==================== inst_trace_buffer
Figure 1. Wire density map (inst_trace_buffer).
Scale: 1 px per um. 37 x 33 tiles, from white (low) to dark blue (high), scaled to the fullest tile. Values are wire area over tile area, all layers added.
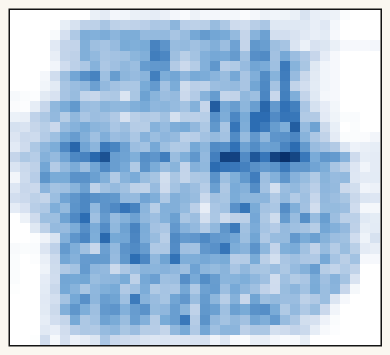
--- src/rtl/inst_trace_buffer.sv ---
// inst_trace_buffer
// Instruction trace history for the KLP32V1 debug outputs. Every retired
// instruction (a change of PC) is recorded as {pc, inst, writeBack, flags}
// into a circular buffer of 2**ADDR_W entries. While frozen, the user steps
// back and forth through the history and the viewed entry drives o_*.
// Optional build macro: TRACE_STOP_ON_FULL_EN -- keep the first DEPTH
// captures after reset and drop later ones instead of overwriting.
module inst_trace_buffer #(
  parameter int ADDR_W = 4
) (
  input  logic              second_clk,
  input  logic              reset,
  input  logic [31:0]       i_pcOut,
  input  logic [31:0]       i_inst,
  input  logic [31:0]       i_writeBack,
  input  logic [3:0]        i_flags,
  input  logic              i_freeze,
  input  logic              i_step_back,
  input  logic              i_step_fwd,
  output logic [31:0]       o_pc,
  output logic [31:0]       o_inst,
  output logic [31:0]       o_wb,
  output logic [3:0]        o_flags,
  output logic [ADDR_W:0]   o_count,
  output logic [ADDR_W-1:0] o_view_off,
  output logic              o_overflow,
  output logic              o_frozen
);

  localparam int               DEPTH   = 2 ** ADDR_W;
  localparam logic [ADDR_W:0]  DEPTH_C = (ADDR_W + 1)'(DEPTH);

  typedef enum logic {
    ST_CAPTURE = 1'b0,
    ST_FROZEN  = 1'b1
  } state_e;

  state_e              state_q, state_d;
  logic [ADDR_W-1:0]   wr_ptr_q, wr_ptr_d;
  logic [ADDR_W:0]     count_q, count_d;
  logic [31:0]         pc_prev_q;
  logic                primed_q;
  logic [ADDR_W-1:0]   view_off_q, view_off_d;
  logic                overflow_q, overflow_d;
  logic                frozen_q, frozen_d;
  logic [99:0]         view_q, view_d;

  // History storage, intentionally not reset: count_q says what is valid.
  logic [99:0]         trace_mem_q [DEPTH];

  logic                pc_changed_s;
  logic                capture_req_s;
  logic                full_s;
  logic                write_en_s;
  logic                lost_s;
  logic [ADDR_W-1:0]   rd_idx_s;
  logic [99:0]         wr_entry_s;

  // Next-state, capture decision, scroll offset and viewed-entry selection.
  always_comb begin
    state_d       = state_q;
    wr_ptr_d      = wr_ptr_q;
    count_d       = count_q;
    view_off_d    = view_off_q;
    overflow_d    = overflow_q;
    view_d        = 100'd0;
    pc_changed_s  = (i_pcOut != pc_prev_q);
    capture_req_s = (state_q == ST_CAPTURE) && (primed_q || pc_changed_s);
    full_s        = (count_q == DEPTH_C);
    wr_entry_s    = {i_pcOut, i_inst, i_writeBack, i_flags};
    rd_idx_s      = wr_ptr_q - ADDR_W'(1) - view_off_q;

    case (state_q)
      ST_CAPTURE: begin
        if (i_freeze) begin
          state_d = ST_FROZEN;
        end else begin
          state_d = ST_CAPTURE;
        end
      end
      ST_FROZEN: begin
        if (!i_freeze) begin
          state_d = ST_CAPTURE;
        end else begin
          state_d = ST_FROZEN;
        end
      end
      default: begin
        state_d = ST_CAPTURE;
      end
    endcase

`ifdef TRACE_STOP_ON_FULL_EN
    // A full buffer keeps its oldest contents; the new capture is lost.
    write_en_s = capture_req_s && !full_s;
    lost_s     = capture_req_s && full_s;
`else
    // A full buffer overwrites its oldest entry, which is then lost.
    write_en_s = capture_req_s;
    lost_s     = capture_req_s && full_s;
`endif

    if (write_en_s) begin
      wr_ptr_d = wr_ptr_q + ADDR_W'(1);
    end else begin
      wr_ptr_d = wr_ptr_q;
    end

    if (write_en_s && !full_s) begin
      count_d = count_q + (ADDR_W + 1)'(1);
    end else begin
      count_d = count_q;
    end

    // A PC change seen while frozen is an instruction that never gets recorded.
    if (lost_s || ((state_q == ST_FROZEN) && pc_changed_s)) begin
      overflow_d = 1'b1;
    end else begin
      overflow_d = overflow_q;
    end

    if ((state_q == ST_CAPTURE) || !i_freeze) begin
      view_off_d = '0;
    end else if (i_step_back && !i_step_fwd) begin
      if ((count_q != (ADDR_W + 1)'(0)) &&
          ({1'b0, view_off_q} < (count_q - (ADDR_W + 1)'(1)))) begin
        view_off_d = view_off_q + ADDR_W'(1);
      end else begin
        view_off_d = view_off_q;
      end
    end else if (i_step_fwd && !i_step_back) begin
      if (view_off_q != ADDR_W'(0)) begin
        view_off_d = view_off_q - ADDR_W'(1);
      end else begin
        view_off_d = view_off_q;
      end
    end else begin
      view_off_d = view_off_q;
    end

    if (count_q == (ADDR_W + 1)'(0)) begin
      view_d = 100'd0;
    end else begin
      view_d = trace_mem_q[rd_idx_s];
    end

    frozen_d = (state_d == ST_FROZEN);
  end

  // Control and output registers with asynchronous reset.
  always_ff @(posedge second_clk or posedge reset) begin
    if (reset) begin
      state_q    <= ST_CAPTURE;
      wr_ptr_q   <= '0;
      count_q    <= '0;
      pc_prev_q  <= 32'd0;
      primed_q   <= 1'b1;
      view_off_q <= '0;
      overflow_q <= 1'b0;
      frozen_q   <= 1'b0;
      view_q     <= 100'd0;
    end else begin
      state_q    <= state_d;
      wr_ptr_q   <= wr_ptr_d;
      count_q    <= count_d;
      pc_prev_q  <= i_pcOut;
      primed_q   <= 1'b0;
      view_off_q <= view_off_d;
      overflow_q <= overflow_d;
      frozen_q   <= frozen_d;
      view_q     <= view_d;
    end
  end

  // History write port.
  always_ff @(posedge second_clk) begin
    if (write_en_s) begin
      trace_mem_q[wr_ptr_q] <= wr_entry_s;
    end
  end

  assign o_pc       = view_q[99:68];
  assign o_inst     = view_q[67:36];
  assign o_wb       = view_q[35:4];
  assign o_flags    = view_q[3:0];
  assign o_count    = count_q;
  assign o_view_off = view_off_q;
  assign o_overflow = overflow_q;
  assign o_frozen   = frozen_q;

endmodule

--- config.mk ---
export PLATFORM = sky130hd
export DESIGN_NAME = inst_trace_buffer
export DESIGN_NICKNAME = d
export VERILOG_FILES = /design/src/rtl/inst_trace_buffer.sv
export SDC_FILE = /design/constraint.sdc
export NUM_CORES = 2
export LEC_CHECK = 0
export ABC_AREA = 1
export CAP_MARGIN = 15
export CORE_ASPECT_RATIO = 0.9
export CORE_MARGIN = 8
export CORE_UTILIZATION = 61
export DETAILED_ROUTE_END_ITERATION = 6
export PLACE_DENSITY = 0.8
export SETUP_SLACK_MARGIN = 0.1
export SYNTH_ARGS = -nofsm -noshare
export SYNTH_HDL_FRONTEND = slang
export SYNTH_SLANG_ARGS = --single-unit
--- constraint.sdc ---
create_clock -name second_clk -period 10.05 [get_ports second_clk]
set_clock_uncertainty 0.2 [all_clocks]
set_input_delay 1.5075 -clock second_clk [delete_from_list [all_inputs] [get_ports second_clk]]
set_output_delay 1.5075 -clock second_clk [all_outputs]
set_load 0.005 [all_outputs]
==> impl_metrics.ini <==
; synthesis and place-and-route metrics
[floorplan]
boundaryPins = 216
die_area_um2 = 124000

[worst_setup_path]
cp_max_fo = 59
cp_slowest_stage_delay_ps = 1080
cp_slowest_cell = nor3_2
crit_chain = clkdlybuf4s50_1 -> inv_1 -> nand2_1 -> nand2_1 -> nand2_1 -> nor2_1 -> nand2_1 -> nor2_1 -> nand3_2 -> nand2_1 -> nor3_2 -> buf_4

[power_and_ir_drop]
power_frac_comb_pct = 37.0
netSwitchingPower_w = 0.00904

[route]
drc = 0
highest-signal-layer = met5

[min_path]
hold_depth = 2
hold_class = flip-flop to flip-flop

[synthesis]
synth-edff-count = 1600
yosys_cells = 5449

[clock_tree]
cts_hold_buf = 0
post_cts_buffers = 0

[sta]
slew_headroom_pct = 12.9

[global_routing]
antenna_found_initial = 14

[run_status]
status = finished, final reports clean

[finish]
drive_gt1_share_pct = 7.24
About Figure 1:
emptiest ninth of the die: north-east
nearly empty tiles: 11%
fullest tile: 0.67
tiles over half the peak: 21%
DR WL/cell: 22.9 um
final wirelength: 165000 um
Overall Global Routing Usage: 26.1%
DR vias: 43700

==> sequential cells by signal, indices dropped and copies added, names as in the netlist <==
register     cells
o_count          5
o_frozen         1
o_overflow       1
o_view_off       4
pc_prev_q       32
primed_q         1
trace_mem_q   1600
view_q         100
wr_ptr_q         4
==> layout make-up <==
class | count | area, um2
tap | 1487 | 1860
sequential | 1748 | 51800
fill | 7109 | 35000
clock inverter | 84 | 986
inverter | 50 | 218
antenna | 7 | 17.5
timing repair buffer | 282 | 2740
clock buffer | 224 | 4450
multi-input combinational | 3304 | 15500
==> cell families after synthesis <==
logic type | share of synthesized area (%)
and+or+nand+nor | 19.3
DFF | 75.1
buffers and inverters | 2.62
AOI/OAI and AO/OA | 2.28
xor gates and xnor gates | 0.419
adders and majority gates | 0.312
other | 0.00544
==> per-stage QoR <==
step	hold WS, ps	cell area (um2)	power [W]	worst slack, ps
3_5_place_dp	382	72100	0.0178	3450
2_1_floorplan	267	68900	0.0148	189
3_3_place_gp	366	72100	0.0175	3540
5_1_grt	451	77500	0.0250	3890
6_report	392	77500	0.0240	4190
4_1_cts	396	77500	0.0240	4210

==================== score_display_ctrl
==> src/rtl/score_display_ctrl_pkg.sv <==
// score_display_ctrl_pkg: shared state encoding and seven-segment constants
package score_display_ctrl_pkg;
  typedef enum logic [1:0] {
    ST_PLAY      = 2'd0,
    ST_GAME_OVER = 2'd1,
    ST_RESTART   = 2'd2
  } state_t;
  localparam int SEG_TOP = 0;
  localparam int SEG_UL  = 1;
  localparam int SEG_UR  = 2;
  localparam int SEG_MID = 3;
  localparam int SEG_LL  = 4;
  localparam int SEG_LR  = 5;
  localparam int SEG_BOT = 6;
  localparam logic [6:0] SEG_0     = 7'h77;
  localparam logic [6:0] SEG_1     = 7'h24;
  localparam logic [6:0] SEG_2     = 7'h5D;
  localparam logic [6:0] SEG_3     = 7'h6D;
  localparam logic [6:0] SEG_4     = 7'h2E;
  localparam logic [6:0] SEG_5     = 7'h6B;
  localparam logic [6:0] SEG_6     = 7'h7B;
  localparam logic [6:0] SEG_7     = 7'h25;
  localparam logic [6:0] SEG_8     = 7'h7F;
  localparam logic [6:0] SEG_9     = 7'h6F;
  localparam logic [6:0] SEG_BLANK = 7'h00;
endpackage

==> src/rtl/score_display_ctrl_seg7_encode.sv <==
// seg7_encode: 4-bit value to 7-bit segment vector, blank above 9
module seg7_encode
  import score_display_ctrl_pkg::*;
(
  input  logic [3:0] value,
  output logic [6:0] code
);
  always_comb begin
    code = SEG_BLANK;
    case (value)
      4'd0: code = SEG_0;
      4'd1: code = SEG_1;
      4'd2: code = SEG_2;
      4'd3: code = SEG_3;
      4'd4: code = SEG_4;
      4'd5: code = SEG_5;
      4'd6: code = SEG_6;
      4'd7: code = SEG_7;
      4'd8: code = SEG_8;
      4'd9: code = SEG_9;
      default: code = SEG_BLANK;
    endcase
  end
endmodule

==> src/rtl/score_display_ctrl.sv <==
// score_display_ctrl: frame-synchronous score keeping, game-over sequencing and score digit mux
module score_display_ctrl
  import score_display_ctrl_pkg::*;
#(
  parameter int unsigned WIN_SCORE    = 9,
  parameter logic [9:0]  LEFT_X       = 10'd280,
  parameter logic [9:0]  RIGHT_X      = 10'd336,
  parameter logic [9:0]  SCORE_Y      = 10'd16,
  parameter logic [9:0]  MID_X        = 10'd320,
  parameter int unsigned BLINK_FRAMES = 16,
  parameter int unsigned OVER_FRAMES  = 180
) (
  input  logic       i_clk,
  input  logic       i_reset,
  input  logic       i_frame_start,
  input  logic [9:0] i_pixel_x,
  input  logic       i_point_left,
  input  logic       i_point_right,
  input  logic       i_restart,
  output logic [3:0] o_score_left,
  output logic [3:0] o_score_right,
  output logic       o_game_over,
  output logic       o_winner,
  output logic [9:0] o_font_x,
  output logic [9:0] o_font_y,
  output logic [6:0] o_digit
);
  localparam logic [3:0] WIN = 4'(WIN_SCORE);
  state_t state;
  logic pend_l, pend_r, blink_off, commit, clear, win_l, win_r, game_end, blank_l, blank_r;
  logic [3:0] nxt_l, nxt_r;
  logic [7:0] frame_cnt, blink_cnt;
  logic [6:0] seg_l, seg_r, enc_l, enc_r;
  always_comb begin
    commit   = state == ST_PLAY && i_frame_start;
    clear    = state == ST_RESTART && i_frame_start;
    nxt_l    = clear ? 4'd0 : (commit && pend_l && o_score_left < WIN) ? o_score_left + 4'd1 : o_score_left;
    nxt_r    = clear ? 4'd0 : (commit && pend_r && o_score_right < WIN) ? o_score_right + 4'd1 : o_score_right;
    win_l    = nxt_l == WIN;
    win_r    = nxt_r == WIN;
    game_end = commit && (win_l || win_r);
    blank_l  = state == ST_GAME_OVER && blink_off && !o_winner;
    blank_r  = state == ST_GAME_OVER && blink_off && o_winner;
    o_font_x = i_pixel_x < MID_X ? LEFT_X : RIGHT_X;
    o_font_y = SCORE_Y;
    o_digit  = i_pixel_x < MID_X ? (blank_l ? SEG_BLANK : seg_l) : (blank_r ? SEG_BLANK : seg_r);
  end
  seg7_encode u_enc_l (.value(nxt_l), .code(enc_l));
  seg7_encode u_enc_r (.value(nxt_r), .code(enc_r));
  always_ff @(posedge i_clk or posedge i_reset) begin
    if (i_reset) begin
      state         <= ST_PLAY;
      o_score_left  <= 4'd0;
      o_score_right <= 4'd0;
      pend_l        <= 1'b0;
      pend_r        <= 1'b0;
      frame_cnt     <= 8'd0;
      blink_cnt     <= 8'd0;
      blink_off     <= 1'b0;
      o_game_over   <= 1'b0;
      o_winner      <= 1'b0;
      seg_l         <= SEG_0;
      seg_r         <= SEG_0;
    end else begin
      o_score_left  <= nxt_l;
      o_score_right <= nxt_r;
      seg_l         <= enc_l;
      seg_r         <= enc_r;
      // a point arriving on the commit cycle itself is kept for the next frame
      pend_l <= state == ST_PLAY && !game_end && (i_point_left || (pend_l && !commit));
      pend_r <= state == ST_PLAY && !game_end && (i_point_right || (pend_r && !commit));
      case (state)
        ST_PLAY: if (game_end) begin
          state       <= ST_GAME_OVER;
          o_game_over <= 1'b1;
          o_winner    <= !win_l;
        end
        ST_GAME_OVER: if (i_frame_start) begin
          frame_cnt <= frame_cnt + 8'd1;
          blink_cnt <= blink_cnt == 8'(BLINK_FRAMES - 1) ? 8'd0 : blink_cnt + 8'd1;
          blink_off <= blink_cnt == 8'(BLINK_FRAMES - 1) ? !blink_off : blink_off;
          if (i_restart || frame_cnt == 8'(OVER_FRAMES - 1)) state <= ST_RESTART;
        end
        ST_RESTART: if (i_frame_start) begin
          state       <= ST_PLAY;
          o_game_over <= 1'b0;
          frame_cnt   <= 8'd0;
          blink_cnt   <= 8'd0;
          blink_off   <= 1'b0;
        end
        default: state <= ST_PLAY;
      endcase
    end
  end
endmodule
==> config.mk <==
export PLATFORM = sky130hd
export DESIGN_NAME = score_display_ctrl
export DESIGN_NICKNAME = d
export VERILOG_FILES = /design/src/rtl/score_display_ctrl_pkg.sv /design/src/rtl/score_display_ctrl_seg7_encode.sv /design/src/rtl/score_display_ctrl.sv
export SDC_FILE = /design/constraint.sdc
export NUM_CORES = 1
export LEC_CHECK = 0
export ABC_CLOCK_PERIOD_IN_PS = 2150
export CORE_MARGIN = 5
export CORE_UTILIZATION = 40
export CTS_CLUSTER_DIAMETER = 40
export DETAILED_ROUTE_END_ITERATION = 12
export PLACE_DENSITY = 0.67
export SLEW_MARGIN = 15
export SYNTH_ARGS = -nofsm -noshare
export SYNTH_HDL_FRONTEND = slang
export SYNTH_HIERARCHICAL = 1
export SYNTH_SLANG_ARGS = --single-unit
==> constraint.sdc <==
create_clock -name i_clk -period 2.15 [get_ports i_clk]
set_input_delay 0.215 -clock i_clk [delete_from_list [all_inputs] [get_ports i_clk]]
set_output_delay 0.215 -clock i_clk [all_outputs]
set_load 0.02 [all_outputs]
Figure 2. Wires at chosen ports, followed through buffers (score_display_ctrl).
Scale: 4 px per um.
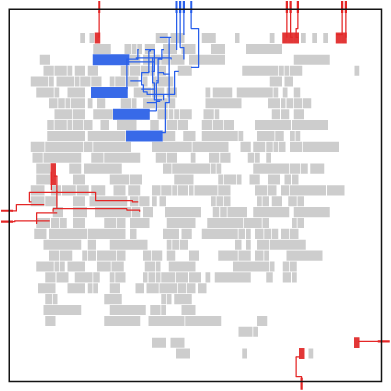
| colour | port | bits | direction | end cells | buffers | wire |
|---|---|---|---|---|---|---|
| blue | o_score_right | 4 | output | 4 | 6 | 186 um |
| red | o_font_x | 10 | output | 10 | 4 | 151 um |
IO Port Bufs: 28
Top Ports: 53

Figure 3. Clock distribution (score_display_ctrl).
Scale: 4 px per um.
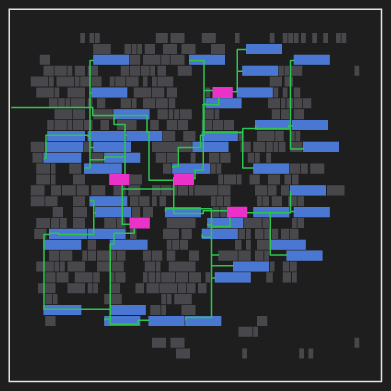
[blue] flip-flops | count: 45
[green] clock wires | length: 558 um
[magenta] cells driving clock nets | count: 5
routed clock nets: 6
worst skew pair latency: 300 ps
clock power share: 11.8%

==> impl_metrics.ini <==
; synthesis and place-and-route metrics
[synthesis]
ys_sh_mux_pct = 1.10
synth-seq-cells = 45
topCellsByArea = dfrtp_1 30%, dfstp_2 12%, ha_1 8.2%
top_cell = dfrtp_1

[global_routing]
track_usage_pct = 13.3

[route]
vias_per_cell = 4.91
highest-signal-layer = met4
drt_iter0_drc = 72

[clock_tree]
ctsRootBufferMaster = clkbuf_8
numCtsBuffers = 5
cts_max_path_buffers = 2
cts.sinks = 45

[sta]
whs_ps = 358
setup_tns_ps = 0
fin_skew_ps = 8.64

[flow_run]
maxCapViolations = 0

[worst_setup_path]
endpoint_kind = output pin
crit_chain = nor2b_1 -> a31oi_1 -> buf_4 -> a22o_1 -> dlygate4sd2_1
start_kind = flip-flop

[finish]
diodes = 0
final_cells = 426
mostFrequentLayoutCell = buf_4
num-fill-cells = 582

[run_status]
status = finished, final reports clean
## layout make-up
cell class	count	area [um2]	share of cell area, %
Inverter	23	86.3	2.55
Clock buffer	7	96.3	2.84
Tap cell	80	100	2.96
Sequential cell	45	1140	33.7
Multi-Input combinational cell	205	1390	41.0
Timing Repair Buffer	65	567	16.7
Clock inverter	1	5.00	0.148
## worst register-to-register path, stage by stage, from the launching register on
cell and delay, ps:
dfrtp_1 360, inv_1 50, ha_1 290, or2_1 230
a2111o_1 410, a211o_1 320, o21ai_0 160, and2_1 150
## logic make-up (layout without fill, tap and decap cells)
logic type	after synthesis	in the layout
buffers and inverters	50	96
XOR/XNOR	11	11
adder cells (fa/ha/maj)	18	18
AND/OR/NAND/NOR	79	79
flip-flops	45	45
other	2	18
AND-OR/OR-AND	76	76
multiplexers	3	3
## power by group
group | switching (W) | internal (W) | total (W)
clock network | 0.000281 | 0.000291 | 0.000572
logic | 0.00146 | 0.00136 | 0.00282
registers | 0.000217 | 0.00123 | 0.00145
total | 0.00196 | 0.00288 | 0.00484
## state kept, by name, summed over array words and instances (netlist names), 2 cells and up
register / count
blink_cnt: 8
frame_cnt: 8
o_score_left: 4
o_score_right: 4
seg_l: 7
seg_r: 7
state: 2

==================== serial_digit_adder
$ cat src/rtl/serial_digit_adder.sv
//==============================================================================
// Module      : serial_digit_adder
// Description : Digit-serial unsigned adder. It accepts a, b and ci through a
//               valid/ready handshake, adds DIGIT bits per cycle LSB-first,
//               and holds {co,s} in DONE until the consumer takes the result.
//               Optional subtract mode (a + ~b + 1) is enabled by defining
//               the macro SERIAL_DIGIT_ADDER_SUB_EN, which adds a 'sub' input.
// Revision    : 1.0 - initial release
//==============================================================================
`default_nettype none

module serial_digit_adder #(
    parameter int WIDTH = 8,
    parameter int DIGIT = 2
) (
    input  logic             clk,
    input  logic             rst_n,
    input  logic             in_valid,
    output logic             in_ready,
    input  logic [WIDTH-1:0] a,
    input  logic [WIDTH-1:0] b,
    input  logic             ci,
`ifdef SERIAL_DIGIT_ADDER_SUB_EN
    input  logic             sub,
`endif
    output logic             out_valid,
    input  logic             out_ready,
    output logic [WIDTH-1:0] s,
    output logic             co
);

    localparam int c_ndig = WIDTH / DIGIT;
    localparam int c_cw   = (c_ndig > 1) ? $clog2(c_ndig) : 1;
    localparam logic [c_cw-1:0] c_last = c_cw'(c_ndig - 1);

    typedef enum logic [1:0] {
        IDLE = 2'd0,
        RUN  = 2'd1,
        DONE = 2'd2
    } state_t;

    state_t             r_state;
    logic [WIDTH-1:0]   r_a;
    logic [WIDTH-1:0]   r_b;
    logic               r_carry;
    logic [c_cw-1:0]    r_cnt;
    // Set once the final digit has been written; the following RUN edge
    // moves to DONE, giving WIDTH/DIGIT+1 cycles from acceptance to out_valid.
    logic               r_fin;

    logic [DIGIT-1:0]   w_a_dig;
    logic [DIGIT-1:0]   w_b_dig;
    logic [DIGIT:0]     w_sum;
    logic [WIDTH-1:0]   w_b_in;
    logic               w_c_in;

    // Operand preparation at acceptance: subtract folds into an add of ~b
    // with a forced carry-in, so the serial datapath is shared.
`ifdef SERIAL_DIGIT_ADDER_SUB_EN
    assign w_b_in = sub ? ~b : b;
    assign w_c_in = sub ? 1'b1 : ci;
`else
    assign w_b_in = b;
    assign w_c_in = ci;
`endif

    // Current digit slice and its (DIGIT+1)-bit sum including the carry.
    assign w_a_dig = r_a[r_cnt*DIGIT +: DIGIT];
    assign w_b_dig = r_b[r_cnt*DIGIT +: DIGIT];
    assign w_sum   = {1'b0, w_a_dig} + {1'b0, w_b_dig} + {{DIGIT{1'b0}}, r_carry};

    // Control FSM and datapath registers; reset overrides every handshake.
    always_ff @(posedge clk) begin
        if (!rst_n) begin
            r_state   <= IDLE;
            r_a       <= '0;
            r_b       <= '0;
            r_carry   <= 1'b0;
            r_cnt     <= '0;
            r_fin     <= 1'b0;
            in_ready  <= 1'b1;
            out_valid <= 1'b0;
            s         <= '0;
            co        <= 1'b0;
        end else begin
            case (r_state)
                IDLE: begin
                    if (in_valid && in_ready) begin
                        r_a      <= a;
                        r_b      <= w_b_in;
                        r_carry  <= w_c_in;
                        r_cnt    <= '0;
                        r_fin    <= 1'b0;
                        in_ready <= 1'b0;
                        r_state  <= RUN;
                    end
                end
                RUN: begin
                    if (!r_fin) begin
                        s[r_cnt*DIGIT +: DIGIT] <= w_sum[DIGIT-1:0];
                        r_carry                 <= w_sum[DIGIT];
                        if (r_cnt == c_last) begin
                            co    <= w_sum[DIGIT];
                            r_fin <= 1'b1;
                        end else begin
                            r_cnt <= r_cnt + 1'b1;
                        end
                    end else begin
                        out_valid <= 1'b1;
                        r_state   <= DONE;
                    end
                end
                DONE: begin
                    // in_ready rises only with the return to IDLE, so no
                    // operand can be accepted on the completing edge.
                    if (out_ready) begin
                        out_valid <= 1'b0;
                        in_ready  <= 1'b1;
                        r_state   <= IDLE;
                    end
                end
                default: begin
                    out_valid <= 1'b0;
                    in_ready  <= 1'b1;
                    r_state   <= IDLE;
                end
            endcase
        end
    end

endmodule

`default_nettype wire
$ cat config.mk
export PLATFORM = sky130hd
export DESIGN_NAME = serial_digit_adder
export DESIGN_NICKNAME = d
export VERILOG_FILES = /design/src/rtl/serial_digit_adder.sv
export SDC_FILE = /design/constraint.sdc
export NUM_CORES = 1
export LEC_CHECK = 0
export CAP_MARGIN = 20
export CORE_MARGIN = 5
export CORE_UTILIZATION = 30
export DETAILED_ROUTE_END_ITERATION = 10
export PLACE_DENSITY = 0.51
export SLEW_MARGIN = 25
export SYNTH_ARGS = -nofsm -noshare
export SYNTH_HDL_FRONTEND = slang
export SYNTH_SLANG_ARGS = --single-unit
$ cat constraint.sdc
create_clock -name clk -period 4.6 [get_ports clk]
set_clock_uncertainty 0.1 [all_clocks]
set_input_delay 1.15 -clock clk [delete_from_list [all_inputs] [get_ports clk]]
set_output_delay 1.15 -clock clk [all_outputs]
set_load 0.03 [all_outputs]
==> impl_metrics.ini <==
; synthesis and place-and-route metrics
[place]
dpl.hpwl_um = 2510
dpl_cell_area_um2 = 1950

[run_status]
status = finished, final reports clean

[synthesis]
synth-edff-count = 0
netlist_top_cells_count = 35 x nand2_1, 33 x dfxtp_1, 24 x a21oi_1
yosysTopAreaCell = dfxtp_1
syn-cell-area_um2 = 1600
synthFlopType = dfxtp_1
syn_area_per_cell_um2 = 9.17
ys_seq_share_pct = 41.2

[power_and_ir_drop]
p_leak_nw = 0.742
finalPower_w = 0.000745
power_frac_comb_pct = 14.0
power_frac_seq_pct = 42.7
power.density_nw_per_um2 = 357
vdd_drop_max_uv = 130
netSwitchingPower_w = 0.000173
p_sw_share_pct = 23.3

[clock_tree]
cts_hold_buf = 0
cts.sinks = 33
numCtsBuffers = 5

[worst_setup_path]
cp_max_fo = 18
cp-endpoint = s[7]
reg2reg_from = r_cnt[0]
start_kind = flip-flop
crit_required_ps = 4700

[global_routing]
antenna_found_initial = 0

[floorplan]
num_rows = 26

[finish]
diodes = 0
fin_nets = 230

[route]
wl_per_cell_um = 12.8
route.met3.wl_um = 175
antenna_left = 0
drc = 0

[sta]
hold_viol = 0
fin_crit_sh_pct = 65.1

[min_path]
hold_depth = 2
## flip-flops by register name (all words and copies together) (netlist names)
register and cells:
r_a 8, r_cnt 2, co 1, r_carry 1
out_valid 1, r_b 8, r_state 2, r_fin 1
in_ready 1, s 8
## metal layers
metal,global-route usage [%],up-vias
met1,13.7,593
met4,3.86,0
met5,0,-
met2,16.8,29
li1,-,669
met3,3.76,5
## area by class of cell
class | count | area [um2]
clock buffers | 5 | 68.8
clock inverters | 3 | 65.1
fillers | 541 | 3060
inverters | 3 | 11.3
multi-input cells | 127 | 881
flip-flops and latches | 33 | 661
well taps | 70 | 87.6
repair buffers | 31 | 310
## critical path, stage by stage, from the launching register on
cell and delay (ps):
dfxtp_1 750, mux4_2 610, fa_1 410, fa_1 540, nor4bb_1 290, mux2i_1 110, nor2_1 100
## power by group through the flow
| stage | logic (W) | clock network, W | registers [W] |
|---|---|---|---|
| after global placement | 0.000103 | 0 | 0.000324 |
| after global routing | 0.000117 | 0.000342 | 0.000321 |
| after CTS | 0.000105 | 0.000332 | 0.000318 |
| after detailed placement | 0.000105 | 0 | 0.000324 |
| final | 0.000104 | 0.000323 | 0.000318 |
| after floorplan | 0.0000728 | 0 | 0.000320 |
Figure 4. Gate-type map (serial_digit_adder).
Scale: 4 px per um.
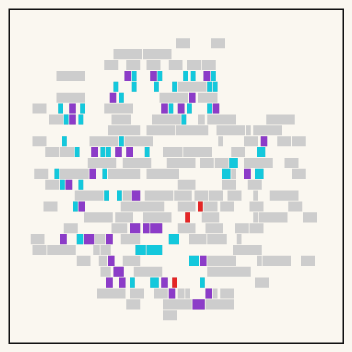
| colour | family | cells | most used |
|---|---|---|---|
| red | inverters | 3 | inv_1 |
| purple | inverting AOI/OAI gates | 34 | a21oi_1 |
| cyan | NAND gates | 45 | nand2_1 |
combinational share of cell area: 42.3%
Layout Cells excl Fill: 272
Top cell excl fill/tap: nand2_1

Figure 5. Track usage over the die (serial_digit_adder).
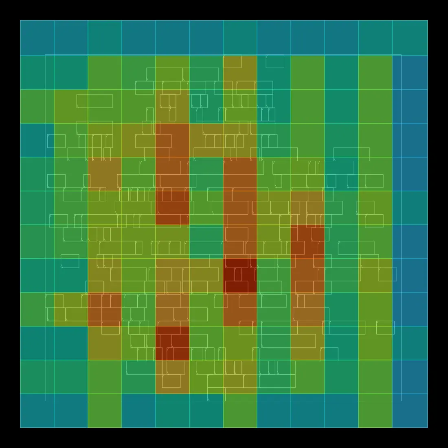
Final Util: 40.6%
GR Util met2: 16.8%
Overall Global Routing Usage: 10.7%
met3 Resource Use GR: 3.76%
met1 Resource Use GR: 13.7%


==================== rom_loader
--- src/rtl/rom_loader.sv ---
// rtl/rom_loader.sv - framed byte-stream loader that programs the instruction ROM and holds the core in reset
// Optional trailing XOR checksum byte and CSUM state: define ROM_LOADER_CHECKSUM_EN.
module rom_loader #(
  parameter int          ROM_ADDR_WIDTH = 12,
  parameter logic [31:0] ROM_BASE       = 32'h0000_0000,
  parameter logic [7:0]  SYNC_BYTE      = 8'hA5,
  parameter int          TIMEOUT_CYCLES = 1_000_000
) (
  input  logic        clk,
  input  logic        rst_n,
  input  logic        rx_valid_i,
  input  logic [7:0]  rx_data_i,
  output logic        rx_ready_o,
  output logic        rom_wr_en_o,
  output logic [31:0] rom_wr_addr_o,
  output logic [31:0] rom_wr_data_o,
  output logic        cpu_hold_o,
  output logic        load_done_o,
  output logic        load_err_o
);

  localparam int          WIDX_W       = ROM_ADDR_WIDTH - 1;
  localparam logic [16:0] DEPTH        = 17'(1) << (ROM_ADDR_WIDTH - 2);
  localparam logic [23:0] TIMEOUT_LAST = 24'(TIMEOUT_CYCLES - 1);

  typedef enum logic [2:0] {
    IDLE, LEN_LO, LEN_HI, DATA,
`ifdef ROM_LOADER_CHECKSUM_EN
    CSUM,
`endif
    DONE, ERR
  } state_t;

`ifdef ROM_LOADER_CHECKSUM_EN
  localparam state_t PAYLOAD_END = CSUM;
`else
  localparam state_t PAYLOAD_END = DONE;
`endif

  state_t              state, state_next;
  logic [7:0]          len_lo;
  logic [15:0]         word_cnt;
  logic [WIDX_W-1:0]   word_idx;
  logic [1:0]          lane;
  logic [23:0]         word_buf;
  logic [23:0]         idle_cnt;
`ifdef ROM_LOADER_CHECKSUM_EN
  logic [7:0]          csum;
`endif

  logic accept, is_sync, in_frame, timed_out, start_frame, wr_fire;
  logic [16:0] len_full;

  assign accept    = rx_valid_i & rx_ready_o;
  assign is_sync   = accept && (rx_data_i == SYNC_BYTE);
  assign in_frame  = (state != IDLE) && (state != DONE) && (state != ERR);
  assign timed_out = in_frame && !accept && (idle_cnt == TIMEOUT_LAST);
  assign len_full  = {1'b0, rx_data_i, len_lo};

  always_ff @(posedge clk) begin
    if (!rst_n) state <= IDLE;
    else        state <= state_next;
  end

  always_comb begin
    state_next  = state;
    start_frame = 1'b0;
    wr_fire     = 1'b0;
    case (state)
      IDLE, DONE: begin
        if (is_sync) begin
          start_frame = 1'b1;
          state_next  = LEN_LO;
        end
      end
      LEN_LO: if (accept) state_next = LEN_HI;
      LEN_HI: begin
        if (accept) begin
          if (len_full > DEPTH)       state_next = ERR;
          else if (len_full == 17'd0) state_next = PAYLOAD_END;
          else                        state_next = DATA;
        end
      end
      DATA: begin
        if (accept && lane == 2'd3) begin
          wr_fire = 1'b1;
          if ((17'(word_idx) + 17'd1) == {1'b0, word_cnt}) state_next = PAYLOAD_END;
        end
      end
`ifdef ROM_LOADER_CHECKSUM_EN
      CSUM: if (accept) state_next = (rx_data_i == csum) ? DONE : ERR;
`endif
      ERR:     state_next = IDLE;
      default: state_next = IDLE;
    endcase
    if (timed_out) state_next = ERR;
  end

  always_ff @(posedge clk) begin
    if (!rst_n) begin
      rx_ready_o    <= 1'b0;
      rom_wr_en_o   <= 1'b0;
      rom_wr_addr_o <= ROM_BASE;
      rom_wr_data_o <= 32'h0;
      cpu_hold_o    <= 1'b1;
      load_done_o   <= 1'b0;
      load_err_o    <= 1'b0;
      len_lo        <= 8'h0;
      word_cnt      <= 16'h0;
      word_idx      <= '0;
      lane          <= 2'd0;
      word_buf      <= 24'h0;
      idle_cnt      <= 24'h0;
`ifdef ROM_LOADER_CHECKSUM_EN
      csum          <= 8'h0;
`endif
    end else begin
      rx_ready_o  <= 1'b1;
      rom_wr_en_o <= wr_fire;

      if (accept || !in_frame) idle_cnt <= 24'h0;
      else                     idle_cnt <= idle_cnt + 24'd1;

      if (start_frame) begin
        load_done_o <= 1'b0;
        load_err_o  <= 1'b0;
        cpu_hold_o  <= 1'b1;
        word_idx    <= '0;
        lane        <= 2'd0;
`ifdef ROM_LOADER_CHECKSUM_EN
        csum        <= 8'h0;
`endif
      end else begin
        if (state == DONE) begin
          load_done_o <= 1'b1;
          cpu_hold_o  <= 1'b0;
        end
        if (state == ERR) load_err_o <= 1'b1;
      end

      if (state == LEN_LO && accept) len_lo   <= rx_data_i;
      if (state == LEN_HI && accept) word_cnt <= {rx_data_i, len_lo};

      // Bytes shift in from the top so the first three land little-endian in word_buf.
      if (state == DATA && accept) begin
        lane     <= lane + 2'd1;
        word_buf <= {rx_data_i, word_buf[23:8]};
`ifdef ROM_LOADER_CHECKSUM_EN
        csum     <= csum ^ rx_data_i;
`endif
      end

      if (wr_fire) begin
        rom_wr_data_o <= {rx_data_i, word_buf};
        rom_wr_addr_o <= ROM_BASE + 32'({word_idx, 2'b00});
        word_idx      <= word_idx + WIDX_W'(1);
      end
    end
  end

endmodule

--- config.mk ---
export PLATFORM = sky130hd
export DESIGN_NAME = rom_loader
export DESIGN_NICKNAME = d
export VERILOG_FILES = /design/src/rtl/rom_loader.sv
export SDC_FILE = /design/constraint.sdc
export NUM_CORES = 1
export LEC_CHECK = 0
export CORE_MARGIN = 4
export CORE_UTILIZATION = 35
export DETAILED_ROUTE_END_ITERATION = 8
export HOLD_SLACK_MARGIN = 0.1
export PLACE_DENSITY = 0.61
export SLEW_MARGIN = 30
export SYNTH_ARGS = -nofsm -noshare
export SYNTH_HDL_FRONTEND = slang
export SYNTH_SLANG_ARGS = --single-unit
--- constraint.sdc ---
create_clock -name clk -period 2.6 [get_ports clk]
set_input_delay 0.52 -clock clk [delete_from_list [all_inputs] [get_ports clk]]
set_output_delay 0.52 -clock clk [all_outputs]
set_load 0.05 [all_outputs]
Figure 6. Wires at chosen ports, followed through buffers (rom_loader).
Scale: 3 px per um.
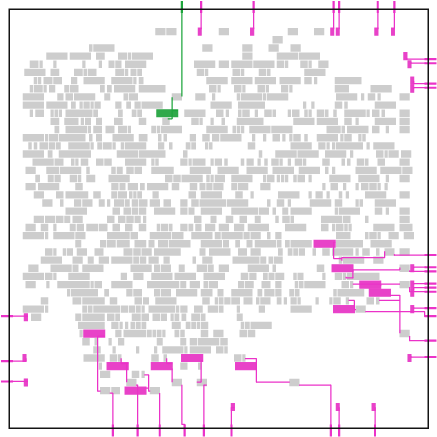
| colour | port | bits | direction | end cells | buffers | wire |
|---|---|---|---|---|---|---|
| green | cpu_hold_o | 1 | output | 1 | 1 | 38.9 um |
| magenta | rom_wr_addr_o | 32 | output | 32 | 11 | 429 um |
Top Ports: 80
IO Port Bufs: 58

Figure 7. Track usage over the die (rom_loader).
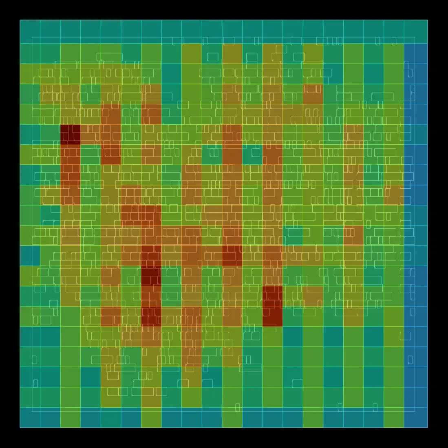
met3 Resource Use GR: 4.07%
GR Util met2: 21.9%
DR WL/cell: 13.9 um
Overall Global Routing Usage: 14.6%
Final Util: 45.9%

Figure 8. Clock distribution (rom_loader).
Scale: 3 px per um.
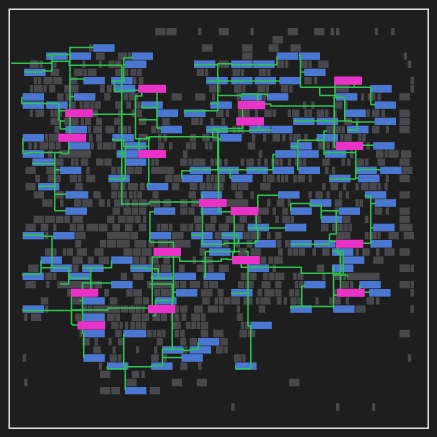
[magenta] cells driving clock nets | count: 17
[blue] flip-flops | count: 136
[green] clock wires | length: 1730 um
routed clock nets: 18
Layout Skew: 8.35 ps
worst skew pair latency: 420 ps
clock power share: 52.7%

==> impl_metrics.ini <==
; synthesis and place-and-route metrics
[synthesis]
topCellsByArea = dfxtp_1 45%, nand2_1 10%, a21boi_0 8.9%
yosysChipArea_um2 = 6020
synth-xor-area-share_pct = 4.07
netlist_top_cells_count = 165 x nand2_1, 136 x dfxtp_1, 71 x a21boi_0
synthCells = 709
ys_sh_mux_pct = 4.32
syn-cell-area_um2 = 6020
syn_area_per_cell_um2 = 8.49
ys_seq_share_pct = 45.2

[floorplan]
die_h_um = 139
initCoreUtil_pct = 36.0
floorplan.core_area_um2 = 16700

[sta]
slew_headroom_pct = 65.7
setup_ws_ps = 81.5
whs_ps = 452
rsz0062_at_grt = no
setup-violations-final = 0

[min_path]
hold_class = flip-flop to flip-flop
min_to = cpu_hold_o
hold_depth = 1

[run_status]
status = finished, final reports clean

[clock_tree]
cts_max_path_buffers = 2

[global_routing]
overflow = 0

[power_and_ir_drop]
finalPower_w = 0.00495

[flow_run]
warning_count = 26

[worst_setup_path]
reg2reg_from = word_idx[1]
critPathLaunch = word_idx[1]
crit_required_ps = 2900
reg2reg_to = state[0]

[route]
antenna_left = 0
vias_per_cell = 4.77
drt-met1-wl_um = 6980

[place]
dpl_cell_area_um2 = 6960
dpl.hpwl_um = 9640

[finish]
drive_gt1_share_pct = 11.5
==> state kept, by name, summed over array words and instances, names as in the netlist <==
| name | count |
|---|---|
| state | 3 |
| word_cnt | 16 |
| rom_wr_data_o | 32 |
| cpu_hold_o | 1 |
| len_lo | 8 |
| rom_wr_addr_o | 11 |
| rom_wr_en_o | 1 |
| load_done_o | 1 |
| load_err_o | 1 |
| word_idx | 11 |
| lane | 2 |
| idle_cnt | 24 |
| word_buf | 24 |
| rx_ready_o | 1 |
==> power breakdown <==
group / internal (W) / switching, W / leakage [nW]
Combinational: 0.0000779 / 0.000161 / 1.16
Sequential: 0.00209 / 0.00000981 / 1.10
Clock: 0.00171 / 0.000896 / 0.313
==> cell type report <==
class | instances | area (um2)
clock inverters | 10 | 166
inverters | 4 | 15.0
repair buffers | 100 | 917
fillers | 1681 | 9030
well taps | 220 | 275
flip-flops and latches | 136 | 2730
multi-input cells | 525 | 3080
clock buffers | 22 | 484
==> critical path, cell delays in order (launching register included) <==
cell	delay (ps)
dfxtp_2	350
ha_4	130
nand2_1	80
or3_4	390
a211o_1	300
or4_4	510
or4_4	430
a31oi_1	150
a21boi_1	80

==================== player_bullet_ctrl_flat
==> config.mk <==
export PLATFORM = sky130hd
export DESIGN_NAME = player_bullet_ctrl_flat
export DESIGN_NICKNAME = d
export VERILOG_FILES = /design/src/rtl/player_bullet_ctrl_if.sv /design/src/rtl/player_bullet_ctrl.sv /design/src/flat_wrapper.sv
export SDC_FILE = /design/constraint.sdc
export NUM_CORES = 1
export LEC_CHECK = 0
export ABC_AREA = 1
export ABC_CLOCK_PERIOD_IN_PS = 1700
export CAP_MARGIN = 30
export CORE_MARGIN = 8
export CORE_UTILIZATION = 30
export DETAILED_ROUTE_END_ITERATION = 16
export GPL_ROUTABILITY_DRIVEN = 0
export SLEW_MARGIN = 40
export SYNTH_ARGS = -nofsm -noshare
export SYNTH_HDL_FRONTEND = slang
export SYNTH_SLANG_ARGS = --single-unit
==> constraint.sdc <==
create_clock -name clk -period 1.7 [get_ports clk]
set_clock_uncertainty 0.15 [all_clocks]
set_input_delay 0.425 -clock clk [delete_from_list [all_inputs] [get_ports clk]]
set_output_delay 0.425 -clock clk [all_outputs]
set_load 0.01 [all_outputs]
==> src/rtl/player_bullet_ctrl_if.sv <==
// Interface between the player bullet controller and its neighbours
// (frame timing, fire button, player position, hit judge).
interface player_bullet_ctrl_if;
   logic       frame_tick;
   logic       fire_btn;
   logic [9:0] p_x;
   logic [9:0] p_y;
   logic       hit_clr;
   logic [9:0] b_x;
   logic [9:0] b_y;
   logic       mybullet_en;
   logic       fire_pulse;

   modport master (
      output frame_tick, fire_btn, p_x, p_y, hit_clr,
      input  b_x, b_y, mybullet_en, fire_pulse
   );

   modport slave (
      input  frame_tick, fire_btn, p_x, p_y, hit_clr,
      output b_x, b_y, mybullet_en, fire_pulse
   );
endinterface

==> src/rtl/player_bullet_ctrl.sv <==
// Player's single bullet: spawn on fire, climb once per frame, retire on hit or
// top edge, then frame-counted cooldown. PLAYER_BULLET_AUTOFIRE_EN: held fire re-spawns.
module player_bullet_ctrl #(
   parameter int unsigned BULLET_SPEED    = 4,
   parameter int unsigned BULLET_H        = 10,
   parameter int unsigned GUN_OFFSET_X    = 20,
   parameter int unsigned COOLDOWN_FRAMES = 8
) (
   input logic                 clk,
   input logic                 rst,
   player_bullet_ctrl_if.slave bus
);

   localparam logic [1:0] ST_IDLE     = 2'd0;
   localparam logic [1:0] ST_FLYING   = 2'd1;
   localparam logic [1:0] ST_COOLDOWN = 2'd2;

   localparam int unsigned CNT_W = (COOLDOWN_FRAMES < 2) ? 1 : $clog2(COOLDOWN_FRAMES + 1);

   localparam logic [9:0]       SPEED   = 10'(BULLET_SPEED);
   localparam logic [9:0]       SPAWN_H = 10'(BULLET_H);
   localparam logic [9:0]       GUN_X   = 10'(GUN_OFFSET_X);
   localparam logic [CNT_W-1:0] CD_LOAD = CNT_W'(COOLDOWN_FRAMES);
   localparam logic [CNT_W-1:0] CD_ONE  = CNT_W'(1);

   logic [1:0]       state_q, state_d;
   logic [2:0]       sync_q, sync_d;
   logic [CNT_W-1:0] cd_cnt_q, cd_cnt_d;
   logic [9:0]       b_x_q, b_x_d;
   logic [9:0]       b_y_q, b_y_d;
   logic             en_q, en_d;
   logic             fire_pulse_q, fire_pulse_d;
   logic             spawn_req;
   logic [9:0]       spawn_y;

   // sync_q[0]/[1] form the synchroniser, sync_q[2] is the edge-detect history.
`ifdef PLAYER_BULLET_AUTOFIRE_EN
   assign spawn_req = sync_q[1];
`else
   assign spawn_req = sync_q[1] & ~sync_q[2];
`endif

   assign spawn_y = (bus.p_y < SPAWN_H) ? '0 : (bus.p_y - SPAWN_H);

   always_comb begin
      sync_d       = {sync_q[1:0], bus.fire_btn};
      state_d      = state_q;
      cd_cnt_d     = cd_cnt_q;
      b_x_d        = b_x_q;
      b_y_d        = b_y_q;
      en_d         = en_q;
      fire_pulse_d = 1'b0;

      case (state_q)
         ST_IDLE: begin
            if (spawn_req) begin
               b_x_d        = bus.p_x + GUN_X;
               b_y_d        = spawn_y;
               en_d         = 1'b1;
               fire_pulse_d = 1'b1;
               state_d      = ST_FLYING;
            end
         end

         ST_FLYING: begin
            // A hit outranks movement: position freezes where the judge saw it.
            if (bus.hit_clr) begin
               en_d     = 1'b0;
               cd_cnt_d = CD_LOAD;
               state_d  = ST_COOLDOWN;
            end else if (bus.frame_tick) begin
               if (b_y_q < SPEED) begin
                  en_d     = 1'b0;
                  b_y_d    = '0;
                  cd_cnt_d = CD_LOAD;
                  state_d  = ST_COOLDOWN;
               end else begin
                  b_y_d = b_y_q - SPEED;
               end
            end
         end

         ST_COOLDOWN: begin
            if (cd_cnt_q == '0) begin
               state_d = ST_IDLE;
            end else if (bus.frame_tick) begin
               cd_cnt_d = cd_cnt_q - CD_ONE;
            end
         end

         default: begin
            state_d = ST_IDLE;
            en_d    = 1'b0;
         end
      endcase
   end

   always_ff @(posedge clk or posedge rst) begin
      if (rst) begin
         state_q      <= ST_IDLE;
         sync_q       <= '0;
         cd_cnt_q     <= '0;
         b_x_q        <= '0;
         b_y_q        <= '0;
         en_q         <= 1'b0;
         fire_pulse_q <= 1'b0;
      end else begin
         state_q      <= state_d;
         sync_q       <= sync_d;
         cd_cnt_q     <= cd_cnt_d;
         b_x_q        <= b_x_d;
         b_y_q        <= b_y_d;
         en_q         <= en_d;
         fire_pulse_q <= fire_pulse_d;
      end
   end

   assign bus.b_x         = b_x_q;
   assign bus.b_y         = b_y_q;
   assign bus.mybullet_en = en_q;
   assign bus.fire_pulse  = fire_pulse_q;

endmodule

==> src/flat_wrapper.sv <==
// flat-port wrapper written by rule: the top's interface ports become plain ports
module player_bullet_ctrl_flat 
#(
   parameter int unsigned BULLET_SPEED    = 4,
   parameter int unsigned BULLET_H        = 10,
   parameter int unsigned GUN_OFFSET_X    = 20,
   parameter int unsigned COOLDOWN_FRAMES = 8
)
  (clk, rst, bus_frame_tick, bus_fire_btn, bus_p_x, bus_p_y, bus_hit_clr, bus_b_x, bus_b_y, bus_mybullet_en, bus_fire_pulse);
  player_bullet_ctrl_if bus_i ();
  input logic clk;
  input logic rst;
  input wire logic [$bits(bus_i.frame_tick)-1:0] bus_frame_tick;
  input wire logic [$bits(bus_i.fire_btn)-1:0] bus_fire_btn;
  input wire logic [$bits(bus_i.p_x)-1:0] bus_p_x;
  input wire logic [$bits(bus_i.p_y)-1:0] bus_p_y;
  input wire logic [$bits(bus_i.hit_clr)-1:0] bus_hit_clr;
  output wire logic [$bits(bus_i.b_x)-1:0] bus_b_x;
  output wire logic [$bits(bus_i.b_y)-1:0] bus_b_y;
  output wire logic [$bits(bus_i.mybullet_en)-1:0] bus_mybullet_en;
  output wire logic [$bits(bus_i.fire_pulse)-1:0] bus_fire_pulse;
  assign bus_i.frame_tick = bus_frame_tick;
  assign bus_i.fire_btn = bus_fire_btn;
  assign bus_i.p_x = bus_p_x;
  assign bus_i.p_y = bus_p_y;
  assign bus_i.hit_clr = bus_hit_clr;
  assign bus_b_x = bus_i.b_x;
  assign bus_b_y = bus_i.b_y;
  assign bus_mybullet_en = bus_i.mybullet_en;
  assign bus_fire_pulse = bus_i.fire_pulse;
  player_bullet_ctrl #(.BULLET_SPEED(BULLET_SPEED), .BULLET_H(BULLET_H), .GUN_OFFSET_X(GUN_OFFSET_X), .COOLDOWN_FRAMES(COOLDOWN_FRAMES)) u_core (.clk(clk), .rst(rst), .bus(bus_i));
endmodule
Figure 9. Wires at chosen ports, followed through buffers (player_bullet_ctrl_flat).
Scale: 4 px per um.
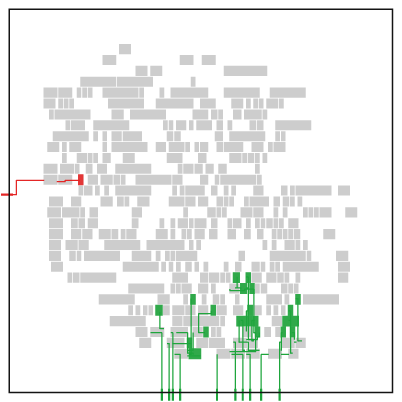
| colour | port | bits | direction | end cells | buffers | wire |
|---|---|---|---|---|---|---|
| green | bus_p_y | 10 | input | 20 | 16 | 296 um |
| red | rst | 1 | input | 1 | 1 | 17.7 um |
IO Port Bufs: 46
Top Ports: 47

==> final timing paths <==
kind / depth (start not counted) / startpoint / end
min in group asynchronous: 3 / rst / u_core.bus.b_x[9]
max reg2reg: 10 / u_core.bus.b_y[3] / u_core.bus.b_y[2]
min: 0 / u_core.sync_q[0] / u_core.sync_q[1]
max in group asynchronous: 3 / rst / u_core.bus.b_y[4]
min reg2reg: 0 / u_core.sync_q[0] / u_core.sync_q[1]
max: 10 / u_core.bus.b_y[3] / u_core.bus.b_y[2]
==> per-stage QoR <==
step | cell area (um2) | instances | hold WS [ps]
detailed placement | 2710 | 422 | 189
floorplan | 1890 | 265 | 181
global placement | 2710 | 422 | 188
CTS | 2800 | 431 | 205
global route | 2880 | 431 | 218
finish | 2880 | 431 | 203
==> metal layers <==
metal  up-vias  track usage (%)  part of all wire, %
li1       1004                -                    -
met1       845             14.4                   46
met2        35             19.0                   47
met3         7             4.09                  6.4
met4         0             3.97                  1.1
met5         -                0                    0
==> state kept, by name (all words and copies together) (netlist names) <==
name	flops
u_core.bus.b_x	10
u_core.bus.b_y	10
u_core.cd_cnt_q	4
u_core.sync_q	3
u_core.state_q	2
u_core.bus.fire_pulse	1
u_core.bus.mybullet_en	1
==> impl_metrics.ini <==
; synthesis and place-and-route metrics
[power_and_ir_drop]
finalPower_w = 0.00413
power_frac_seq_pct = 31.1
p_leak_nw = 1.51

[worst_setup_path]
cp_max_fo = 6
crit_arrival_ps = 1650
path_delay_family = simple AND/OR/NAND/NOR gates
start_kind = flip-flop

[synthesis]
yosys_cells = 265
synth-seq-cells = 31
synthSimpleGateAreaFrac_pct = 36.1
synthCells = 265
yosysTopAreaCellShare_pct = 41.0

[route]
drc = 0
wl_per_cell_um = 11.5
routed_wl_um = 4940

[sta]
setup_tns_ps = 0
worst_pin_slew_ps = 245

[finish]
syn_to_final_growth_pct = 51.8
flops = 31
mostFrequentLayoutCell = nand2_1
inv_count = 37
final_util_pct = 46.1
nMultiInputCombCells = 195
clk_share_pct = 3.91

[run_status]
status = finished, final reports clean

[clock_tree]
path_clk_slew_ps = 70
cts_tree = yes
ctsResizeCount = 23

[floorplan]
chipWidth_um = 95.5

[global_routing]
grt_start_max_net_pins = 19

==================== k12a_skip_counter
[src/rtl/k12a_skip_counter_pkg.sv]
// Shared skip-select encodings for the k12a skip logic.
// Encodings 0-3 match the original 2-bit skip_sel_t; codes 5-7 are reserved.
package k12a_skip_counter_pkg;

  localparam int unsigned SKIP_SEL_W = 3;

  typedef enum logic [SKIP_SEL_W-1:0] {
    SKIP_SEL_HOLD               = 3'd0,
    SKIP_SEL_0                  = 3'd1,
    SKIP_SEL_CONDITION          = 3'd2,
    SKIP_SEL_CONDITION_INVERTED = 3'd3,
    SKIP_SEL_ALWAYS             = 3'd4
  } skip_sel_t;

  // True for the selects that may start a skip run; reserved codes never do.
  function automatic logic skip_sel_loads(input logic [SKIP_SEL_W-1:0] sel);
    logic loads;
    loads = 1'b0;
    case (sel)
      SKIP_SEL_CONDITION,
      SKIP_SEL_CONDITION_INVERTED,
      SKIP_SEL_ALWAYS: loads = 1'b1;
      default:         loads = 1'b0;
    endcase
    return loads;
  endfunction

endpackage

[src/rtl/k12a_skip_cond_mux.sv]
// Condition select and skip load-value generation for k12a_skip_counter.
// Out-of-range cond_idx reads as a false condition.
module k12a_skip_cond_mux
  import k12a_skip_counter_pkg::*;
#(
  parameter int unsigned NUM_COND   = 4,
  parameter int unsigned CNT_W      = 3,
  parameter int unsigned COND_IDX_W = (NUM_COND > 1) ? $clog2(NUM_COND) : 1
) (
  input  logic [NUM_COND-1:0]   cond_in,
  input  logic [COND_IDX_W-1:0] cond_idx,
  input  logic [SKIP_SEL_W-1:0] skip_sel,
  input  logic [CNT_W-1:0]      skip_len,
  output logic                  load_req,
  output logic [CNT_W-1:0]      load_val
);

  logic cond;

  // Explicit compare loop keeps out-of-range indices from reading past cond_in.
  always_comb begin
    cond = 1'b0;
    for (int unsigned i = 0; i < NUM_COND; i++) begin
      if (cond_idx == COND_IDX_W'(i)) begin
        cond = cond_in[i];
      end
    end
  end

  always_comb begin
    load_req = skip_sel_loads(skip_sel);
    load_val = '0;
    case (skip_sel)
      SKIP_SEL_CONDITION:          load_val = cond  ? skip_len : '0;
      SKIP_SEL_CONDITION_INVERTED: load_val = !cond ? skip_len : '0;
      SKIP_SEL_ALWAYS:             load_val = skip_len;
      default:                     load_val = '0;
    endcase
  end

endmodule

[src/rtl/k12a_skip_counter.sv]
// Multi-instruction skip counter: loads a run length on a selected condition
// and suppresses that many following instructions as they retire.
module k12a_skip_counter
  import k12a_skip_counter_pkg::*;
#(
  parameter int unsigned NUM_COND   = 4,
  parameter int unsigned CNT_W      = 3,
  localparam int unsigned COND_IDX_W = (NUM_COND > 1) ? $clog2(NUM_COND) : 1
) (
  input  logic                  cpu_clock,
  input  logic                  reset_n,
  input  logic [NUM_COND-1:0]   cond_in,
  input  logic [COND_IDX_W-1:0] cond_idx,
  input  logic [SKIP_SEL_W-1:0] skip_sel,
  input  logic [CNT_W-1:0]      skip_len,
  input  logic                  instr_retire,
  output logic                  skip,
  output logic [CNT_W-1:0]      skip_count,
  output logic                  skip_done
);

  logic             load_req;
  logic [CNT_W-1:0] load_val;
  logic [CNT_W-1:0] count_q, count_d;
  logic             done_q, done_d;

  k12a_skip_cond_mux #(
    .NUM_COND  (NUM_COND),
    .CNT_W     (CNT_W),
    .COND_IDX_W(COND_IDX_W)
  ) u_cond_mux (
    .cond_in (cond_in),
    .cond_idx(cond_idx),
    .skip_sel(skip_sel),
    .skip_len(skip_len),
    .load_req(load_req),
    .load_val(load_val)
  );

  // CLEAR beats everything; loads only start from idle, so a retire in the
  // loading cycle belongs to the loading instruction and is not counted.
  always_comb begin
    count_d = count_q;
    done_d  = 1'b0;
    if (skip_sel == SKIP_SEL_0) begin
      count_d = '0;
    end else if (count_q == '0) begin
      if (load_req) begin
        count_d = load_val;
      end
    end else if (instr_retire) begin
      count_d = count_q - CNT_W'(1);
      done_d  = (count_q == CNT_W'(1));
    end
  end

  always_ff @(posedge cpu_clock or negedge reset_n) begin
    if (!reset_n) begin
      count_q <= '0;
      done_q  <= 1'b0;
    end else begin
      count_q <= count_d;
      done_q  <= done_d;
    end
  end

  assign skip       = (count_q != '0);
  assign skip_count = count_q;
  assign skip_done  = done_q;

endmodule

[config.mk]
export PLATFORM = sky130hd
export DESIGN_NAME = k12a_skip_counter
export DESIGN_NICKNAME = d
export VERILOG_FILES = /design/src/rtl/k12a_skip_counter_pkg.sv /design/src/rtl/k12a_skip_cond_mux.sv /design/src/rtl/k12a_skip_counter.sv
export SDC_FILE = /design/constraint.sdc
export NUM_CORES = 1
export LEC_CHECK = 0
export ABC_AREA = 1
export CAP_MARGIN = 25
export CORE_AREA = 2 2 39 41
export CTS_CLUSTER_SIZE = 14
export DETAILED_ROUTE_END_ITERATION = 6
export DIE_AREA = 0 0 41 43
export GPL_ROUTABILITY_DRIVEN = 0
export PLACE_DENSITY = 0.73
export SLEW_MARGIN = 15
export SYNTH_ARGS = -nofsm -noshare
export SYNTH_HDL_FRONTEND = slang
export SYNTH_SLANG_ARGS = --single-unit
[constraint.sdc]
create_clock -name cpu_clock -period 1.3 [get_ports cpu_clock]
set_clock_uncertainty 0.05 [all_clocks]
set_input_delay 0.26 -clock cpu_clock [delete_from_list [all_inputs] [get_ports cpu_clock]]
set_output_delay 0.26 -clock cpu_clock [all_outputs]
set_load 0.01 [all_outputs]
Figure 10. Wires at chosen ports, followed through buffers (k12a_skip_counter).
Scale: 12 px per um.
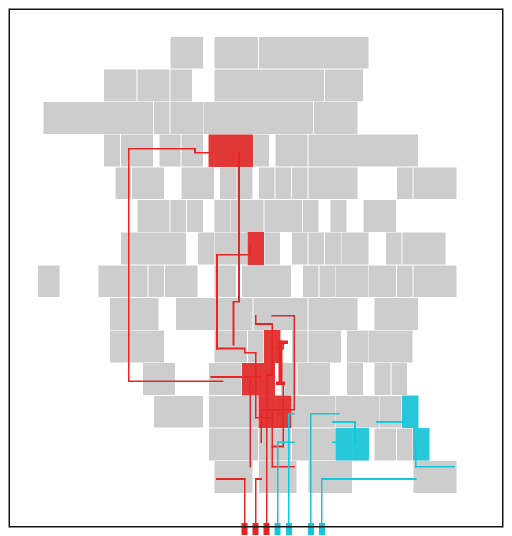
| colour | port | bits | direction | end cells | buffers | wire |
|---|---|---|---|---|---|---|
| red | skip_sel | 3 | input | 7 | 6 | 146 um |
| cyan | cond_in | 4 | input | 4 | 4 | 52.4 um |
IO Port Bufs: 19
Top Ports: 20

Figure 11. Clock distribution (k12a_skip_counter).
Scale: 12 px per um.
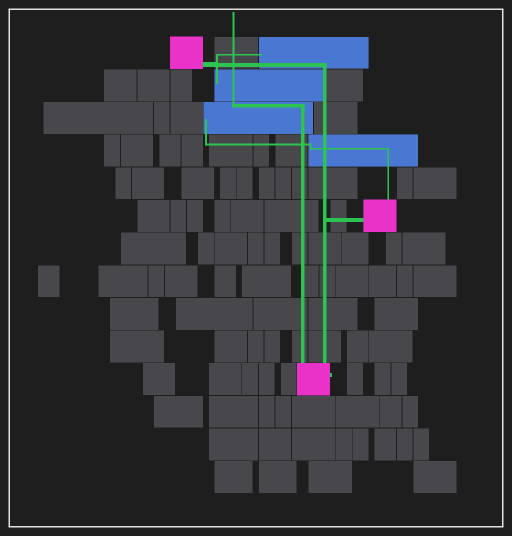
[magenta] cells driving clock nets | count: 3
[blue] flip-flops | count: 4
[green] clock wires | length: 110 um
routed clock nets: 4
clock power share: 11.1%
P_clk: 0.000162 W
worst skew pair latency: 250 ps

==> impl_metrics.ini <==
; synthesis and place-and-route metrics
[min_path]
hold_class = input pin to asynchronous set/reset pin

[global_routing]
overflow = 0
grt_pass1_wl_um = 2420
track_usage_pct = 21.6

[power_and_ir_drop]
finalPower_w = 0.00146
power_frac_comb_pct = 74.5
p_int_w = 0.000847
p_sw_share_pct = 42.1

[synthesis]
topCellsByArea = nand2_1 26%, dfrtp_1 25%, ha_1 9.4%
yosysTopAreaCellShare_pct = 26.3
ys_sh_mux_pct = 0
synth-seq-cells = 4
yosysTopAreaCell = nand2_1
fa_ha_area_share_pct = 9.40
syn-cell-area_um2 = 399
ys_warn_count = 0
synthCells = 65
synth_cell_type_count = 14

[sta]
setup_ws_ps = -103
setup-violations-final = 5
setup_tns_ps = -328
worst_pin_slew_ps = 232
fin_crit_sh_pct = 108

[worst_setup_path]
critPathLaunch = skip_count[0]
cp_slowest_cell = dfrtp_1
path_delay_family = simple AND/OR/NAND/NOR gates
cp-endpoint = skip_count[1]
path_buffers = 2

[route]
vias_per_cell = 4.49

[run_status]
status = finished with violations
violations = negative setup slack

[clock_tree]
cts_hold_buf = 0
post_cts_buffers = 6
cts.sinks = 4

[finish]
mostFrequentLayoutCell = nand2_1
fin_nets = 126

[place]
dpl_cell_area_um2 = 727

[floorplan]
floorplan.core_area_um2 = 1380
die_h_um = 43
-- synth_stat cells --
| master | number |
|---|---|
| nor2_4 | 2 |
| nor3_2 | 1 |
| inv_1 | 7 |
| inv_2 | 4 |
| a21boi_0 | 1 |
| nand3_2 | 1 |
| dfrtp_1 | 4 |
| nor3_1 | 1 |
| nand2_1 | 28 |
| nand3_1 | 4 |
| o21ai_0 | 1 |
| nand2_2 | 2 |
| nor2_1 | 6 |
| ha_1 | 3 |
-- flip-flops by register name, indices dropped and copies added (netlist names) --
register	cells
skip_count	3
skip_done	1
-- area by class of cell --
class	instances	area [um2]
fill	124	566
clock buffer	3	22.5
inverter	11	41.3
sequential	4	100
timing repair buffer	38	323
multi-input combinational	50	312
tap	16	20.0
-- routing by layer --
layer | vias to the layer above | global-route usage (%) | wire [um]
li1 | 277 | - | -
met1 | 239 | 21.1 | 506
met2 | 23 | 35.3 | 769
met3 | 9 | 4.71 | 68
met4 | 0 | 18.0 | 72
met5 | - | 0 | 0
-- worst reg2reg max path, cell delays in order (launching register included) --
cell     delay, ps
dfrtp_1        390
inv_2           80
ha_4           150
nand2_4         50
buf_6          120
nand2_4         60
nand2_4         50
nor2_4         140
nor2_4          60
nand2_1         80
nand2_1         60

==================== line_follow_ctrl
## config.mk

```make
export PLATFORM = sky130hd
export DESIGN_NAME = line_follow_ctrl
export DESIGN_NICKNAME = d
export VERILOG_FILES = /design/src/rtl/line_follow_ctrl.sv
export SDC_FILE = /design/constraint.sdc
export NUM_CORES = 1
export LEC_CHECK = 0
export CAP_MARGIN = 5
export CORE_MARGIN = 4
export CORE_UTILIZATION = 48
export DETAILED_ROUTE_END_ITERATION = 7
export PLACE_DENSITY = 0.69
export SLEW_MARGIN = 10
export SYNTH_ARGS = -nofsm -noshare
export SYNTH_HDL_FRONTEND = slang
export SYNTH_HIERARCHICAL = 1
export SYNTH_SLANG_ARGS = --single-unit
export TNS_END_PERCENT = 100
```

## constraint.sdc

```tcl
create_clock -name clk -period 4.04 [get_ports clk]
set_input_delay 0.404 -clock clk [delete_from_list [all_inputs] [get_ports clk]]
set_output_delay 0.404 -clock clk [all_outputs]
set_load 0.03 [all_outputs]
```

## src/rtl/line_follow_ctrl.sv

```systemverilog
// Line-follow rover motor controller: debounced sensor inputs, follow/lost/search/blocked/halt
// state machine and per-mode PWM enables for a two-motor H-bridge.

module lfc_debounce #(
  parameter int W        = 1,
  parameter int DEBOUNCE = 4
) (
  input  logic         clk,
  input  logic         rst_n,
  input  logic [W-1:0] raw_i,
  output logic [W-1:0] filt_o
);
  localparam int CW = $clog2(DEBOUNCE + 1);

  logic [W-1:0]  sync1_q, sync2_q, prev_q, filt_q, filt_d;
  logic [CW-1:0] cnt_q, cnt_d, run_len;

  // run_len counts consecutive identical synchronised samples that differ from the filtered value
  always_comb begin
    // NOTE: every comb output gets a default first so no path can leave it unassigned (no latch).
    filt_d  = filt_q;
    run_len = (sync2_q != prev_q) ? CW'(1) : cnt_q + CW'(1);
    cnt_d   = run_len;
    if (sync2_q == filt_q) begin
      cnt_d = '0;
    end else if (run_len == CW'(DEBOUNCE)) begin
      filt_d = sync2_q;
      cnt_d  = '0;
    end
  end

  always_ff @(posedge clk) begin
    // NOTE: state uses non-blocking assignments so all flops sample pre-edge values together.
    if (!rst_n) begin
      sync1_q <= '0;
      sync2_q <= '0;
      prev_q  <= '0;
      filt_q  <= '0;
      cnt_q   <= '0;
    end else begin
      sync1_q <= raw_i;
      sync2_q <= sync1_q;
      prev_q  <= sync2_q;
      filt_q  <= filt_d;
      cnt_q   <= cnt_d;
    end
  end

  assign filt_o = filt_q;
endmodule

module line_follow_ctrl #(
  parameter int N_SENS       = 5,
  parameter int PWM_W        = 8,
  parameter int DEBOUNCE     = 4,
  parameter int LOST_TIMEOUT = 1000
) (
  input  logic              clk,
  input  logic              rst_n,
  input  logic [N_SENS-1:0] induct,
  input  logic              proxim,
  input  logic              red,
  input  logic              go,
  input  logic [PWM_W-1:0]  duty_fwd,
  input  logic [PWM_W-1:0]  duty_turn,
  output logic [3:0]        motorIn,
  output logic [1:0]        motorEn,
  output logic [2:0]        state
);
  localparam int C  = N_SENS / 2;
  localparam int TW = $clog2(LOST_TIMEOUT + 1);

  typedef enum logic [2:0] {
    S_IDLE = 3'd0, S_FOLLOW = 3'd1, S_LOST = 3'd2,
    S_SEARCH = 3'd3, S_BLOCKED = 3'd4, S_HALT = 3'd5
  } state_e;
  typedef enum logic {SIDE_LEFT = 1'b0, SIDE_RIGHT = 1'b1} side_e;

  localparam logic [3:0] M_STOP    = 4'b0000;
  localparam logic [3:0] M_FWD     = 4'b0101;
  localparam logic [3:0] M_STEER_L = 4'b0001;
  localparam logic [3:0] M_STEER_R = 4'b0100;
  localparam logic [3:0] M_PIVOT_L = 4'b1001;
  localparam logic [3:0] M_PIVOT_R = 4'b0110;
  localparam logic [N_SENS-1:0] ONLY_LEFT  = N_SENS'(1);
  localparam logic [N_SENS-1:0] ONLY_RIGHT = N_SENS'(1) << (N_SENS - 1);

  logic [N_SENS-1:0] induct_f;
  logic              proxim_f, red_f;
  logic              lf, rf, none;
  logic [3:0]        fol_motor;
  logic              fol_turn;

  state_e            state_q, state_d;
  side_e             last_side_q, last_side_d;
  logic [TW-1:0]     lost_cnt_q, lost_cnt_d;
  logic [3:0]        motor_q, motor_d;
  logic              turn_q, turn_d;
  logic [PWM_W-1:0]  pwm_cnt_q, pwm_cnt_d, duty_q, duty_d;
  logic [1:0]        en_q, en_d;

  lfc_debounce #(.W(N_SENS), .DEBOUNCE(DEBOUNCE)) u_db_induct (
    .clk(clk), .rst_n(rst_n), .raw_i(induct), .filt_o(induct_f));
  lfc_debounce #(.W(1), .DEBOUNCE(DEBOUNCE)) u_db_proxim (
    .clk(clk), .rst_n(rst_n), .raw_i(proxim), .filt_o(proxim_f));
  lfc_debounce #(.W(1), .DEBOUNCE(DEBOUNCE)) u_db_red (
    .clk(clk), .rst_n(rst_n), .raw_i(red), .filt_o(red_f));

  assign lf   = |induct_f[C-1:0];
  assign rf   = |induct_f[N_SENS-1:C+1];
  assign none = ~|induct_f;

  // Pivots are the most specific patterns; centre-only and both-sides fall through to forward.
  always_comb begin
    fol_motor   = M_FWD;
    fol_turn    = 1'b0;
    last_side_d = last_side_q;
    if (induct_f == ONLY_LEFT) begin
      fol_motor = M_PIVOT_L;
      fol_turn  = 1'b1;
    end else if (induct_f == ONLY_RIGHT) begin
      fol_motor = M_PIVOT_R;
      fol_turn  = 1'b1;
    end else if (lf && !rf) begin
      fol_motor = M_STEER_L;
      fol_turn  = 1'b1;
    end else if (rf && !lf) begin
      fol_motor = M_STEER_R;
      fol_turn  = 1'b1;
    end
    if (lf && !rf)      last_side_d = SIDE_LEFT;
    else if (rf && !lf) last_side_d = SIDE_RIGHT;
  end

  always_ff @(posedge clk) begin
    if (!rst_n) begin
      state_q     <= S_IDLE;
      last_side_q <= SIDE_LEFT;
      lost_cnt_q  <= '0;
      motor_q     <= M_STOP;
      turn_q      <= 1'b0;
      pwm_cnt_q   <= '0;
      duty_q      <= '0;
      en_q        <= '0;
    end else begin
      state_q     <= state_d;
      last_side_q <= last_side_d;
      lost_cnt_q  <= lost_cnt_d;
      motor_q     <= motor_d;
      turn_q      <= turn_d;
      pwm_cnt_q   <= pwm_cnt_d;
      duty_q      <= duty_d;
      en_q        <= en_d;
    end
  end

  always_comb begin
    state_d    = state_q;
    lost_cnt_d = lost_cnt_q;
    case (state_q)
      S_IDLE: if (go) state_d = S_FOLLOW;
      S_HALT: if (go && !red_f) state_d = proxim_f ? S_BLOCKED : S_FOLLOW;
      default: begin
        if (red_f) begin
          state_d = S_HALT;
        end else if (proxim_f) begin
          state_d = S_BLOCKED;
        end else begin
          case (state_q)
            S_FOLLOW: if (none) begin
              state_d    = S_LOST;
              lost_cnt_d = '0;
            end
            S_LOST: begin
              if (!none)                                     state_d = S_FOLLOW;
              else if (lost_cnt_q == TW'(LOST_TIMEOUT - 1))  state_d = S_SEARCH;
              else                                           lost_cnt_d = lost_cnt_q + TW'(1);
            end
            S_SEARCH:  if (!none) state_d = S_FOLLOW;
            S_BLOCKED: state_d = S_FOLLOW;
            default:   state_d = S_IDLE;
          endcase
        end
      end
    endcase
  end

  // Outputs are computed from the next state so motorIn changes on the same edge as state.
  always_comb begin
    motor_d = motor_q;
    turn_d  = turn_q;
    case (state_d)
      S_FOLLOW: if (!none) begin
        motor_d = fol_motor;
        turn_d  = fol_turn;
      end
      S_LOST:   motor_d = motor_q;
      S_SEARCH: begin
        motor_d = (last_side_q == SIDE_RIGHT) ? M_PIVOT_R : M_PIVOT_L;
        turn_d  = 1'b1;
      end
      default:  motor_d = M_STOP;
    endcase
    pwm_cnt_d = pwm_cnt_q + PWM_W'(1);
    duty_d    = (&pwm_cnt_q) ? (turn_d ? duty_turn : duty_fwd) : duty_q;
    en_d[1]   = (pwm_cnt_d < duty_d) && (motor_d[3:2] != 2'b00);
    en_d[0]   = (pwm_cnt_d < duty_d) && (motor_d[1:0] != 2'b00);
  end

  assign motorIn = motor_q;
  assign motorEn = en_q;
  assign state   = state_q;
endmodule

```

Figure 12. Gate-type map (line_follow_ctrl).
Scale: 4 px per um.
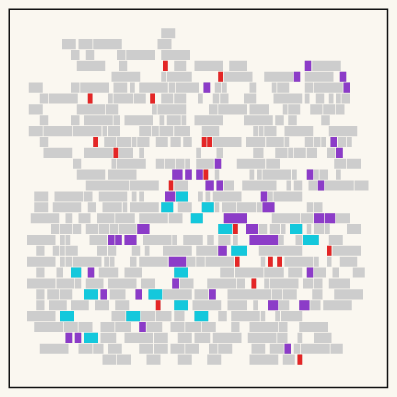
| colour | family | cells | most used |
|---|---|---|---|
| cyan | AND-OR and OR-AND gates | 17 | o21ba_2 |
| purple | inverting AOI/OAI gates | 41 | o21ai_0 |
| red | inverters | 18 | inv_1 |
Layout Cells excl Fill: 522
Top cell excl fill/tap: dfxtp_1
combinational share of cell area: 46.5%

==> impl_metrics.ini <==
; synthesis and place-and-route metrics
[sta]
whs_ps = 432

[clock_tree]
clk_latency_ps = 340
cts_max_path_buffers = 2
ctsRootBufferMaster = clkbuf_8

[route]
via_count = 2742

[synthesis]
ys_seq_share_pct = 41.5
yosysTopAreaCellShare_pct = 41.5

[power_and_ir_drop]
pg_clk_w = 0.000687
p_leak_nw = 1.71
clkPwrFrac_pct = 38.8
power_frac_seq_pct = 44.2

[finish]
syn_to_final_growth_pct = 20.1
diodes = 0

[run_status]
status = finished, final reports clean

[global_routing]
grt_pass1_wl_um = 11600
grt_start_max_net_pins = 53

[worst_setup_path]
cp_slowest_stage_delay_ps = 610
reg2reg_from = u_db_induct/filt_o[4]

[place]
preCtsSetupSlack_ps = 152
dp_cells = 506
critical path: cells and delay by family (launching register included):
kind            cells  cell delay [ps]
fa+ha+maj           1              260
flops               1              380
compound gates      5              920
mux                 3              820
simple gates        5             1240
layout by cell type (no fill, tap or decap), types with 5 or more instances in the layout:
cell / n
clkbuf_8: 9
mux2i_1: 19
nor3_1: 9
nand3b_1: 6
mux2_2: 6
dfxtp_1: 74
and2_1: 23
a21oi_1: 7
nor2_1: 29
xor2_1: 15
xnor2_1: 12
nand2_1: 32
clkdlybuf4s50_1: 34
buf_4: 5
ha_1: 14
inv_1: 17
nand3_1: 9
o21ai_0: 19
o21ba_2: 7
nand4_1: 6
final cells by class:
type,instances,share of cell area (%)
multi-input cells,276,46.5
inverters,18,1.58
well taps,99,2.89
repair buffers,39,8.82
flip-flops and latches,74,34.6
clock buffers,9,2.89
clock inverters,7,2.75
sequential cells by signal, indices dropped and copies added (netlist names), 4 cells and up:
name                 count
duty_q                   8
motorIn                  4
u_db_induct/prev_q       5
u_db_induct/sync1_q      5
pwm_cnt_q                8
u_db_induct/sync2_q      5
lost_cnt_q              10
u_db_induct/filt_o       5

==================== mii_rx_byte_assembler_flat
<file path="config.mk">
export PLATFORM = sky130hd
export DESIGN_NAME = mii_rx_byte_assembler_flat
export DESIGN_NICKNAME = d
export VERILOG_FILES = /design/src/rtl/mii_rx_pkg.sv /design/src/rtl/mii_rx_byte_assembler_if.sv /design/src/rtl/crc32_nibble.sv /design/src/rtl/mii_rx_byte_assembler.sv /design/src/flat_wrapper.sv
export SDC_FILE = /design/constraint.sdc
export NUM_CORES = 1
export LEC_CHECK = 0
export ABC_AREA = 1
export CAP_MARGIN = 20
export CELL_PAD_IN_SITES_DETAIL_PLACEMENT = 0
export CELL_PAD_IN_SITES_GLOBAL_PLACEMENT = 1
export CORE_MARGIN = 8
export CORE_UTILIZATION = 38
export DETAILED_ROUTE_END_ITERATION = 16
export GPL_TIMING_DRIVEN = 0
export PLACE_DENSITY = 0.84
export SLEW_MARGIN = 20
export SYNTH_ARGS = -nofsm -noshare
export SYNTH_HDL_FRONTEND = slang
export SYNTH_SLANG_ARGS = --single-unit
</file>
<file path="constraint.sdc">
create_clock -name clk -period 1.29 [get_ports clk]
set_clock_uncertainty 0.05 [all_clocks]
set_input_delay 0.129 -clock clk [delete_from_list [all_inputs] [get_ports clk]]
set_output_delay 0.129 -clock clk [all_outputs]
set_load 0.05 [all_outputs]
</file>
<file path="src/rtl/mii_rx_pkg.sv">
// +----------------------------------------------------------------------------+
// | mii_rx_pkg: shared states, MII framing nibbles and CRC-32 constants.       |
// | Rev 1.0                                                                    |
// +----------------------------------------------------------------------------+
`default_nettype none

package mii_rx_pkg;

    typedef enum logic [2:0] {
        ST_WAIT_IDLE = 3'd0,
        ST_IDLE      = 3'd1,
        ST_PREAMBLE  = 3'd2,
        ST_DATA_LO   = 3'd3,
        ST_DATA_HI   = 3'd4
    } rx_state_e;

    localparam logic [3:0]  SFD_NIBBLE      = 4'hD;
    localparam logic [3:0]  PREAMBLE_NIBBLE = 4'h5;

    localparam logic [31:0] CRC32_POLY_REFL = 32'hEDB88320;
    localparam logic [31:0] CRC32_INIT      = 32'hFFFFFFFF;
    localparam logic [31:0] CRC32_RESIDUE   = 32'hDEBB20E3;

    // Reflected CRC: the nibble enters LSB first, one polynomial step per bit.
    function automatic logic [31:0] crc32_nibble_step(input logic [31:0] crc,
                                                      input logic [3:0]  nib);
        logic [31:0] c;
        c = crc ^ {28'd0, nib};
        for (int i = 0; i < 4; i++) begin
            c = c[0] ? ({1'b0, c[31:1]} ^ CRC32_POLY_REFL) : {1'b0, c[31:1]};
        end
        return c;
    endfunction

endpackage

`default_nettype wire

</file>
<file path="src/rtl/mii_rx_byte_assembler_if.sv">
// +----------------------------------------------------------------------------+
// | mii_rx_byte_assembler_if: MII receive nibbles in, byte stream + status out.|
// | Rev 1.0                                                                    |
// +----------------------------------------------------------------------------+
`default_nettype none

interface mii_rx_byte_assembler_if;

    logic [3:0] mii_rxd;
    logic       mii_rx_dv;
    logic       mii_rx_er;
    logic [7:0] m_axis_tdata;
    logic       m_axis_tvalid;
    logic       m_axis_tlast;
    logic       m_axis_tuser;
    logic       stat_rx_frame_good;
    logic       stat_rx_frame_bad;

    // master: the assembler itself; slave: PHY-side source plus FIFO-side sink.
    modport master (
        input  mii_rxd, mii_rx_dv, mii_rx_er,
        output m_axis_tdata, m_axis_tvalid, m_axis_tlast, m_axis_tuser,
        output stat_rx_frame_good, stat_rx_frame_bad
    );

    modport slave (
        output mii_rxd, mii_rx_dv, mii_rx_er,
        input  m_axis_tdata, m_axis_tvalid, m_axis_tlast, m_axis_tuser,
        input  stat_rx_frame_good, stat_rx_frame_bad
    );

endinterface

`default_nettype wire

</file>
<file path="src/rtl/crc32_nibble.sv">
// +----------------------------------------------------------------------------+
// | crc32_nibble: combinational reflected CRC-32 update by one 4-bit nibble.   |
// | Rev 1.0                                                                    |
// +----------------------------------------------------------------------------+
`default_nettype none

module crc32_nibble
    import mii_rx_pkg::*;
(
    input  logic [31:0] crc_i,
    input  logic [3:0]  nibble_i,
    output logic [31:0] crc_o
);

    assign crc_o = crc32_nibble_step(crc_i, nibble_i);

endmodule

`default_nettype wire

</file>
<file path="src/rtl/mii_rx_byte_assembler.sv">
// +----------------------------------------------------------------------------+
// | mii_rx_byte_assembler: strips preamble/SFD, packs MII nibbles into bytes.  |
// | Optional FCS check: define MII_RX_FCS_CHECK_EN.               Rev 1.0      |
// +----------------------------------------------------------------------------+
`default_nettype none

module mii_rx_byte_assembler
    import mii_rx_pkg::*;
#(
    parameter int MAX_FRAME_LEN = 1522,
    parameter int LEN_W         = 11
) (
    input  wire logic                      clk,
    input  wire logic                      rst_n,
    mii_rx_byte_assembler_if.master        bus
);

    localparam logic [LEN_W-1:0] LAST_CNT = LEN_W'(MAX_FRAME_LEN - 1);

    rx_state_e        state_q, state_d;
    logic [3:0]       lo_q, lo_d;
    logic [7:0]       hold_q, hold_d;
    logic             hold_vld_q, hold_vld_d;
    logic             err_q, err_d;
    logic [LEN_W-1:0] cnt_q, cnt_d;

    logic [7:0]       tdata_q, tdata_d;
    logic             tvalid_q, tvalid_d;
    logic             tlast_q, tlast_d;
    logic             tuser_q, tuser_d;
    logic             good_q, good_d;
    logic             bad_q, bad_d;

    logic [7:0]       w_byte;
    logic             w_crc_bad;
    logic             w_is_sfd;

    assign w_byte   = {bus.mii_rxd, lo_q};
    assign w_is_sfd = (state_q == ST_PREAMBLE) && bus.mii_rx_dv && (bus.mii_rxd == SFD_NIBBLE);

`ifdef MII_RX_FCS_CHECK_EN
    logic [31:0] crc_q, crc_d, w_crc_next;

    crc32_nibble u_crc32_nibble (
        .crc_i    (crc_q),
        .nibble_i (bus.mii_rxd),
        .crc_o    (w_crc_next)
    );

    always_comb begin
        crc_d = crc_q;
        if (w_is_sfd) begin
            crc_d = CRC32_INIT;
        end else if (((state_q == ST_DATA_LO) || (state_q == ST_DATA_HI)) && bus.mii_rx_dv) begin
            crc_d = w_crc_next;
        end
    end

    always_ff @(posedge clk or negedge rst_n) begin
        if (!rst_n) begin
            crc_q <= CRC32_INIT;
        end else begin
            crc_q <= crc_d;
        end
    end

    assign w_crc_bad = (crc_q != CRC32_RESIDUE);
`else
    assign w_crc_bad = 1'b0;
`endif

    always_comb begin
        state_d    = state_q;
        lo_d       = lo_q;
        hold_d     = hold_q;
        hold_vld_d = hold_vld_q;
        err_d      = err_q;
        cnt_d      = cnt_q;
        tdata_d    = 8'h00;
        tvalid_d   = 1'b0;
        tlast_d    = 1'b0;
        tuser_d    = 1'b0;
        good_d     = 1'b0;
        bad_d      = 1'b0;

        case (state_q)
            ST_WAIT_IDLE: begin
                err_d      = 1'b0;
                hold_vld_d = 1'b0;
                cnt_d      = '0;
                if (!bus.mii_rx_dv) begin
                    state_d = ST_IDLE;
                end
            end

            ST_IDLE: begin
                err_d      = 1'b0;
                hold_vld_d = 1'b0;
                cnt_d      = '0;
                if (bus.mii_rx_dv) begin
                    state_d = (bus.mii_rxd == PREAMBLE_NIBBLE) ? ST_PREAMBLE : ST_WAIT_IDLE;
                end
            end

            ST_PREAMBLE: begin
                if (!bus.mii_rx_dv) begin
                    state_d = ST_IDLE;
                end else if (bus.mii_rxd == SFD_NIBBLE) begin
                    state_d    = ST_DATA_LO;
                    err_d      = bus.mii_rx_er;
                    cnt_d      = '0;
                    hold_vld_d = 1'b0;
                end else if (bus.mii_rxd != PREAMBLE_NIBBLE) begin
                    state_d = ST_WAIT_IDLE;
                end
            end

            ST_DATA_LO, ST_DATA_HI: begin
                if (!bus.mii_rx_dv) begin
                    // End of frame; a fall in DATA_HI leaves a dribble nibble behind.
                    state_d    = ST_IDLE;
                    hold_vld_d = 1'b0;
                    err_d      = 1'b0;
                    if (hold_vld_q) begin
                        tdata_d  = hold_q;
                        tvalid_d = 1'b1;
                        tlast_d  = 1'b1;
                        tuser_d  = err_q | (state_q == ST_DATA_HI) | w_crc_bad;
                        good_d   = ~tuser_d;
                        bad_d    = tuser_d;
                        cnt_d    = cnt_q + LEN_W'(1);
                    end
                end else begin
                    err_d = err_q | bus.mii_rx_er;
                    if (state_q == ST_DATA_LO) begin
                        lo_d    = bus.mii_rxd;
                        state_d = ST_DATA_HI;
                    end else begin
                        state_d    = ST_DATA_LO;
                        hold_d     = w_byte;
                        hold_vld_d = 1'b1;
                        if (hold_vld_q) begin
                            tdata_d  = hold_q;
                            tvalid_d = 1'b1;
                            cnt_d    = cnt_q + LEN_W'(1);
                            // Held byte is the last one allowed: close the frame as bad.
                            if (cnt_q == LAST_CNT) begin
                                tlast_d    = 1'b1;
                                tuser_d    = 1'b1;
                                bad_d      = 1'b1;
                                state_d    = ST_WAIT_IDLE;
                                hold_vld_d = 1'b0;
                            end
                        end
                    end
                end
            end

            default: begin
                state_d = ST_WAIT_IDLE;
            end
        endcase
    end

    always_ff @(posedge clk or negedge rst_n) begin
        if (!rst_n) begin
            state_q    <= ST_WAIT_IDLE;
            lo_q       <= 4'h0;
            hold_q     <= 8'h00;
            hold_vld_q <= 1'b0;
            err_q      <= 1'b0;
            cnt_q      <= '0;
            tdata_q    <= 8'h00;
            tvalid_q   <= 1'b0;
            tlast_q    <= 1'b0;
            tuser_q    <= 1'b0;
            good_q     <= 1'b0;
            bad_q      <= 1'b0;
        end else begin
            state_q    <= state_d;
            lo_q       <= lo_d;
            hold_q     <= hold_d;
            hold_vld_q <= hold_vld_d;
            err_q      <= err_d;
            cnt_q      <= cnt_d;
            tdata_q    <= tdata_d;
            tvalid_q   <= tvalid_d;
            tlast_q    <= tlast_d;
            tuser_q    <= tuser_d;
            good_q     <= good_d;
            bad_q      <= bad_d;
        end
    end

    assign bus.m_axis_tdata       = tdata_q;
    assign bus.m_axis_tvalid      = tvalid_q;
    assign bus.m_axis_tlast       = tlast_q;
    assign bus.m_axis_tuser       = tuser_q;
    assign bus.stat_rx_frame_good = good_q;
    assign bus.stat_rx_frame_bad  = bad_q;

endmodule

`default_nettype wire

</file>
<file path="src/flat_wrapper.sv">
// flat-port wrapper written by rule: the top's interface ports become plain ports
module mii_rx_byte_assembler_flat import mii_rx_pkg::*;
#(
    parameter int MAX_FRAME_LEN = 1522,
    parameter int LEN_W         = 11
)
  (clk, rst_n, bus_mii_rxd, bus_mii_rx_dv, bus_mii_rx_er, bus_m_axis_tdata, bus_m_axis_tvalid, bus_m_axis_tlast, bus_m_axis_tuser, bus_stat_rx_frame_good, bus_stat_rx_frame_bad);
  mii_rx_byte_assembler_if bus_i ();
  input  wire logic clk;
  input  wire logic rst_n;
  input wire logic [$bits(bus_i.mii_rxd)-1:0] bus_mii_rxd;
  input wire logic [$bits(bus_i.mii_rx_dv)-1:0] bus_mii_rx_dv;
  input wire logic [$bits(bus_i.mii_rx_er)-1:0] bus_mii_rx_er;
  output wire logic [$bits(bus_i.m_axis_tdata)-1:0] bus_m_axis_tdata;
  output wire logic [$bits(bus_i.m_axis_tvalid)-1:0] bus_m_axis_tvalid;
  output wire logic [$bits(bus_i.m_axis_tlast)-1:0] bus_m_axis_tlast;
  output wire logic [$bits(bus_i.m_axis_tuser)-1:0] bus_m_axis_tuser;
  output wire logic [$bits(bus_i.stat_rx_frame_good)-1:0] bus_stat_rx_frame_good;
  output wire logic [$bits(bus_i.stat_rx_frame_bad)-1:0] bus_stat_rx_frame_bad;
  assign bus_i.mii_rxd = bus_mii_rxd;
  assign bus_i.mii_rx_dv = bus_mii_rx_dv;
  assign bus_i.mii_rx_er = bus_mii_rx_er;
  assign bus_m_axis_tdata = bus_i.m_axis_tdata;
  assign bus_m_axis_tvalid = bus_i.m_axis_tvalid;
  assign bus_m_axis_tlast = bus_i.m_axis_tlast;
  assign bus_m_axis_tuser = bus_i.m_axis_tuser;
  assign bus_stat_rx_frame_good = bus_i.stat_rx_frame_good;
  assign bus_stat_rx_frame_bad = bus_i.stat_rx_frame_bad;
  mii_rx_byte_assembler #(.MAX_FRAME_LEN(MAX_FRAME_LEN), .LEN_W(LEN_W)) u_core (.clk(clk), .rst_n(rst_n), .bus(bus_i));
endmodule
</file>
Figure 13. Gate-type map (mii_rx_byte_assembler_flat).
Scale: 4 px per um.
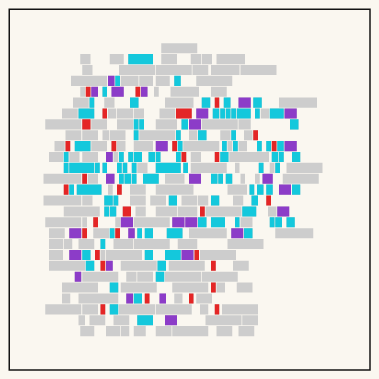
| colour | family | cells | most used |
|---|---|---|---|
| purple | inverting AOI/OAI gates | 29 | o21ai_2 |
| red | inverters | 31 | inv_1 |
| cyan | NAND gates | 97 | nand2_1 |
combinational share of cell area: 37.2%
Layout Cells excl Fill: 373
Top cell excl fill/tap: nand2_1

==> impl_metrics.ini <==
; synthesis and place-and-route metrics
[synthesis]
synthSimpleGateAreaFrac_pct = 31.4
ys_sh_aoi_pct = 9.19
top_cell = nand2_1

[sta]
setup_ws_ps = -141
setup-violations-final = 34
rsz0062_at_grt = yes

[floorplan]
boundaryPins = 21

[run_status]
violations = negative setup slack
status = finished with violations

[route]
drt_iter0_drc = 62

[global_routing]
antenna_found_initial = 0

[power_and_ir_drop]
power_frac_comb_pct = 19.3

[place]
portBuffers = 20
preCtsSetupSlack_ps = -456

[clock_tree]
post_cts_buffers = 18

[finish]
syn_to_final_growth_pct = 47.5
Figure 14. Clock distribution (mii_rx_byte_assembler_flat).
Scale: 6 px per um.
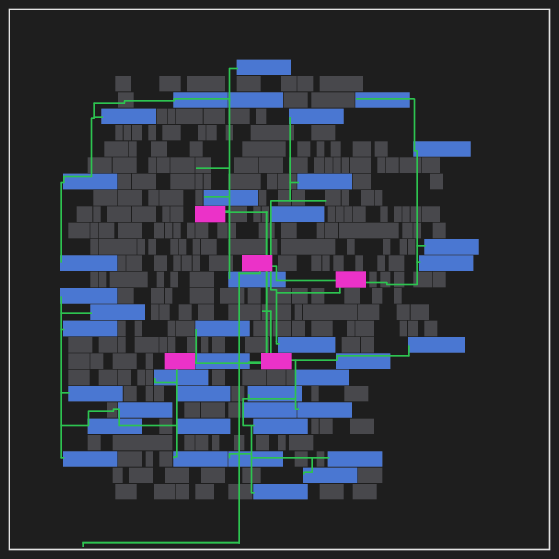
[green] clock wires | length: 555 um
[blue] flip-flops | count: 40
[magenta] cells driving clock nets | count: 5
routed clock nets: 6
P_clk: 0.000886 W
worst skew pair latency: 290 ps
clock power share: 30.6%

## worst max-delay path, stage by stage (launching register included)
cell and delay, ps:
dfrtp_2 470, nor2_4 150, nor2_1 90, nor2_4 120, nand3_4 150, buf_12 190, nand2_2 60, o21ai_2 50
## layout make-up
| type | instances | share of cell area (%) |
|---|---|---|
| repair buffers | 46 | 16.4 |
| flip-flops and latches | 40 | 33.0 |
| clock inverters | 2 | 0.492 |
| clock buffers | 6 | 2.70 |
| multi-input cells | 169 | 37.2 |
| well taps | 72 | 2.95 |
| inverters | 31 | 4.22 |
| plain buffers | 7 | 3.07 |
## registers in the layout (all words and copies together), names as in the netlist
signal,flops
u_core.hold_q,8
u_core.err_q,1
u_core.cnt_q,11
u_core.bus.stat_rx_frame_good,1
u_core.bus.m_axis_tdata,8
u_core.bus.stat_rx_frame_bad,1
u_core.state_q,3
u_core.lo_q,4
u_core.bus.m_axis_tvalid,1
u_core.hold_vld_q,1
u_core.bus.m_axis_tlast,1
## routing by layer
metal  vias up  wire length [um]  GRT usage (%)
met4         0               108           5.50
met2        14              2740           22.5
met5         -                 0              0
li1        887                 -              -
met3         9                74           2.66
met1       832              2020           13.5

==================== izh_spike_decoder
**src/rtl/izh_pkg.sv**
```systemverilog
// Shared types and default constants for the Izhikevich neuron receive path.
package izh_pkg;

   localparam int unsigned       IZH_ISI_W = 12;
   localparam logic signed [7:0] IZH_TH_HI = 8'sh38;   // +0.875 in signed 2.6
   localparam logic signed [7:0] IZH_TH_LO = 8'shE0;   // -0.5 in signed 2.6

   typedef enum logic {
      ST_ARMED = 1'b0,
      ST_FIRED = 1'b1
   } dec_state_e;

   typedef struct packed {
      logic                 first;
      logic                 burst;
      logic [IZH_ISI_W-1:0] isi;
   } spike_event_t;

endpackage

```
**src/rtl/izh_event_fifo.sv**
```systemverilog
// Synchronous first-word-fall-through FIFO for spike events; a push into a full
// queue is accepted only when a pop happens in the same cycle.
module izh_event_fifo #(
   parameter int unsigned WIDTH = 14,
   parameter int unsigned DEPTH = 4
) (
   input  logic             clk,
   input  logic             rst_n,
   input  logic             push_i,
   input  logic [WIDTH-1:0] data_i,
   output logic             full_o,
   input  logic             pop_i,
   output logic [WIDTH-1:0] data_o,
   output logic             empty_o
);

   localparam int unsigned AW       = (DEPTH > 1) ? $clog2(DEPTH) : 1;
   localparam logic [AW:0] FULL_CNT = (AW + 1)'(DEPTH);

   logic [WIDTH-1:0] mem_q [DEPTH];
   logic [AW-1:0]    wr_q;
   logic [AW-1:0]    rd_q;
   logic [AW:0]      cnt_q;
   logic             do_push;
   logic             do_pop;

   always_comb begin
      do_pop  = pop_i && (cnt_q != '0);
      do_push = push_i && ((cnt_q != FULL_CNT) || do_pop);
   end

   // Storage is cleared on reset so the head fields read zero while empty.
   always_ff @(posedge clk) begin
      if (!rst_n) begin
         mem_q <= '{default: '0};
         wr_q  <= '0;
         rd_q  <= '0;
         cnt_q <= '0;
      end else begin
         if (do_push) begin
            mem_q[wr_q] <= data_i;
            wr_q        <= wr_q + 1'b1;
         end
         if (do_pop) begin
            rd_q <= rd_q + 1'b1;
         end
         case ({do_push, do_pop})
            2'b10:   cnt_q <= cnt_q + 1'b1;
            2'b01:   cnt_q <= cnt_q - 1'b1;
            default: cnt_q <= cnt_q;
         endcase
      end
   end

   assign data_o  = mem_q[rd_q];
   assign full_o  = (cnt_q == FULL_CNT);
   assign empty_o = (cnt_q == '0);

endmodule

```
**src/rtl/izh_spike_decoder.sv**
```systemverilog
// Spike detector with hysteresis, inter-spike interval measurement, burst
// flagging and a small event queue drained over valid/ready.
module izh_spike_decoder
   import izh_pkg::*;
#(
   parameter logic signed [7:0] TH_HI      = IZH_TH_HI,
   parameter logic signed [7:0] TH_LO      = IZH_TH_LO,
   parameter int unsigned       ISI_W      = IZH_ISI_W,
   parameter int unsigned       BURST_ISI  = 16,
   parameter int unsigned       FIFO_DEPTH = 4
) (
   input  logic              clk,
   input  logic              rst_n,
   input  logic              sample_en,
   input  logic signed [7:0] v_in,
   output logic              spike_pulse,
   output logic              ev_valid,
   input  logic              ev_ready,
   output logic [ISI_W-1:0]  ev_isi,
   output logic              ev_burst,
   output logic              ev_first,
   output logic [7:0]        spike_count,
   output logic              overflow
);

   localparam logic [ISI_W-1:0] ISI_MAX = '1;
   localparam int unsigned      EV_W    = ISI_W + 2;

   dec_state_e       state_q;
   logic [ISI_W-1:0] isi_q;
   logic             first_q;
   logic             pulse_q;
   logic [7:0]       count_q;
   logic             ovf_q;

   logic             spike;
   logic             rearm;
   logic [ISI_W-1:0] ev_isi_d;
   logic             ev_burst_d;
   logic [EV_W-1:0]  push_data;
   logic [EV_W-1:0]  head_data;
   logic             fifo_full;
   logic             fifo_empty;
   logic             pop;

   always_comb begin
      spike      = sample_en && (state_q == ST_ARMED) && (v_in >= TH_HI);
      rearm      = sample_en && (state_q == ST_FIRED) && (v_in <= TH_LO);
      // The spike sample itself is counted in the interval.
      ev_isi_d   = (isi_q == ISI_MAX) ? ISI_MAX : isi_q + 1'b1;
      ev_burst_d = !first_q && (32'(ev_isi_d) <= BURST_ISI);
      push_data  = {first_q, ev_burst_d, ev_isi_d};
      pop        = !fifo_empty && ev_ready;
   end

   always_ff @(posedge clk) begin
      if (!rst_n) begin
         state_q <= ST_ARMED;
         isi_q   <= '0;
         first_q <= 1'b1;
         pulse_q <= 1'b0;
         count_q <= '0;
         ovf_q   <= 1'b0;
      end else begin
         pulse_q <= spike;
         if (spike) begin
            state_q <= ST_FIRED;
            isi_q   <= '0;
            first_q <= 1'b0;
            if (count_q != 8'hFF) begin
               count_q <= count_q + 1'b1;
            end
         end else if (sample_en) begin
            if (rearm) begin
               state_q <= ST_ARMED;
            end
            if (isi_q != ISI_MAX) begin
               isi_q <= isi_q + 1'b1;
            end
         end
         if (spike && fifo_full && !pop) begin
            ovf_q <= 1'b1;
         end
      end
   end

   izh_event_fifo #(
      .WIDTH (EV_W),
      .DEPTH (FIFO_DEPTH)
   ) u_fifo (
      .clk     (clk),
      .rst_n   (rst_n),
      .push_i  (spike),
      .data_i  (push_data),
      .full_o  (fifo_full),
      .pop_i   (pop),
      .data_o  (head_data),
      .empty_o (fifo_empty)
   );

   assign spike_pulse                   = pulse_q;
   assign ev_valid                      = !fifo_empty;
   assign {ev_first, ev_burst, ev_isi}  = head_data;
   assign spike_count                   = count_q;
   assign overflow                      = ovf_q;

endmodule
```
**config.mk**
```make
export PLATFORM = sky130hd
export DESIGN_NAME = izh_spike_decoder
export DESIGN_NICKNAME = d
export VERILOG_FILES = /design/src/rtl/izh_pkg.sv /design/src/rtl/izh_event_fifo.sv /design/src/rtl/izh_spike_decoder.sv
export SDC_FILE = /design/constraint.sdc
export NUM_CORES = 1
export LEC_CHECK = 0
export ABC_AREA = 1
export CAP_MARGIN = 20
export CORE_UTILIZATION = 40
export CTS_CLUSTER_DIAMETER = 100
export DETAILED_ROUTE_END_ITERATION = 12
export GPL_TIMING_DRIVEN = 0
export PLACE_DENSITY = 0.68
export SLEW_MARGIN = 30
export SYNTH_ARGS = -nofsm -noshare
export SYNTH_HDL_FRONTEND = slang
export SYNTH_SLANG_ARGS = --single-unit
export TNS_END_PERCENT = 20
```
**constraint.sdc**
```tcl
create_clock -name clk -period 2 [get_ports clk]
set_clock_uncertainty 0.05 [all_clocks]
set_input_delay 0.4 -clock clk [delete_from_list [all_inputs] [get_ports clk]]
set_output_delay 0.4 -clock clk [all_outputs]
set_load 0.01 [all_outputs]
```
Figure 15. Wire density map (izh_spike_decoder).
Scale: 4 px per um. 21 x 21 tiles, from white (low) to dark blue (high), scaled to the fullest tile. Values are wire area over tile area, all layers added.
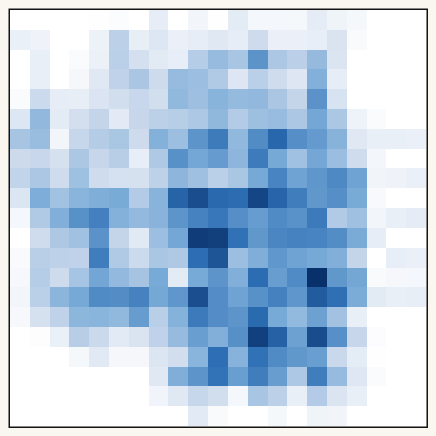
fullest tile: 0.59
tiles over half the peak: 24%
mean over tiles: 0.17
densest ninth of the die: centre
final wirelength: 11500 um
DR WL/cell: 16.0 um
Overall Global Routing Usage: 21.5%

Figure 16. Gate-type map (izh_spike_decoder).
Scale: 4 px per um.
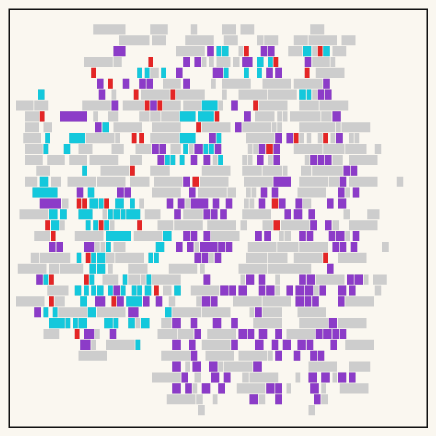
| colour | family | cells | most used |
|---|---|---|---|
| red | inverters | 39 | inv_1 |
| purple | inverting AOI/OAI gates | 190 | o21ai_0 |
| cyan | NAND gates | 91 | nand2_1 |
Layout Cells excl Fill: 718
combinational share of cell area: 43.0%
Top cell excl fill/tap: dfxtp_1

==> stage by stage <==
step | hold WS [ps] | total power (W) | area, um2
CTS | 418 | 0.00389 | 4950
global placement | 400 | 0.00266 | 4700
finish | 383 | 0.00391 | 5000
global route | 411 | 0.00410 | 5000
floorplan | 390 | 0.00233 | 4170
detailed placement | 403 | 0.00267 | 4700
==> per-layer routing <==
layer / share of wire [%] / up-vias / global-route usage [%]
met2: 47 / 134 / 36.2
met1: 45 / 1887 / 28.1
li1: - / 1936 / -
met5: 0 / - / 0
met4: 1.8 / 0 / 7.55
met3: 6.1 / 20 / 2.94
==> state kept, by name, summed over array words and instances (netlist names) <==
register      cells
u_fifo.mem_q     56
isi_q            12
spike_count       8
u_fifo.cnt_q      3
u_fifo.rd_q       2
u_fifo.wr_q       2
first_q           1
overflow          1
spike_pulse       1
state_q           1
==> kinds of logic after synthesis <==
kind of cell,after synthesis
fa+ha+maj,8
flops,87
simple gates,174
buf+inv,69
compound gates,192
xor+xnor,2
==> where the power goes <==
group	internal, W	switching (W)	total [W]
Combinational	0.000335	0.000493	0.000829
Sequential	0.00179	0.0000460	0.00184
Clock	0.000579	0.000659	0.00124
==> impl_metrics.ini <==
; synthesis and place-and-route metrics
[finish]
nMultiInputCombCells = 376
buf_share_pct = 11.8
drive_gt1_share_pct = 20.3

[synthesis]
synth-xor-area-share_pct = 0.600
top_cell = dfxtp_1
fp_nets = 552
yosysTopAreaCellShare_pct = 41.8
syn_area_per_cell_um2 = 7.84
fa_ha_area_share_pct = 2.58

[worst_setup_path]
path_depth = 5
endpoint_kind = output pin
reg2reg_from = u_fifo.cnt_q[2]
cp_slowest_stage_delay_ps = 350

[min_path]
hold_depth = 4
hold_class = input pin to flip-flop

[sta]
slew_headroom_pct = 62.9

[place]
dpl.hpwl_um = 7970
preCtsSetupSlack_ps = -636

[route]
firstDrtPassIters = 5
drc = 0
drt_iter0_drc = 292

[clock_tree]
post_cts_buffers = 1
numCtsBuffers = 9
ctsResizeCount = 67

[floorplan]
nWellTaps = 133
die_area_um2 = 10800

[global_routing]
grt_pass1_wl_um = 18500

[run_status]
status = finished, final reports clean

==================== memory_game_ctrl
Figure 17. Wires at chosen ports, followed through buffers (memory_game_ctrl).
Scale: 4 px per um.
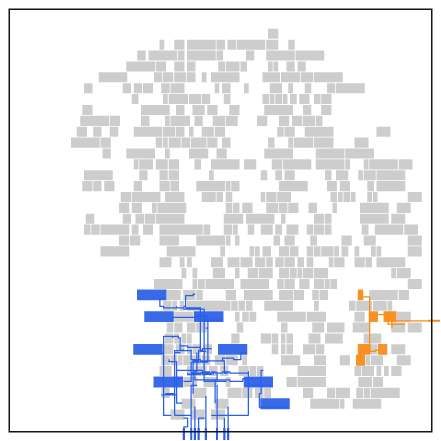
Figure 18. Track usage over the die (memory_game_ctrl).
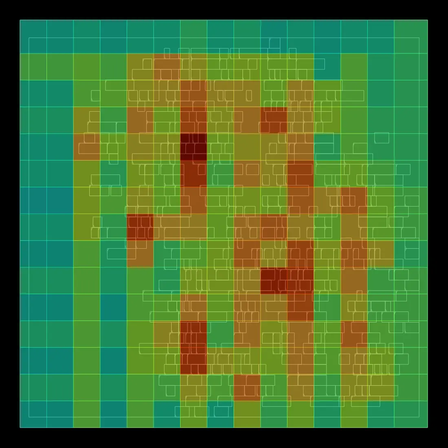
## config.mk

```make
export PLATFORM = sky130hd
export DESIGN_NAME = memory_game_ctrl
export DESIGN_NICKNAME = d
export VERILOG_FILES = /design/src/rtl/memory_game_pkg.sv /design/src/rtl/game_hold_timer.sv /design/src/rtl/memory_game_ctrl.sv
export SDC_FILE = /design/constraint.sdc
export NUM_CORES = 1
export LEC_CHECK = 0
export ABC_CLOCK_PERIOD_IN_PS = 2950
export CORE_MARGIN = 2
export CORE_UTILIZATION = 32
export DETAILED_ROUTE_END_ITERATION = 6
export HOLD_SLACK_MARGIN = 0.03
export PLACE_DENSITY = 0.58
export SYNTH_ARGS = -nofsm -noshare
export SYNTH_HDL_FRONTEND = slang
export SYNTH_SLANG_ARGS = --single-unit
export TNS_END_PERCENT = 100
```

## constraint.sdc

```tcl
create_clock -name clk -period 2.95 [get_ports clk]
set_clock_uncertainty 0.15 [all_clocks]
set_input_delay 0.59 -clock clk [delete_from_list [all_inputs] [get_ports clk]]
set_output_delay 0.59 -clock clk [all_outputs]
set_load 0.02 [all_outputs]
```

## src/rtl/memory_game_pkg.sv

```systemverilog
// Shared types and widths for the card-flip memory game controller.
package memory_game_pkg;

  localparam int unsigned CURSOR_W = 4;
  localparam int unsigned MOVES_W  = 8;

  typedef enum logic [2:0] {
    StIdle,
    StOneUp,
    StCheck,
    StHold,
    StWon
  } game_state_t;

endpackage

```

## src/rtl/game_hold_timer.sv

```systemverilog
// Load/decrement down-counter that keeps a mismatched pair visible.
// done is high while the timer is active and has reached zero.
module game_hold_timer #(
  parameter int unsigned HOLD_CYCLES = 50_000_000
) (
  input  logic clk,
  input  logic reset,
  input  logic load,
  output logic done
);

  localparam int unsigned CntW = (HOLD_CYCLES > 1) ? $clog2(HOLD_CYCLES) : 1;
  localparam logic [CntW-1:0] LoadVal = CntW'(HOLD_CYCLES - 1);

  logic [CntW-1:0] count_d, count_q;
  logic            active_d, active_q;

  always_comb begin
    count_d  = count_q;
    active_d = active_q;
    if (load) begin
      count_d  = LoadVal;
      active_d = 1'b1;
    end else if (active_q) begin
      if (count_q == '0) begin
        active_d = 1'b0;
      end else begin
        count_d = count_q - CntW'(1);
      end
    end
  end

  always_ff @(posedge clk) begin
    if (reset) begin
      count_q  <= '0;
      active_q <= 1'b0;
    end else begin
      count_q  <= count_d;
      active_q <= active_d;
    end
  end

  assign done = active_q && (count_q == '0);

endmodule

```

## src/rtl/memory_game_ctrl.sv

```systemverilog
// Card-flip memory game controller: cursor, flip/match tracking, pair judging,
// mismatch hold timing and move counting for vga_display.
module memory_game_ctrl
  import memory_game_pkg::*;
#(
  parameter int unsigned                 NUM_CARDS   = 4,
  parameter int unsigned                 SYM_W       = 2,
  parameter logic [NUM_CARDS*SYM_W-1:0]  LAYOUT      = 8'h44,
  parameter int unsigned                 HOLD_CYCLES = 50_000_000
) (
  input  logic                 clk,
  input  logic                 reset,
  input  logic                 btn_left,
  input  logic                 btn_right,
  input  logic                 btn_select,
  output logic [NUM_CARDS-1:0] card_states,
  output logic [CURSOR_W-1:0]  cursor_pos,
  output logic [NUM_CARDS-1:0] matched,
  output logic [MOVES_W-1:0]   moves,
  output logic                 busy,
  output logic                 game_won
);

  localparam logic [CURSOR_W-1:0] LastIdx = CURSOR_W'(NUM_CARDS - 1);

  game_state_t state_d, state_q;

  logic [NUM_CARDS-1:0] flipped_d, flipped_q;
  logic [NUM_CARDS-1:0] matched_d, matched_q;
  logic [NUM_CARDS-1:0] card_states_d, card_states_q;
  logic [CURSOR_W-1:0]  first_d, first_q;
  logic [CURSOR_W-1:0]  second_d, second_q;
  logic [CURSOR_W-1:0]  cursor_d, cursor_q;
  logic [MOVES_W-1:0]   moves_d, moves_q;

  logic [NUM_CARDS-1:0] cur_oh, first_oh, second_oh;
  logic [SYM_W-1:0]     sym_first, sym_second;
  logic                 face_down_sel, pair_match, all_matched;
  logic                 accept_first, accept_second;
  logic                 hold_load, hold_done;

  always_comb begin
    cur_oh     = '0;
    first_oh   = '0;
    second_oh  = '0;
    sym_first  = '0;
    sym_second = '0;
    for (int i = 0; i < NUM_CARDS; i++) begin
      cur_oh[i]    = (cursor_q == CURSOR_W'(i));
      first_oh[i]  = (first_q == CURSOR_W'(i));
      second_oh[i] = (second_q == CURSOR_W'(i));
      if (first_q == CURSOR_W'(i))  sym_first  = LAYOUT[SYM_W*i +: SYM_W];
      if (second_q == CURSOR_W'(i)) sym_second = LAYOUT[SYM_W*i +: SYM_W];
    end
    face_down_sel = |(cur_oh & ~(flipped_q | matched_q));
    pair_match    = (sym_first == sym_second);
    all_matched   = &(matched_q | first_oh | second_oh);
    accept_first  = (state_q == StIdle) && btn_select && face_down_sel;
    accept_second = (state_q == StOneUp) && btn_select && face_down_sel &&
                    (cursor_q != first_q);
  end

  always_ff @(posedge clk) begin
    if (reset) begin
      state_q <= StIdle;
    end else begin
      state_q <= state_d;
    end
  end

  always_comb begin
    state_d = state_q;
    unique case (state_q)
      StIdle:  if (accept_first) state_d = StOneUp;
      StOneUp: if (accept_second) state_d = StCheck;
      StCheck: begin
        if (pair_match) state_d = all_matched ? StWon : StIdle;
        else            state_d = StHold;
      end
      StHold:  if (hold_done) state_d = StIdle;
      StWon:   if (btn_select) state_d = StIdle;
      default: state_d = StIdle;
    endcase
  end

  always_comb begin
    flipped_d = flipped_q;
    matched_d = matched_q;
    first_d   = first_q;
    second_d  = second_q;
    moves_d   = moves_q;
    cursor_d  = cursor_q;

    if (accept_first) begin
      flipped_d = flipped_q | cur_oh;
      first_d   = cursor_q;
    end
    if (accept_second) begin
      flipped_d = flipped_q | cur_oh;
      second_d  = cursor_q;
      if (moves_q != '1) moves_d = moves_q + MOVES_W'(1);
    end
    if ((state_q == StCheck) && pair_match) begin
      matched_d = matched_q | first_oh | second_oh;
      flipped_d = '0;
    end
    if ((state_q == StHold) && hold_done) begin
      flipped_d = flipped_q & ~(first_oh | second_oh);
    end

    // Select acts on the pre-move cursor; the move still lands on the same edge.
    if ((state_q != StWon) && (btn_left ^ btn_right)) begin
      if (btn_left) cursor_d = (cursor_q == '0) ? LastIdx : cursor_q - CURSOR_W'(1);
      else          cursor_d = (cursor_q == LastIdx) ? '0 : cursor_q + CURSOR_W'(1);
    end

    if ((state_q == StWon) && btn_select) begin
      flipped_d = '0;
      matched_d = '0;
      moves_d   = '0;
      cursor_d  = '0;
    end

    card_states_d = flipped_d | matched_d;
  end

  always_ff @(posedge clk) begin
    if (reset) begin
      flipped_q     <= '0;
      matched_q     <= '0;
      card_states_q <= '0;
      first_q       <= '0;
      second_q      <= '0;
      cursor_q      <= '0;
      moves_q       <= '0;
    end else begin
      flipped_q     <= flipped_d;
      matched_q     <= matched_d;
      card_states_q <= card_states_d;
      first_q       <= first_d;
      second_q      <= second_d;
      cursor_q      <= cursor_d;
      moves_q       <= moves_d;
    end
  end

  assign hold_load = (state_q == StCheck) && !pair_match;

  game_hold_timer #(
    .HOLD_CYCLES(HOLD_CYCLES)
  ) u_hold_timer (
    .clk  (clk),
    .reset(reset),
    .load (hold_load),
    .done (hold_done)
  );

  always_comb begin
    busy        = (state_q == StCheck) || (state_q == StHold);
    game_won    = (state_q == StWon);
    card_states = card_states_q;
    cursor_pos  = cursor_q;
    matched     = matched_q;
    moves       = moves_q;
  end

endmodule
```

==> impl_metrics.ini <==
; synthesis and place-and-route metrics
[run_status]
status = finished, final reports clean

[worst_setup_path]
cp_max_fo = 6
crit_type = flip-flop to output pin

[finish]
flops = 62

[synthesis]
synthArstFlopShare_pct = 0
topCellsByArea = dfxtp_1 38%, a21oi_1 5.0%, nor2_1 3.4%
synth-edff-count = 0
synthCells = 392

[global_routing]
track_usage_pct = 16.0
grt_pass1_wl_um = 14300

[route]
wl_met2_um = 3910
drt_iter0_drc = 154
vias_per_cell = 5.55
drc = 0

[sta]
worst_pin_slew_ps = 613
Notes on Figure 17 above:
| colour | port | bits | direction | end cells | buffers | wire |
|---|---|---|---|---|---|---|
| orange | btn_left | 1 | input | 6 | 1 | 47.8 um |
| blue | moves | 8 | output | 8 | 8 | 387 um |
Top Ports: 27
IO Port Bufs: 26

Notes on Figure 18 above:
met3 Resource Use GR: 3.46%
GR Util met2: 25.4%
busiest grt layer: met2

==> where the power goes <==
group	switching [W]	internal (W)
Sequential	0.0000275	0.000868
Combinational	0.000213	0.000135
Clock	0.000352	0.000522
==> logic make-up (layout without fill, tap and decap cells) <==
| logic type | Yosys count | in the layout | share of synthesized area (%) |
|---|---|---|---|
| and+or+nand+nor | 154 | 154 | 26.7 |
| AOI/OAI and AO/OA | 122 | 122 | 24.3 |
| DFF | 62 | 62 | 37.8 |
| buffers and inverters | 31 | 72 | 4.16 |
| xor gates and xnor gates | 13 | 13 | 3.47 |
| adders and majority gates | 6 | 6 | 2.29 |
| muxes | 4 | 4 | 1.22 |
==> worst min-delay path: stages, from the launching register on <==
cell	delay, ps
dfxtp_1	320
nand2_1	50
mux2i_1	50
==> worst paths after layout <==
check,from,end,slack [ps],depth (start not counted)
worst max-delay path,state_q[2],game_won,230,3
worst min-delay path,u_hold_timer.count_q[24],u_hold_timer.count_q[24],330,2
worst max register to register,u_hold_timer.count_q[0],card_states[3],290,7
worst min register to register,u_hold_timer.count_q[24],u_hold_timer.count_q[24],330,2

==================== alu_issue_arb
<file path="src/rtl/alu_issue_arb.sv">
// Issue arbiter sharing one registered 64-bit ALU between two requesters, with a registered valid/ready response port.
// Optional build macro ALU_ARB_FIXED_PRIO_EN selects fixed priority (req0 wins) instead of round-robin.
module alu_issue_arb #(
    parameter int XLEN = 64
) (
    input  logic            CLK,
    input  logic            RST_N,

    input  logic            req0_valid,
    output logic            req0_ready,
    input  logic            req0_imm,
    input  logic [4:0]      req0_rd,
    input  logic [XLEN-1:0] req0_op1,
    input  logic [XLEN-1:0] req0_op2,
    input  logic [2:0]      req0_funct3,
    input  logic [6:0]      req0_funct7,
    input  logic            req0_wb,
    input  logic            req0_load,

    input  logic            req1_valid,
    output logic            req1_ready,
    input  logic            req1_imm,
    input  logic [4:0]      req1_rd,
    input  logic [XLEN-1:0] req1_op1,
    input  logic [XLEN-1:0] req1_op2,
    input  logic [2:0]      req1_funct3,
    input  logic [6:0]      req1_funct7,
    input  logic            req1_wb,
    input  logic            req1_load,

    output logic            alu_imm,
    output logic [4:0]      alu_rd_i,
    output logic [XLEN-1:0] alu_op1,
    output logic [XLEN-1:0] alu_op2,
    output logic [2:0]      alu_funct3,
    output logic [6:0]      alu_funct7,
    output logic            alu_wb,
    input  logic [XLEN-1:0] alu_res,
    input  logic            alu_wb_en,
    input  logic [4:0]      alu_rd_o,

    output logic            rsp_valid,
    input  logic            rsp_ready,
    output logic            rsp_id,
    output logic [XLEN-1:0] rsp_res,
    output logic [4:0]      rsp_rd,
    output logic            rsp_wb_en,
    output logic            rsp_load
);

    typedef enum logic [1:0] {
        S_IDLE = 2'd0,
        S_WAIT = 2'd1,
        S_RESP = 2'd2
    } state_t;

    state_t            state_q;
    logic              last_grant_q;
    logic              inflight_id_q;
    logic              inflight_load_q;
    logic              rsp_valid_q;
    logic              rsp_id_q;
    logic [XLEN-1:0]   rsp_res_q;
    logic [4:0]        rsp_rd_q;
    logic              rsp_wb_en_q;
    logic              rsp_load_q;

    logic              issue_win;
    logic              gnt_vld;
    logic              gnt_id;
    logic              gnt_load;

    // A new op may issue only when the response register is free or is being drained this cycle.
    always_comb begin
        issue_win = (state_q == S_IDLE) || ((state_q == S_RESP) && rsp_ready);
        gnt_vld   = issue_win && (req0_valid || req1_valid);
`ifdef ALU_ARB_FIXED_PRIO_EN
        gnt_id    = !req0_valid;
`else
        if (req0_valid && req1_valid) begin
            gnt_id = ~last_grant_q;
        end else begin
            gnt_id = !req0_valid;
        end
`endif
        gnt_load   = gnt_id ? req1_load : req0_load;
        req0_ready = gnt_vld && !gnt_id;
        req1_ready = gnt_vld && gnt_id;
    end

    always_comb begin
        alu_imm    = 1'b0;
        alu_rd_i   = '0;
        alu_op1    = '0;
        alu_op2    = '0;
        alu_funct3 = '0;
        alu_funct7 = '0;
        alu_wb     = 1'b0;
        if (gnt_vld) begin
            if (gnt_id) begin
                alu_imm    = req1_imm;
                alu_rd_i   = req1_rd;
                alu_op1    = req1_op1;
                alu_op2    = req1_op2;
                alu_funct3 = req1_funct3;
                alu_funct7 = req1_funct7;
                alu_wb     = req1_wb;
            end else begin
                alu_imm    = req0_imm;
                alu_rd_i   = req0_rd;
                alu_op1    = req0_op1;
                alu_op2    = req0_op2;
                alu_funct3 = req0_funct3;
                alu_funct7 = req0_funct7;
                alu_wb     = req0_wb;
            end
        end
    end

    always_ff @(posedge CLK) begin
        if (!RST_N) begin
            state_q         <= S_IDLE;
            last_grant_q    <= 1'b1;
            inflight_id_q   <= 1'b0;
            inflight_load_q <= 1'b0;
            rsp_valid_q     <= 1'b0;
            rsp_id_q        <= 1'b0;
            rsp_res_q       <= '0;
            rsp_rd_q        <= '0;
            rsp_wb_en_q     <= 1'b0;
            rsp_load_q      <= 1'b0;
        end else begin
            if (gnt_vld) begin
                inflight_id_q   <= gnt_id;
                inflight_load_q <= gnt_load;
                last_grant_q    <= gnt_id;
            end
            case (state_q)
                S_IDLE: begin
                    if (gnt_vld) begin
                        state_q <= S_WAIT;
                    end
                end
                // ALU has a one-cycle latency, so its result is valid while we sit in WAIT.
                S_WAIT: begin
                    state_q     <= S_RESP;
                    rsp_valid_q <= 1'b1;
                    rsp_res_q   <= alu_res;
                    rsp_wb_en_q <= alu_wb_en;
                    rsp_rd_q    <= alu_rd_o;
                    rsp_id_q    <= inflight_id_q;
                    rsp_load_q  <= inflight_load_q;
                end
                S_RESP: begin
                    if (rsp_ready) begin
                        rsp_valid_q <= 1'b0;
                        state_q     <= gnt_vld ? S_WAIT : S_IDLE;
                    end
                end
                default: begin
                    state_q     <= S_IDLE;
                    rsp_valid_q <= 1'b0;
                end
            endcase
        end
    end

    assign rsp_valid = rsp_valid_q;
    assign rsp_id    = rsp_id_q;
    assign rsp_res   = rsp_res_q;
    assign rsp_rd    = rsp_rd_q;
    assign rsp_wb_en = rsp_wb_en_q;
    assign rsp_load  = rsp_load_q;

endmodule

</file>
<file path="config.mk">
export PLATFORM = sky130hd
export DESIGN_NAME = alu_issue_arb
export DESIGN_NICKNAME = d
export VERILOG_FILES = /design/src/rtl/alu_issue_arb.sv
export SDC_FILE = /design/constraint.sdc
export NUM_CORES = 1
export LEC_CHECK = 0
export ABC_CLOCK_PERIOD_IN_PS = 3050
export CELL_PAD_IN_SITES_DETAIL_PLACEMENT = 1
export CELL_PAD_IN_SITES_GLOBAL_PLACEMENT = 2
export CORE_AREA = 5 5 222 224
export DETAILED_ROUTE_END_ITERATION = 12
export DIE_AREA = 0 0 227 229
export GPL_TIMING_DRIVEN = 0
export PLACE_DENSITY_LB_ADDON = 0.25
export SYNTH_ARGS = -nofsm -noshare
export SYNTH_HDL_FRONTEND = slang
export SYNTH_SLANG_ARGS = --single-unit
</file>
<file path="constraint.sdc">
create_clock -name CLK -period 3.05 [get_ports CLK]
set_input_delay 0.4575 -clock CLK [delete_from_list [all_inputs] [get_ports CLK]]
set_output_delay 0.4575 -clock CLK [all_outputs]
set_load 0.05 [all_outputs]
</file>
Figure 19. Wires at chosen ports, followed through buffers (alu_issue_arb).
Scale: 2 px per um.
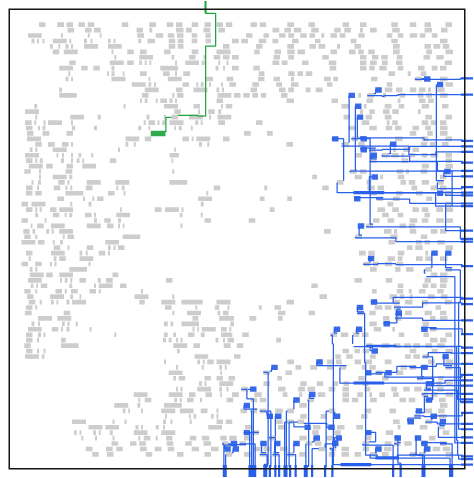
| colour | port | bits | direction | end cells | buffers | wire |
|---|---|---|---|---|---|---|
| green | rsp_wb_en | 1 | output | 1 | 1 | 87.5 um |
| blue | req0_op1 | 64 | input | 64 | 64 | 3090 um |
IO Port Bufs: 586
Top Ports: 587

==> impl_metrics.ini <==
; synthesis and place-and-route metrics
[sta]
max_freq_ghz = 0.338

[worst_setup_path]
crit_chain = clkdlybuf4s50_1 -> and2b_4 -> nor4_4 -> buf_6 -> buf_6 -> dlygate4sd2_1
reg2reg_from = state_q[0]
r2r_setup_slack_ps = 1410

[route]
via_count = 6567
drt_iter0_drc = 169
drc = 0
route.met3.wl_um = 4160
highest-signal-layer = met5

[floorplan]
die_area_um2 = 52000
initCoreUtil_pct = 9.10

[synthesis]
syn-cell-area_um2 = 4290
synthFlopType = dfxtp_1
synthSimpleGateAreaFrac_pct = 15.0
syn_area_per_cell_um2 = 8.20
fa_ha_area_share_pct = 0

[finish]
drive_gt1_share_pct = 17.9
lay_top_cells = 439 x clkdlybuf4s50_1, 145 x a22o_1, 145 x nand2_1
fin_nets = 1487

[clock_tree]
cts.sinks = 78

[power_and_ir_drop]
pg_clk_w = 0.00112
clkPwrFrac_pct = 23.4
powerComb_w = 0.00257
power.density_nw_per_um2 = 427

[min_path]
hold_class = flip-flop to flip-flop

[run_status]
status = finished, final reports clean
## how the worst max path moves through the flow
stage              start           to  slack [ps]
5_1_grt        rsp_ready   req0_ready           6
3_3_place_gp   rsp_ready  alu_op2[59]        -660
2_1_floorplan  rsp_ready  alu_op1[50]         870
6_report       rsp_ready   req0_ready          90
3_5_place_dp   rsp_ready  alu_op2[59]        -630
4_1_cts        rsp_ready   alu_op2[1]         -10
## final cells by class
class                   instances  area (um2)
clock inverters                 4        47.5
diodes                         20        50.0
flip-flops and latches         78        1560
multi-input cells             384        2340
clock buffers                  11         243
well taps                     615         769
repair buffers                586        5840
plain buffers                  57         395
inverters                       4        15.0
fillers                      5528       35900
## through the flow
step / instances / area, um2 / power [W]
6_report: 1759 / 11300 / 0.00481
5_1_grt: 1757 / 11300 / 0.00505
4_1_cts: 1739 / 11200 / 0.00491
3_5_place_dp: 1724 / 10900 / 0.00382
3_3_place_gp: 1724 / 10900 / 0.00382
2_1_floorplan: 523 / 4290 / 0.00258
## metal layers
metal	global-route usage [%]	vias to the layer above
li1	-	3122
met1	14.0	3088
met2	27.3	302
met3	6.27	43
met4	6.90	12
met5	0	-
## critical path: cells and delay by family
family	cells	cell delay, ps
simple gates	2	490
buf+inv	4	1530


==> layout pictures side by side <==
Wire density map.
picture 1
Scale: 1.5 px per um. 23 x 23 tiles, from white (low) to dark blue (high), scaled to the fullest tile. Values are wire area over tile area, all layers added.
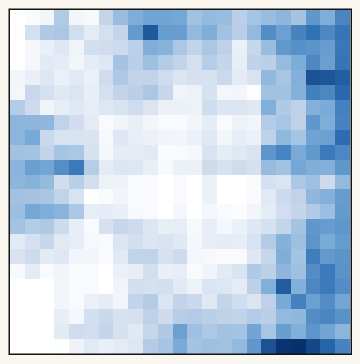
picture 2
Scale: 4 px per um. 21 x 21 tiles, from white (low) to dark blue (high), scaled to the fullest tile. Values are wire area over tile area, all layers added.
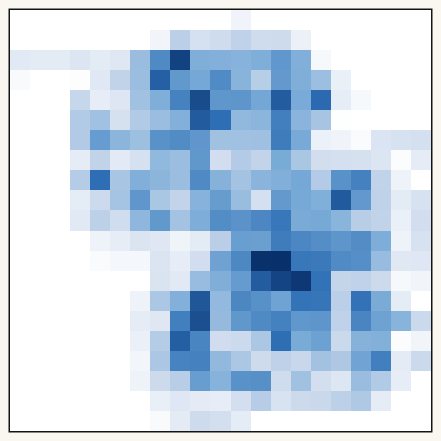
picture 3
Scale: 8 px per um. 8 x 9 tiles, from white (low) to dark blue (high), scaled to the fullest tile. Values are wire area over tile area, all layers added.
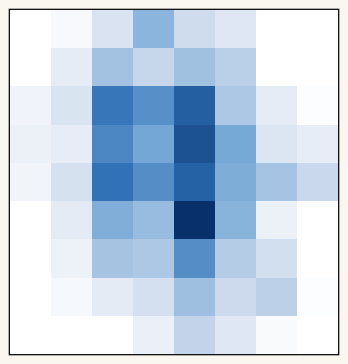
picture 4
Scale: 4 px per um. 18 x 18 tiles, from white (low) to dark blue (high), scaled to the fullest tile. Values are wire area over tile area, all layers added.
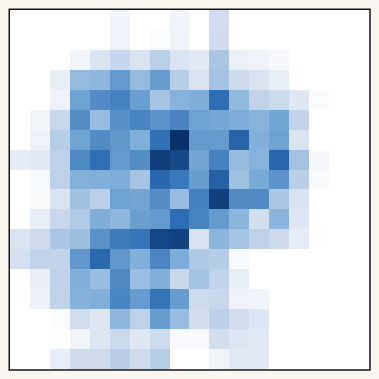
picture 5
Scale: 3 px per um. 28 x 28 tiles, from white (low) to dark blue (high), scaled to the fullest tile. Values are wire area over tile area, all layers added.
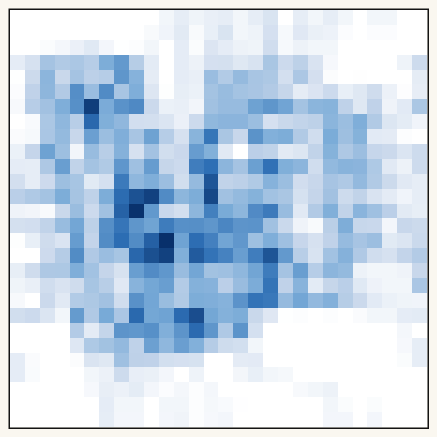
picture 6
Scale: 4 px per um. 19 x 19 tiles, from white (low) to dark blue (high), scaled to the fullest tile. Values are wire area over tile area, all layers added.
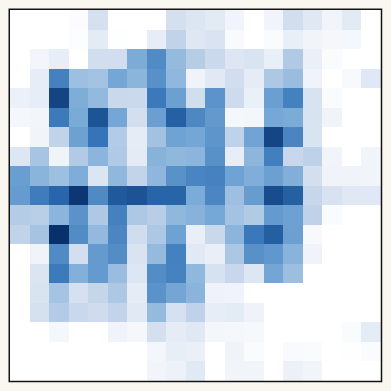
The one with the largest die is picture 1.
The one with the smallest die is picture 3.
rom_loader: picture 5
k12a_skip_counter: picture 3
memory_game_ctrl: picture 2
score_display_ctrl: picture 6
mii_rx_byte_assembler_flat: picture 4
alu_issue_arb: picture 1

Key to picture 2:
nearly empty tiles: 34%
emptiest ninth of the die: south-west
mean over tiles: 0.12
fullest tile: 0.48
tiles over half the peak: 20%


==> gallery <==
Clock distribution.
panel A
Scale: 1 px per um.
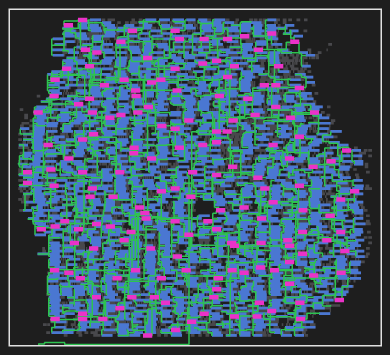
panel B
Scale: 4 px per um.
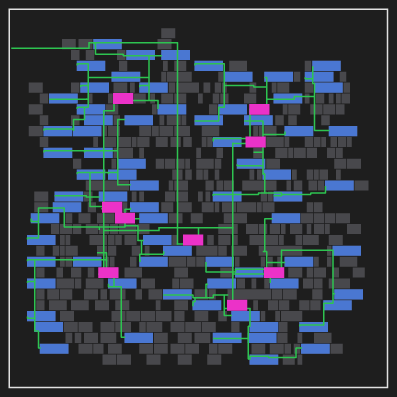
panel C
Scale: 4 px per um.
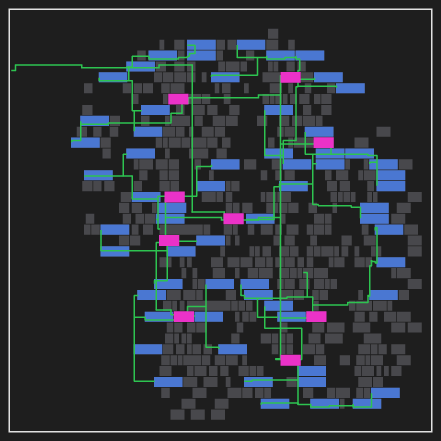
panel D
Scale: 4 px per um.
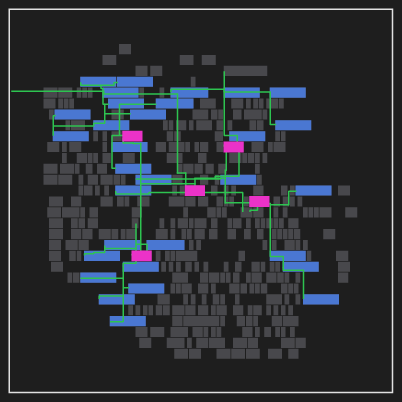
panel E
Scale: 4 px per um.
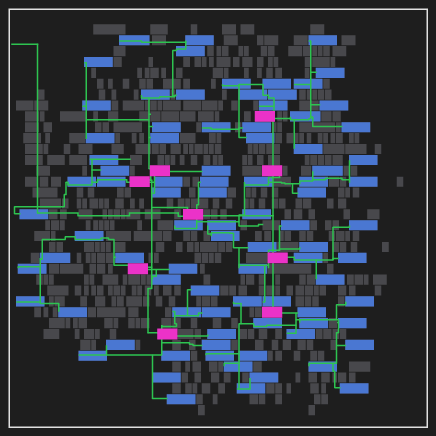
panel F
Scale: 2 px per um.
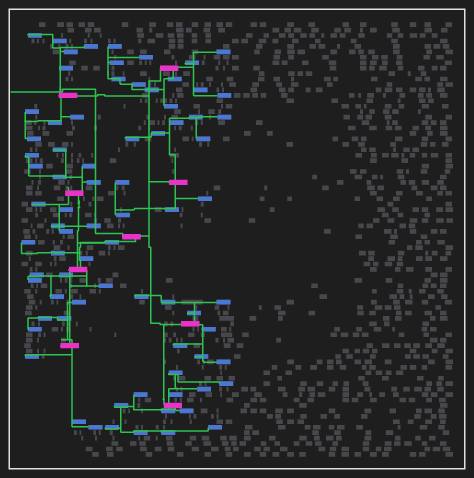
- most sequential cells: panel A
Panel E comes from izh_spike_decoder.
Panel C comes from memory_game_ctrl.
Panel F comes from alu_issue_arb.
Panel D comes from player_bullet_ctrl_flat.
Panel B comes from line_follow_ctrl.
Panel A comes from inst_trace_buffer.

Key to panel C:
[blue] flip-flops | count: 62
[green] clock wires | length: 903 um
[magenta] cells driving clock nets | count: 9
routed clock nets: 10

Power and IR drop assume default switching activity.
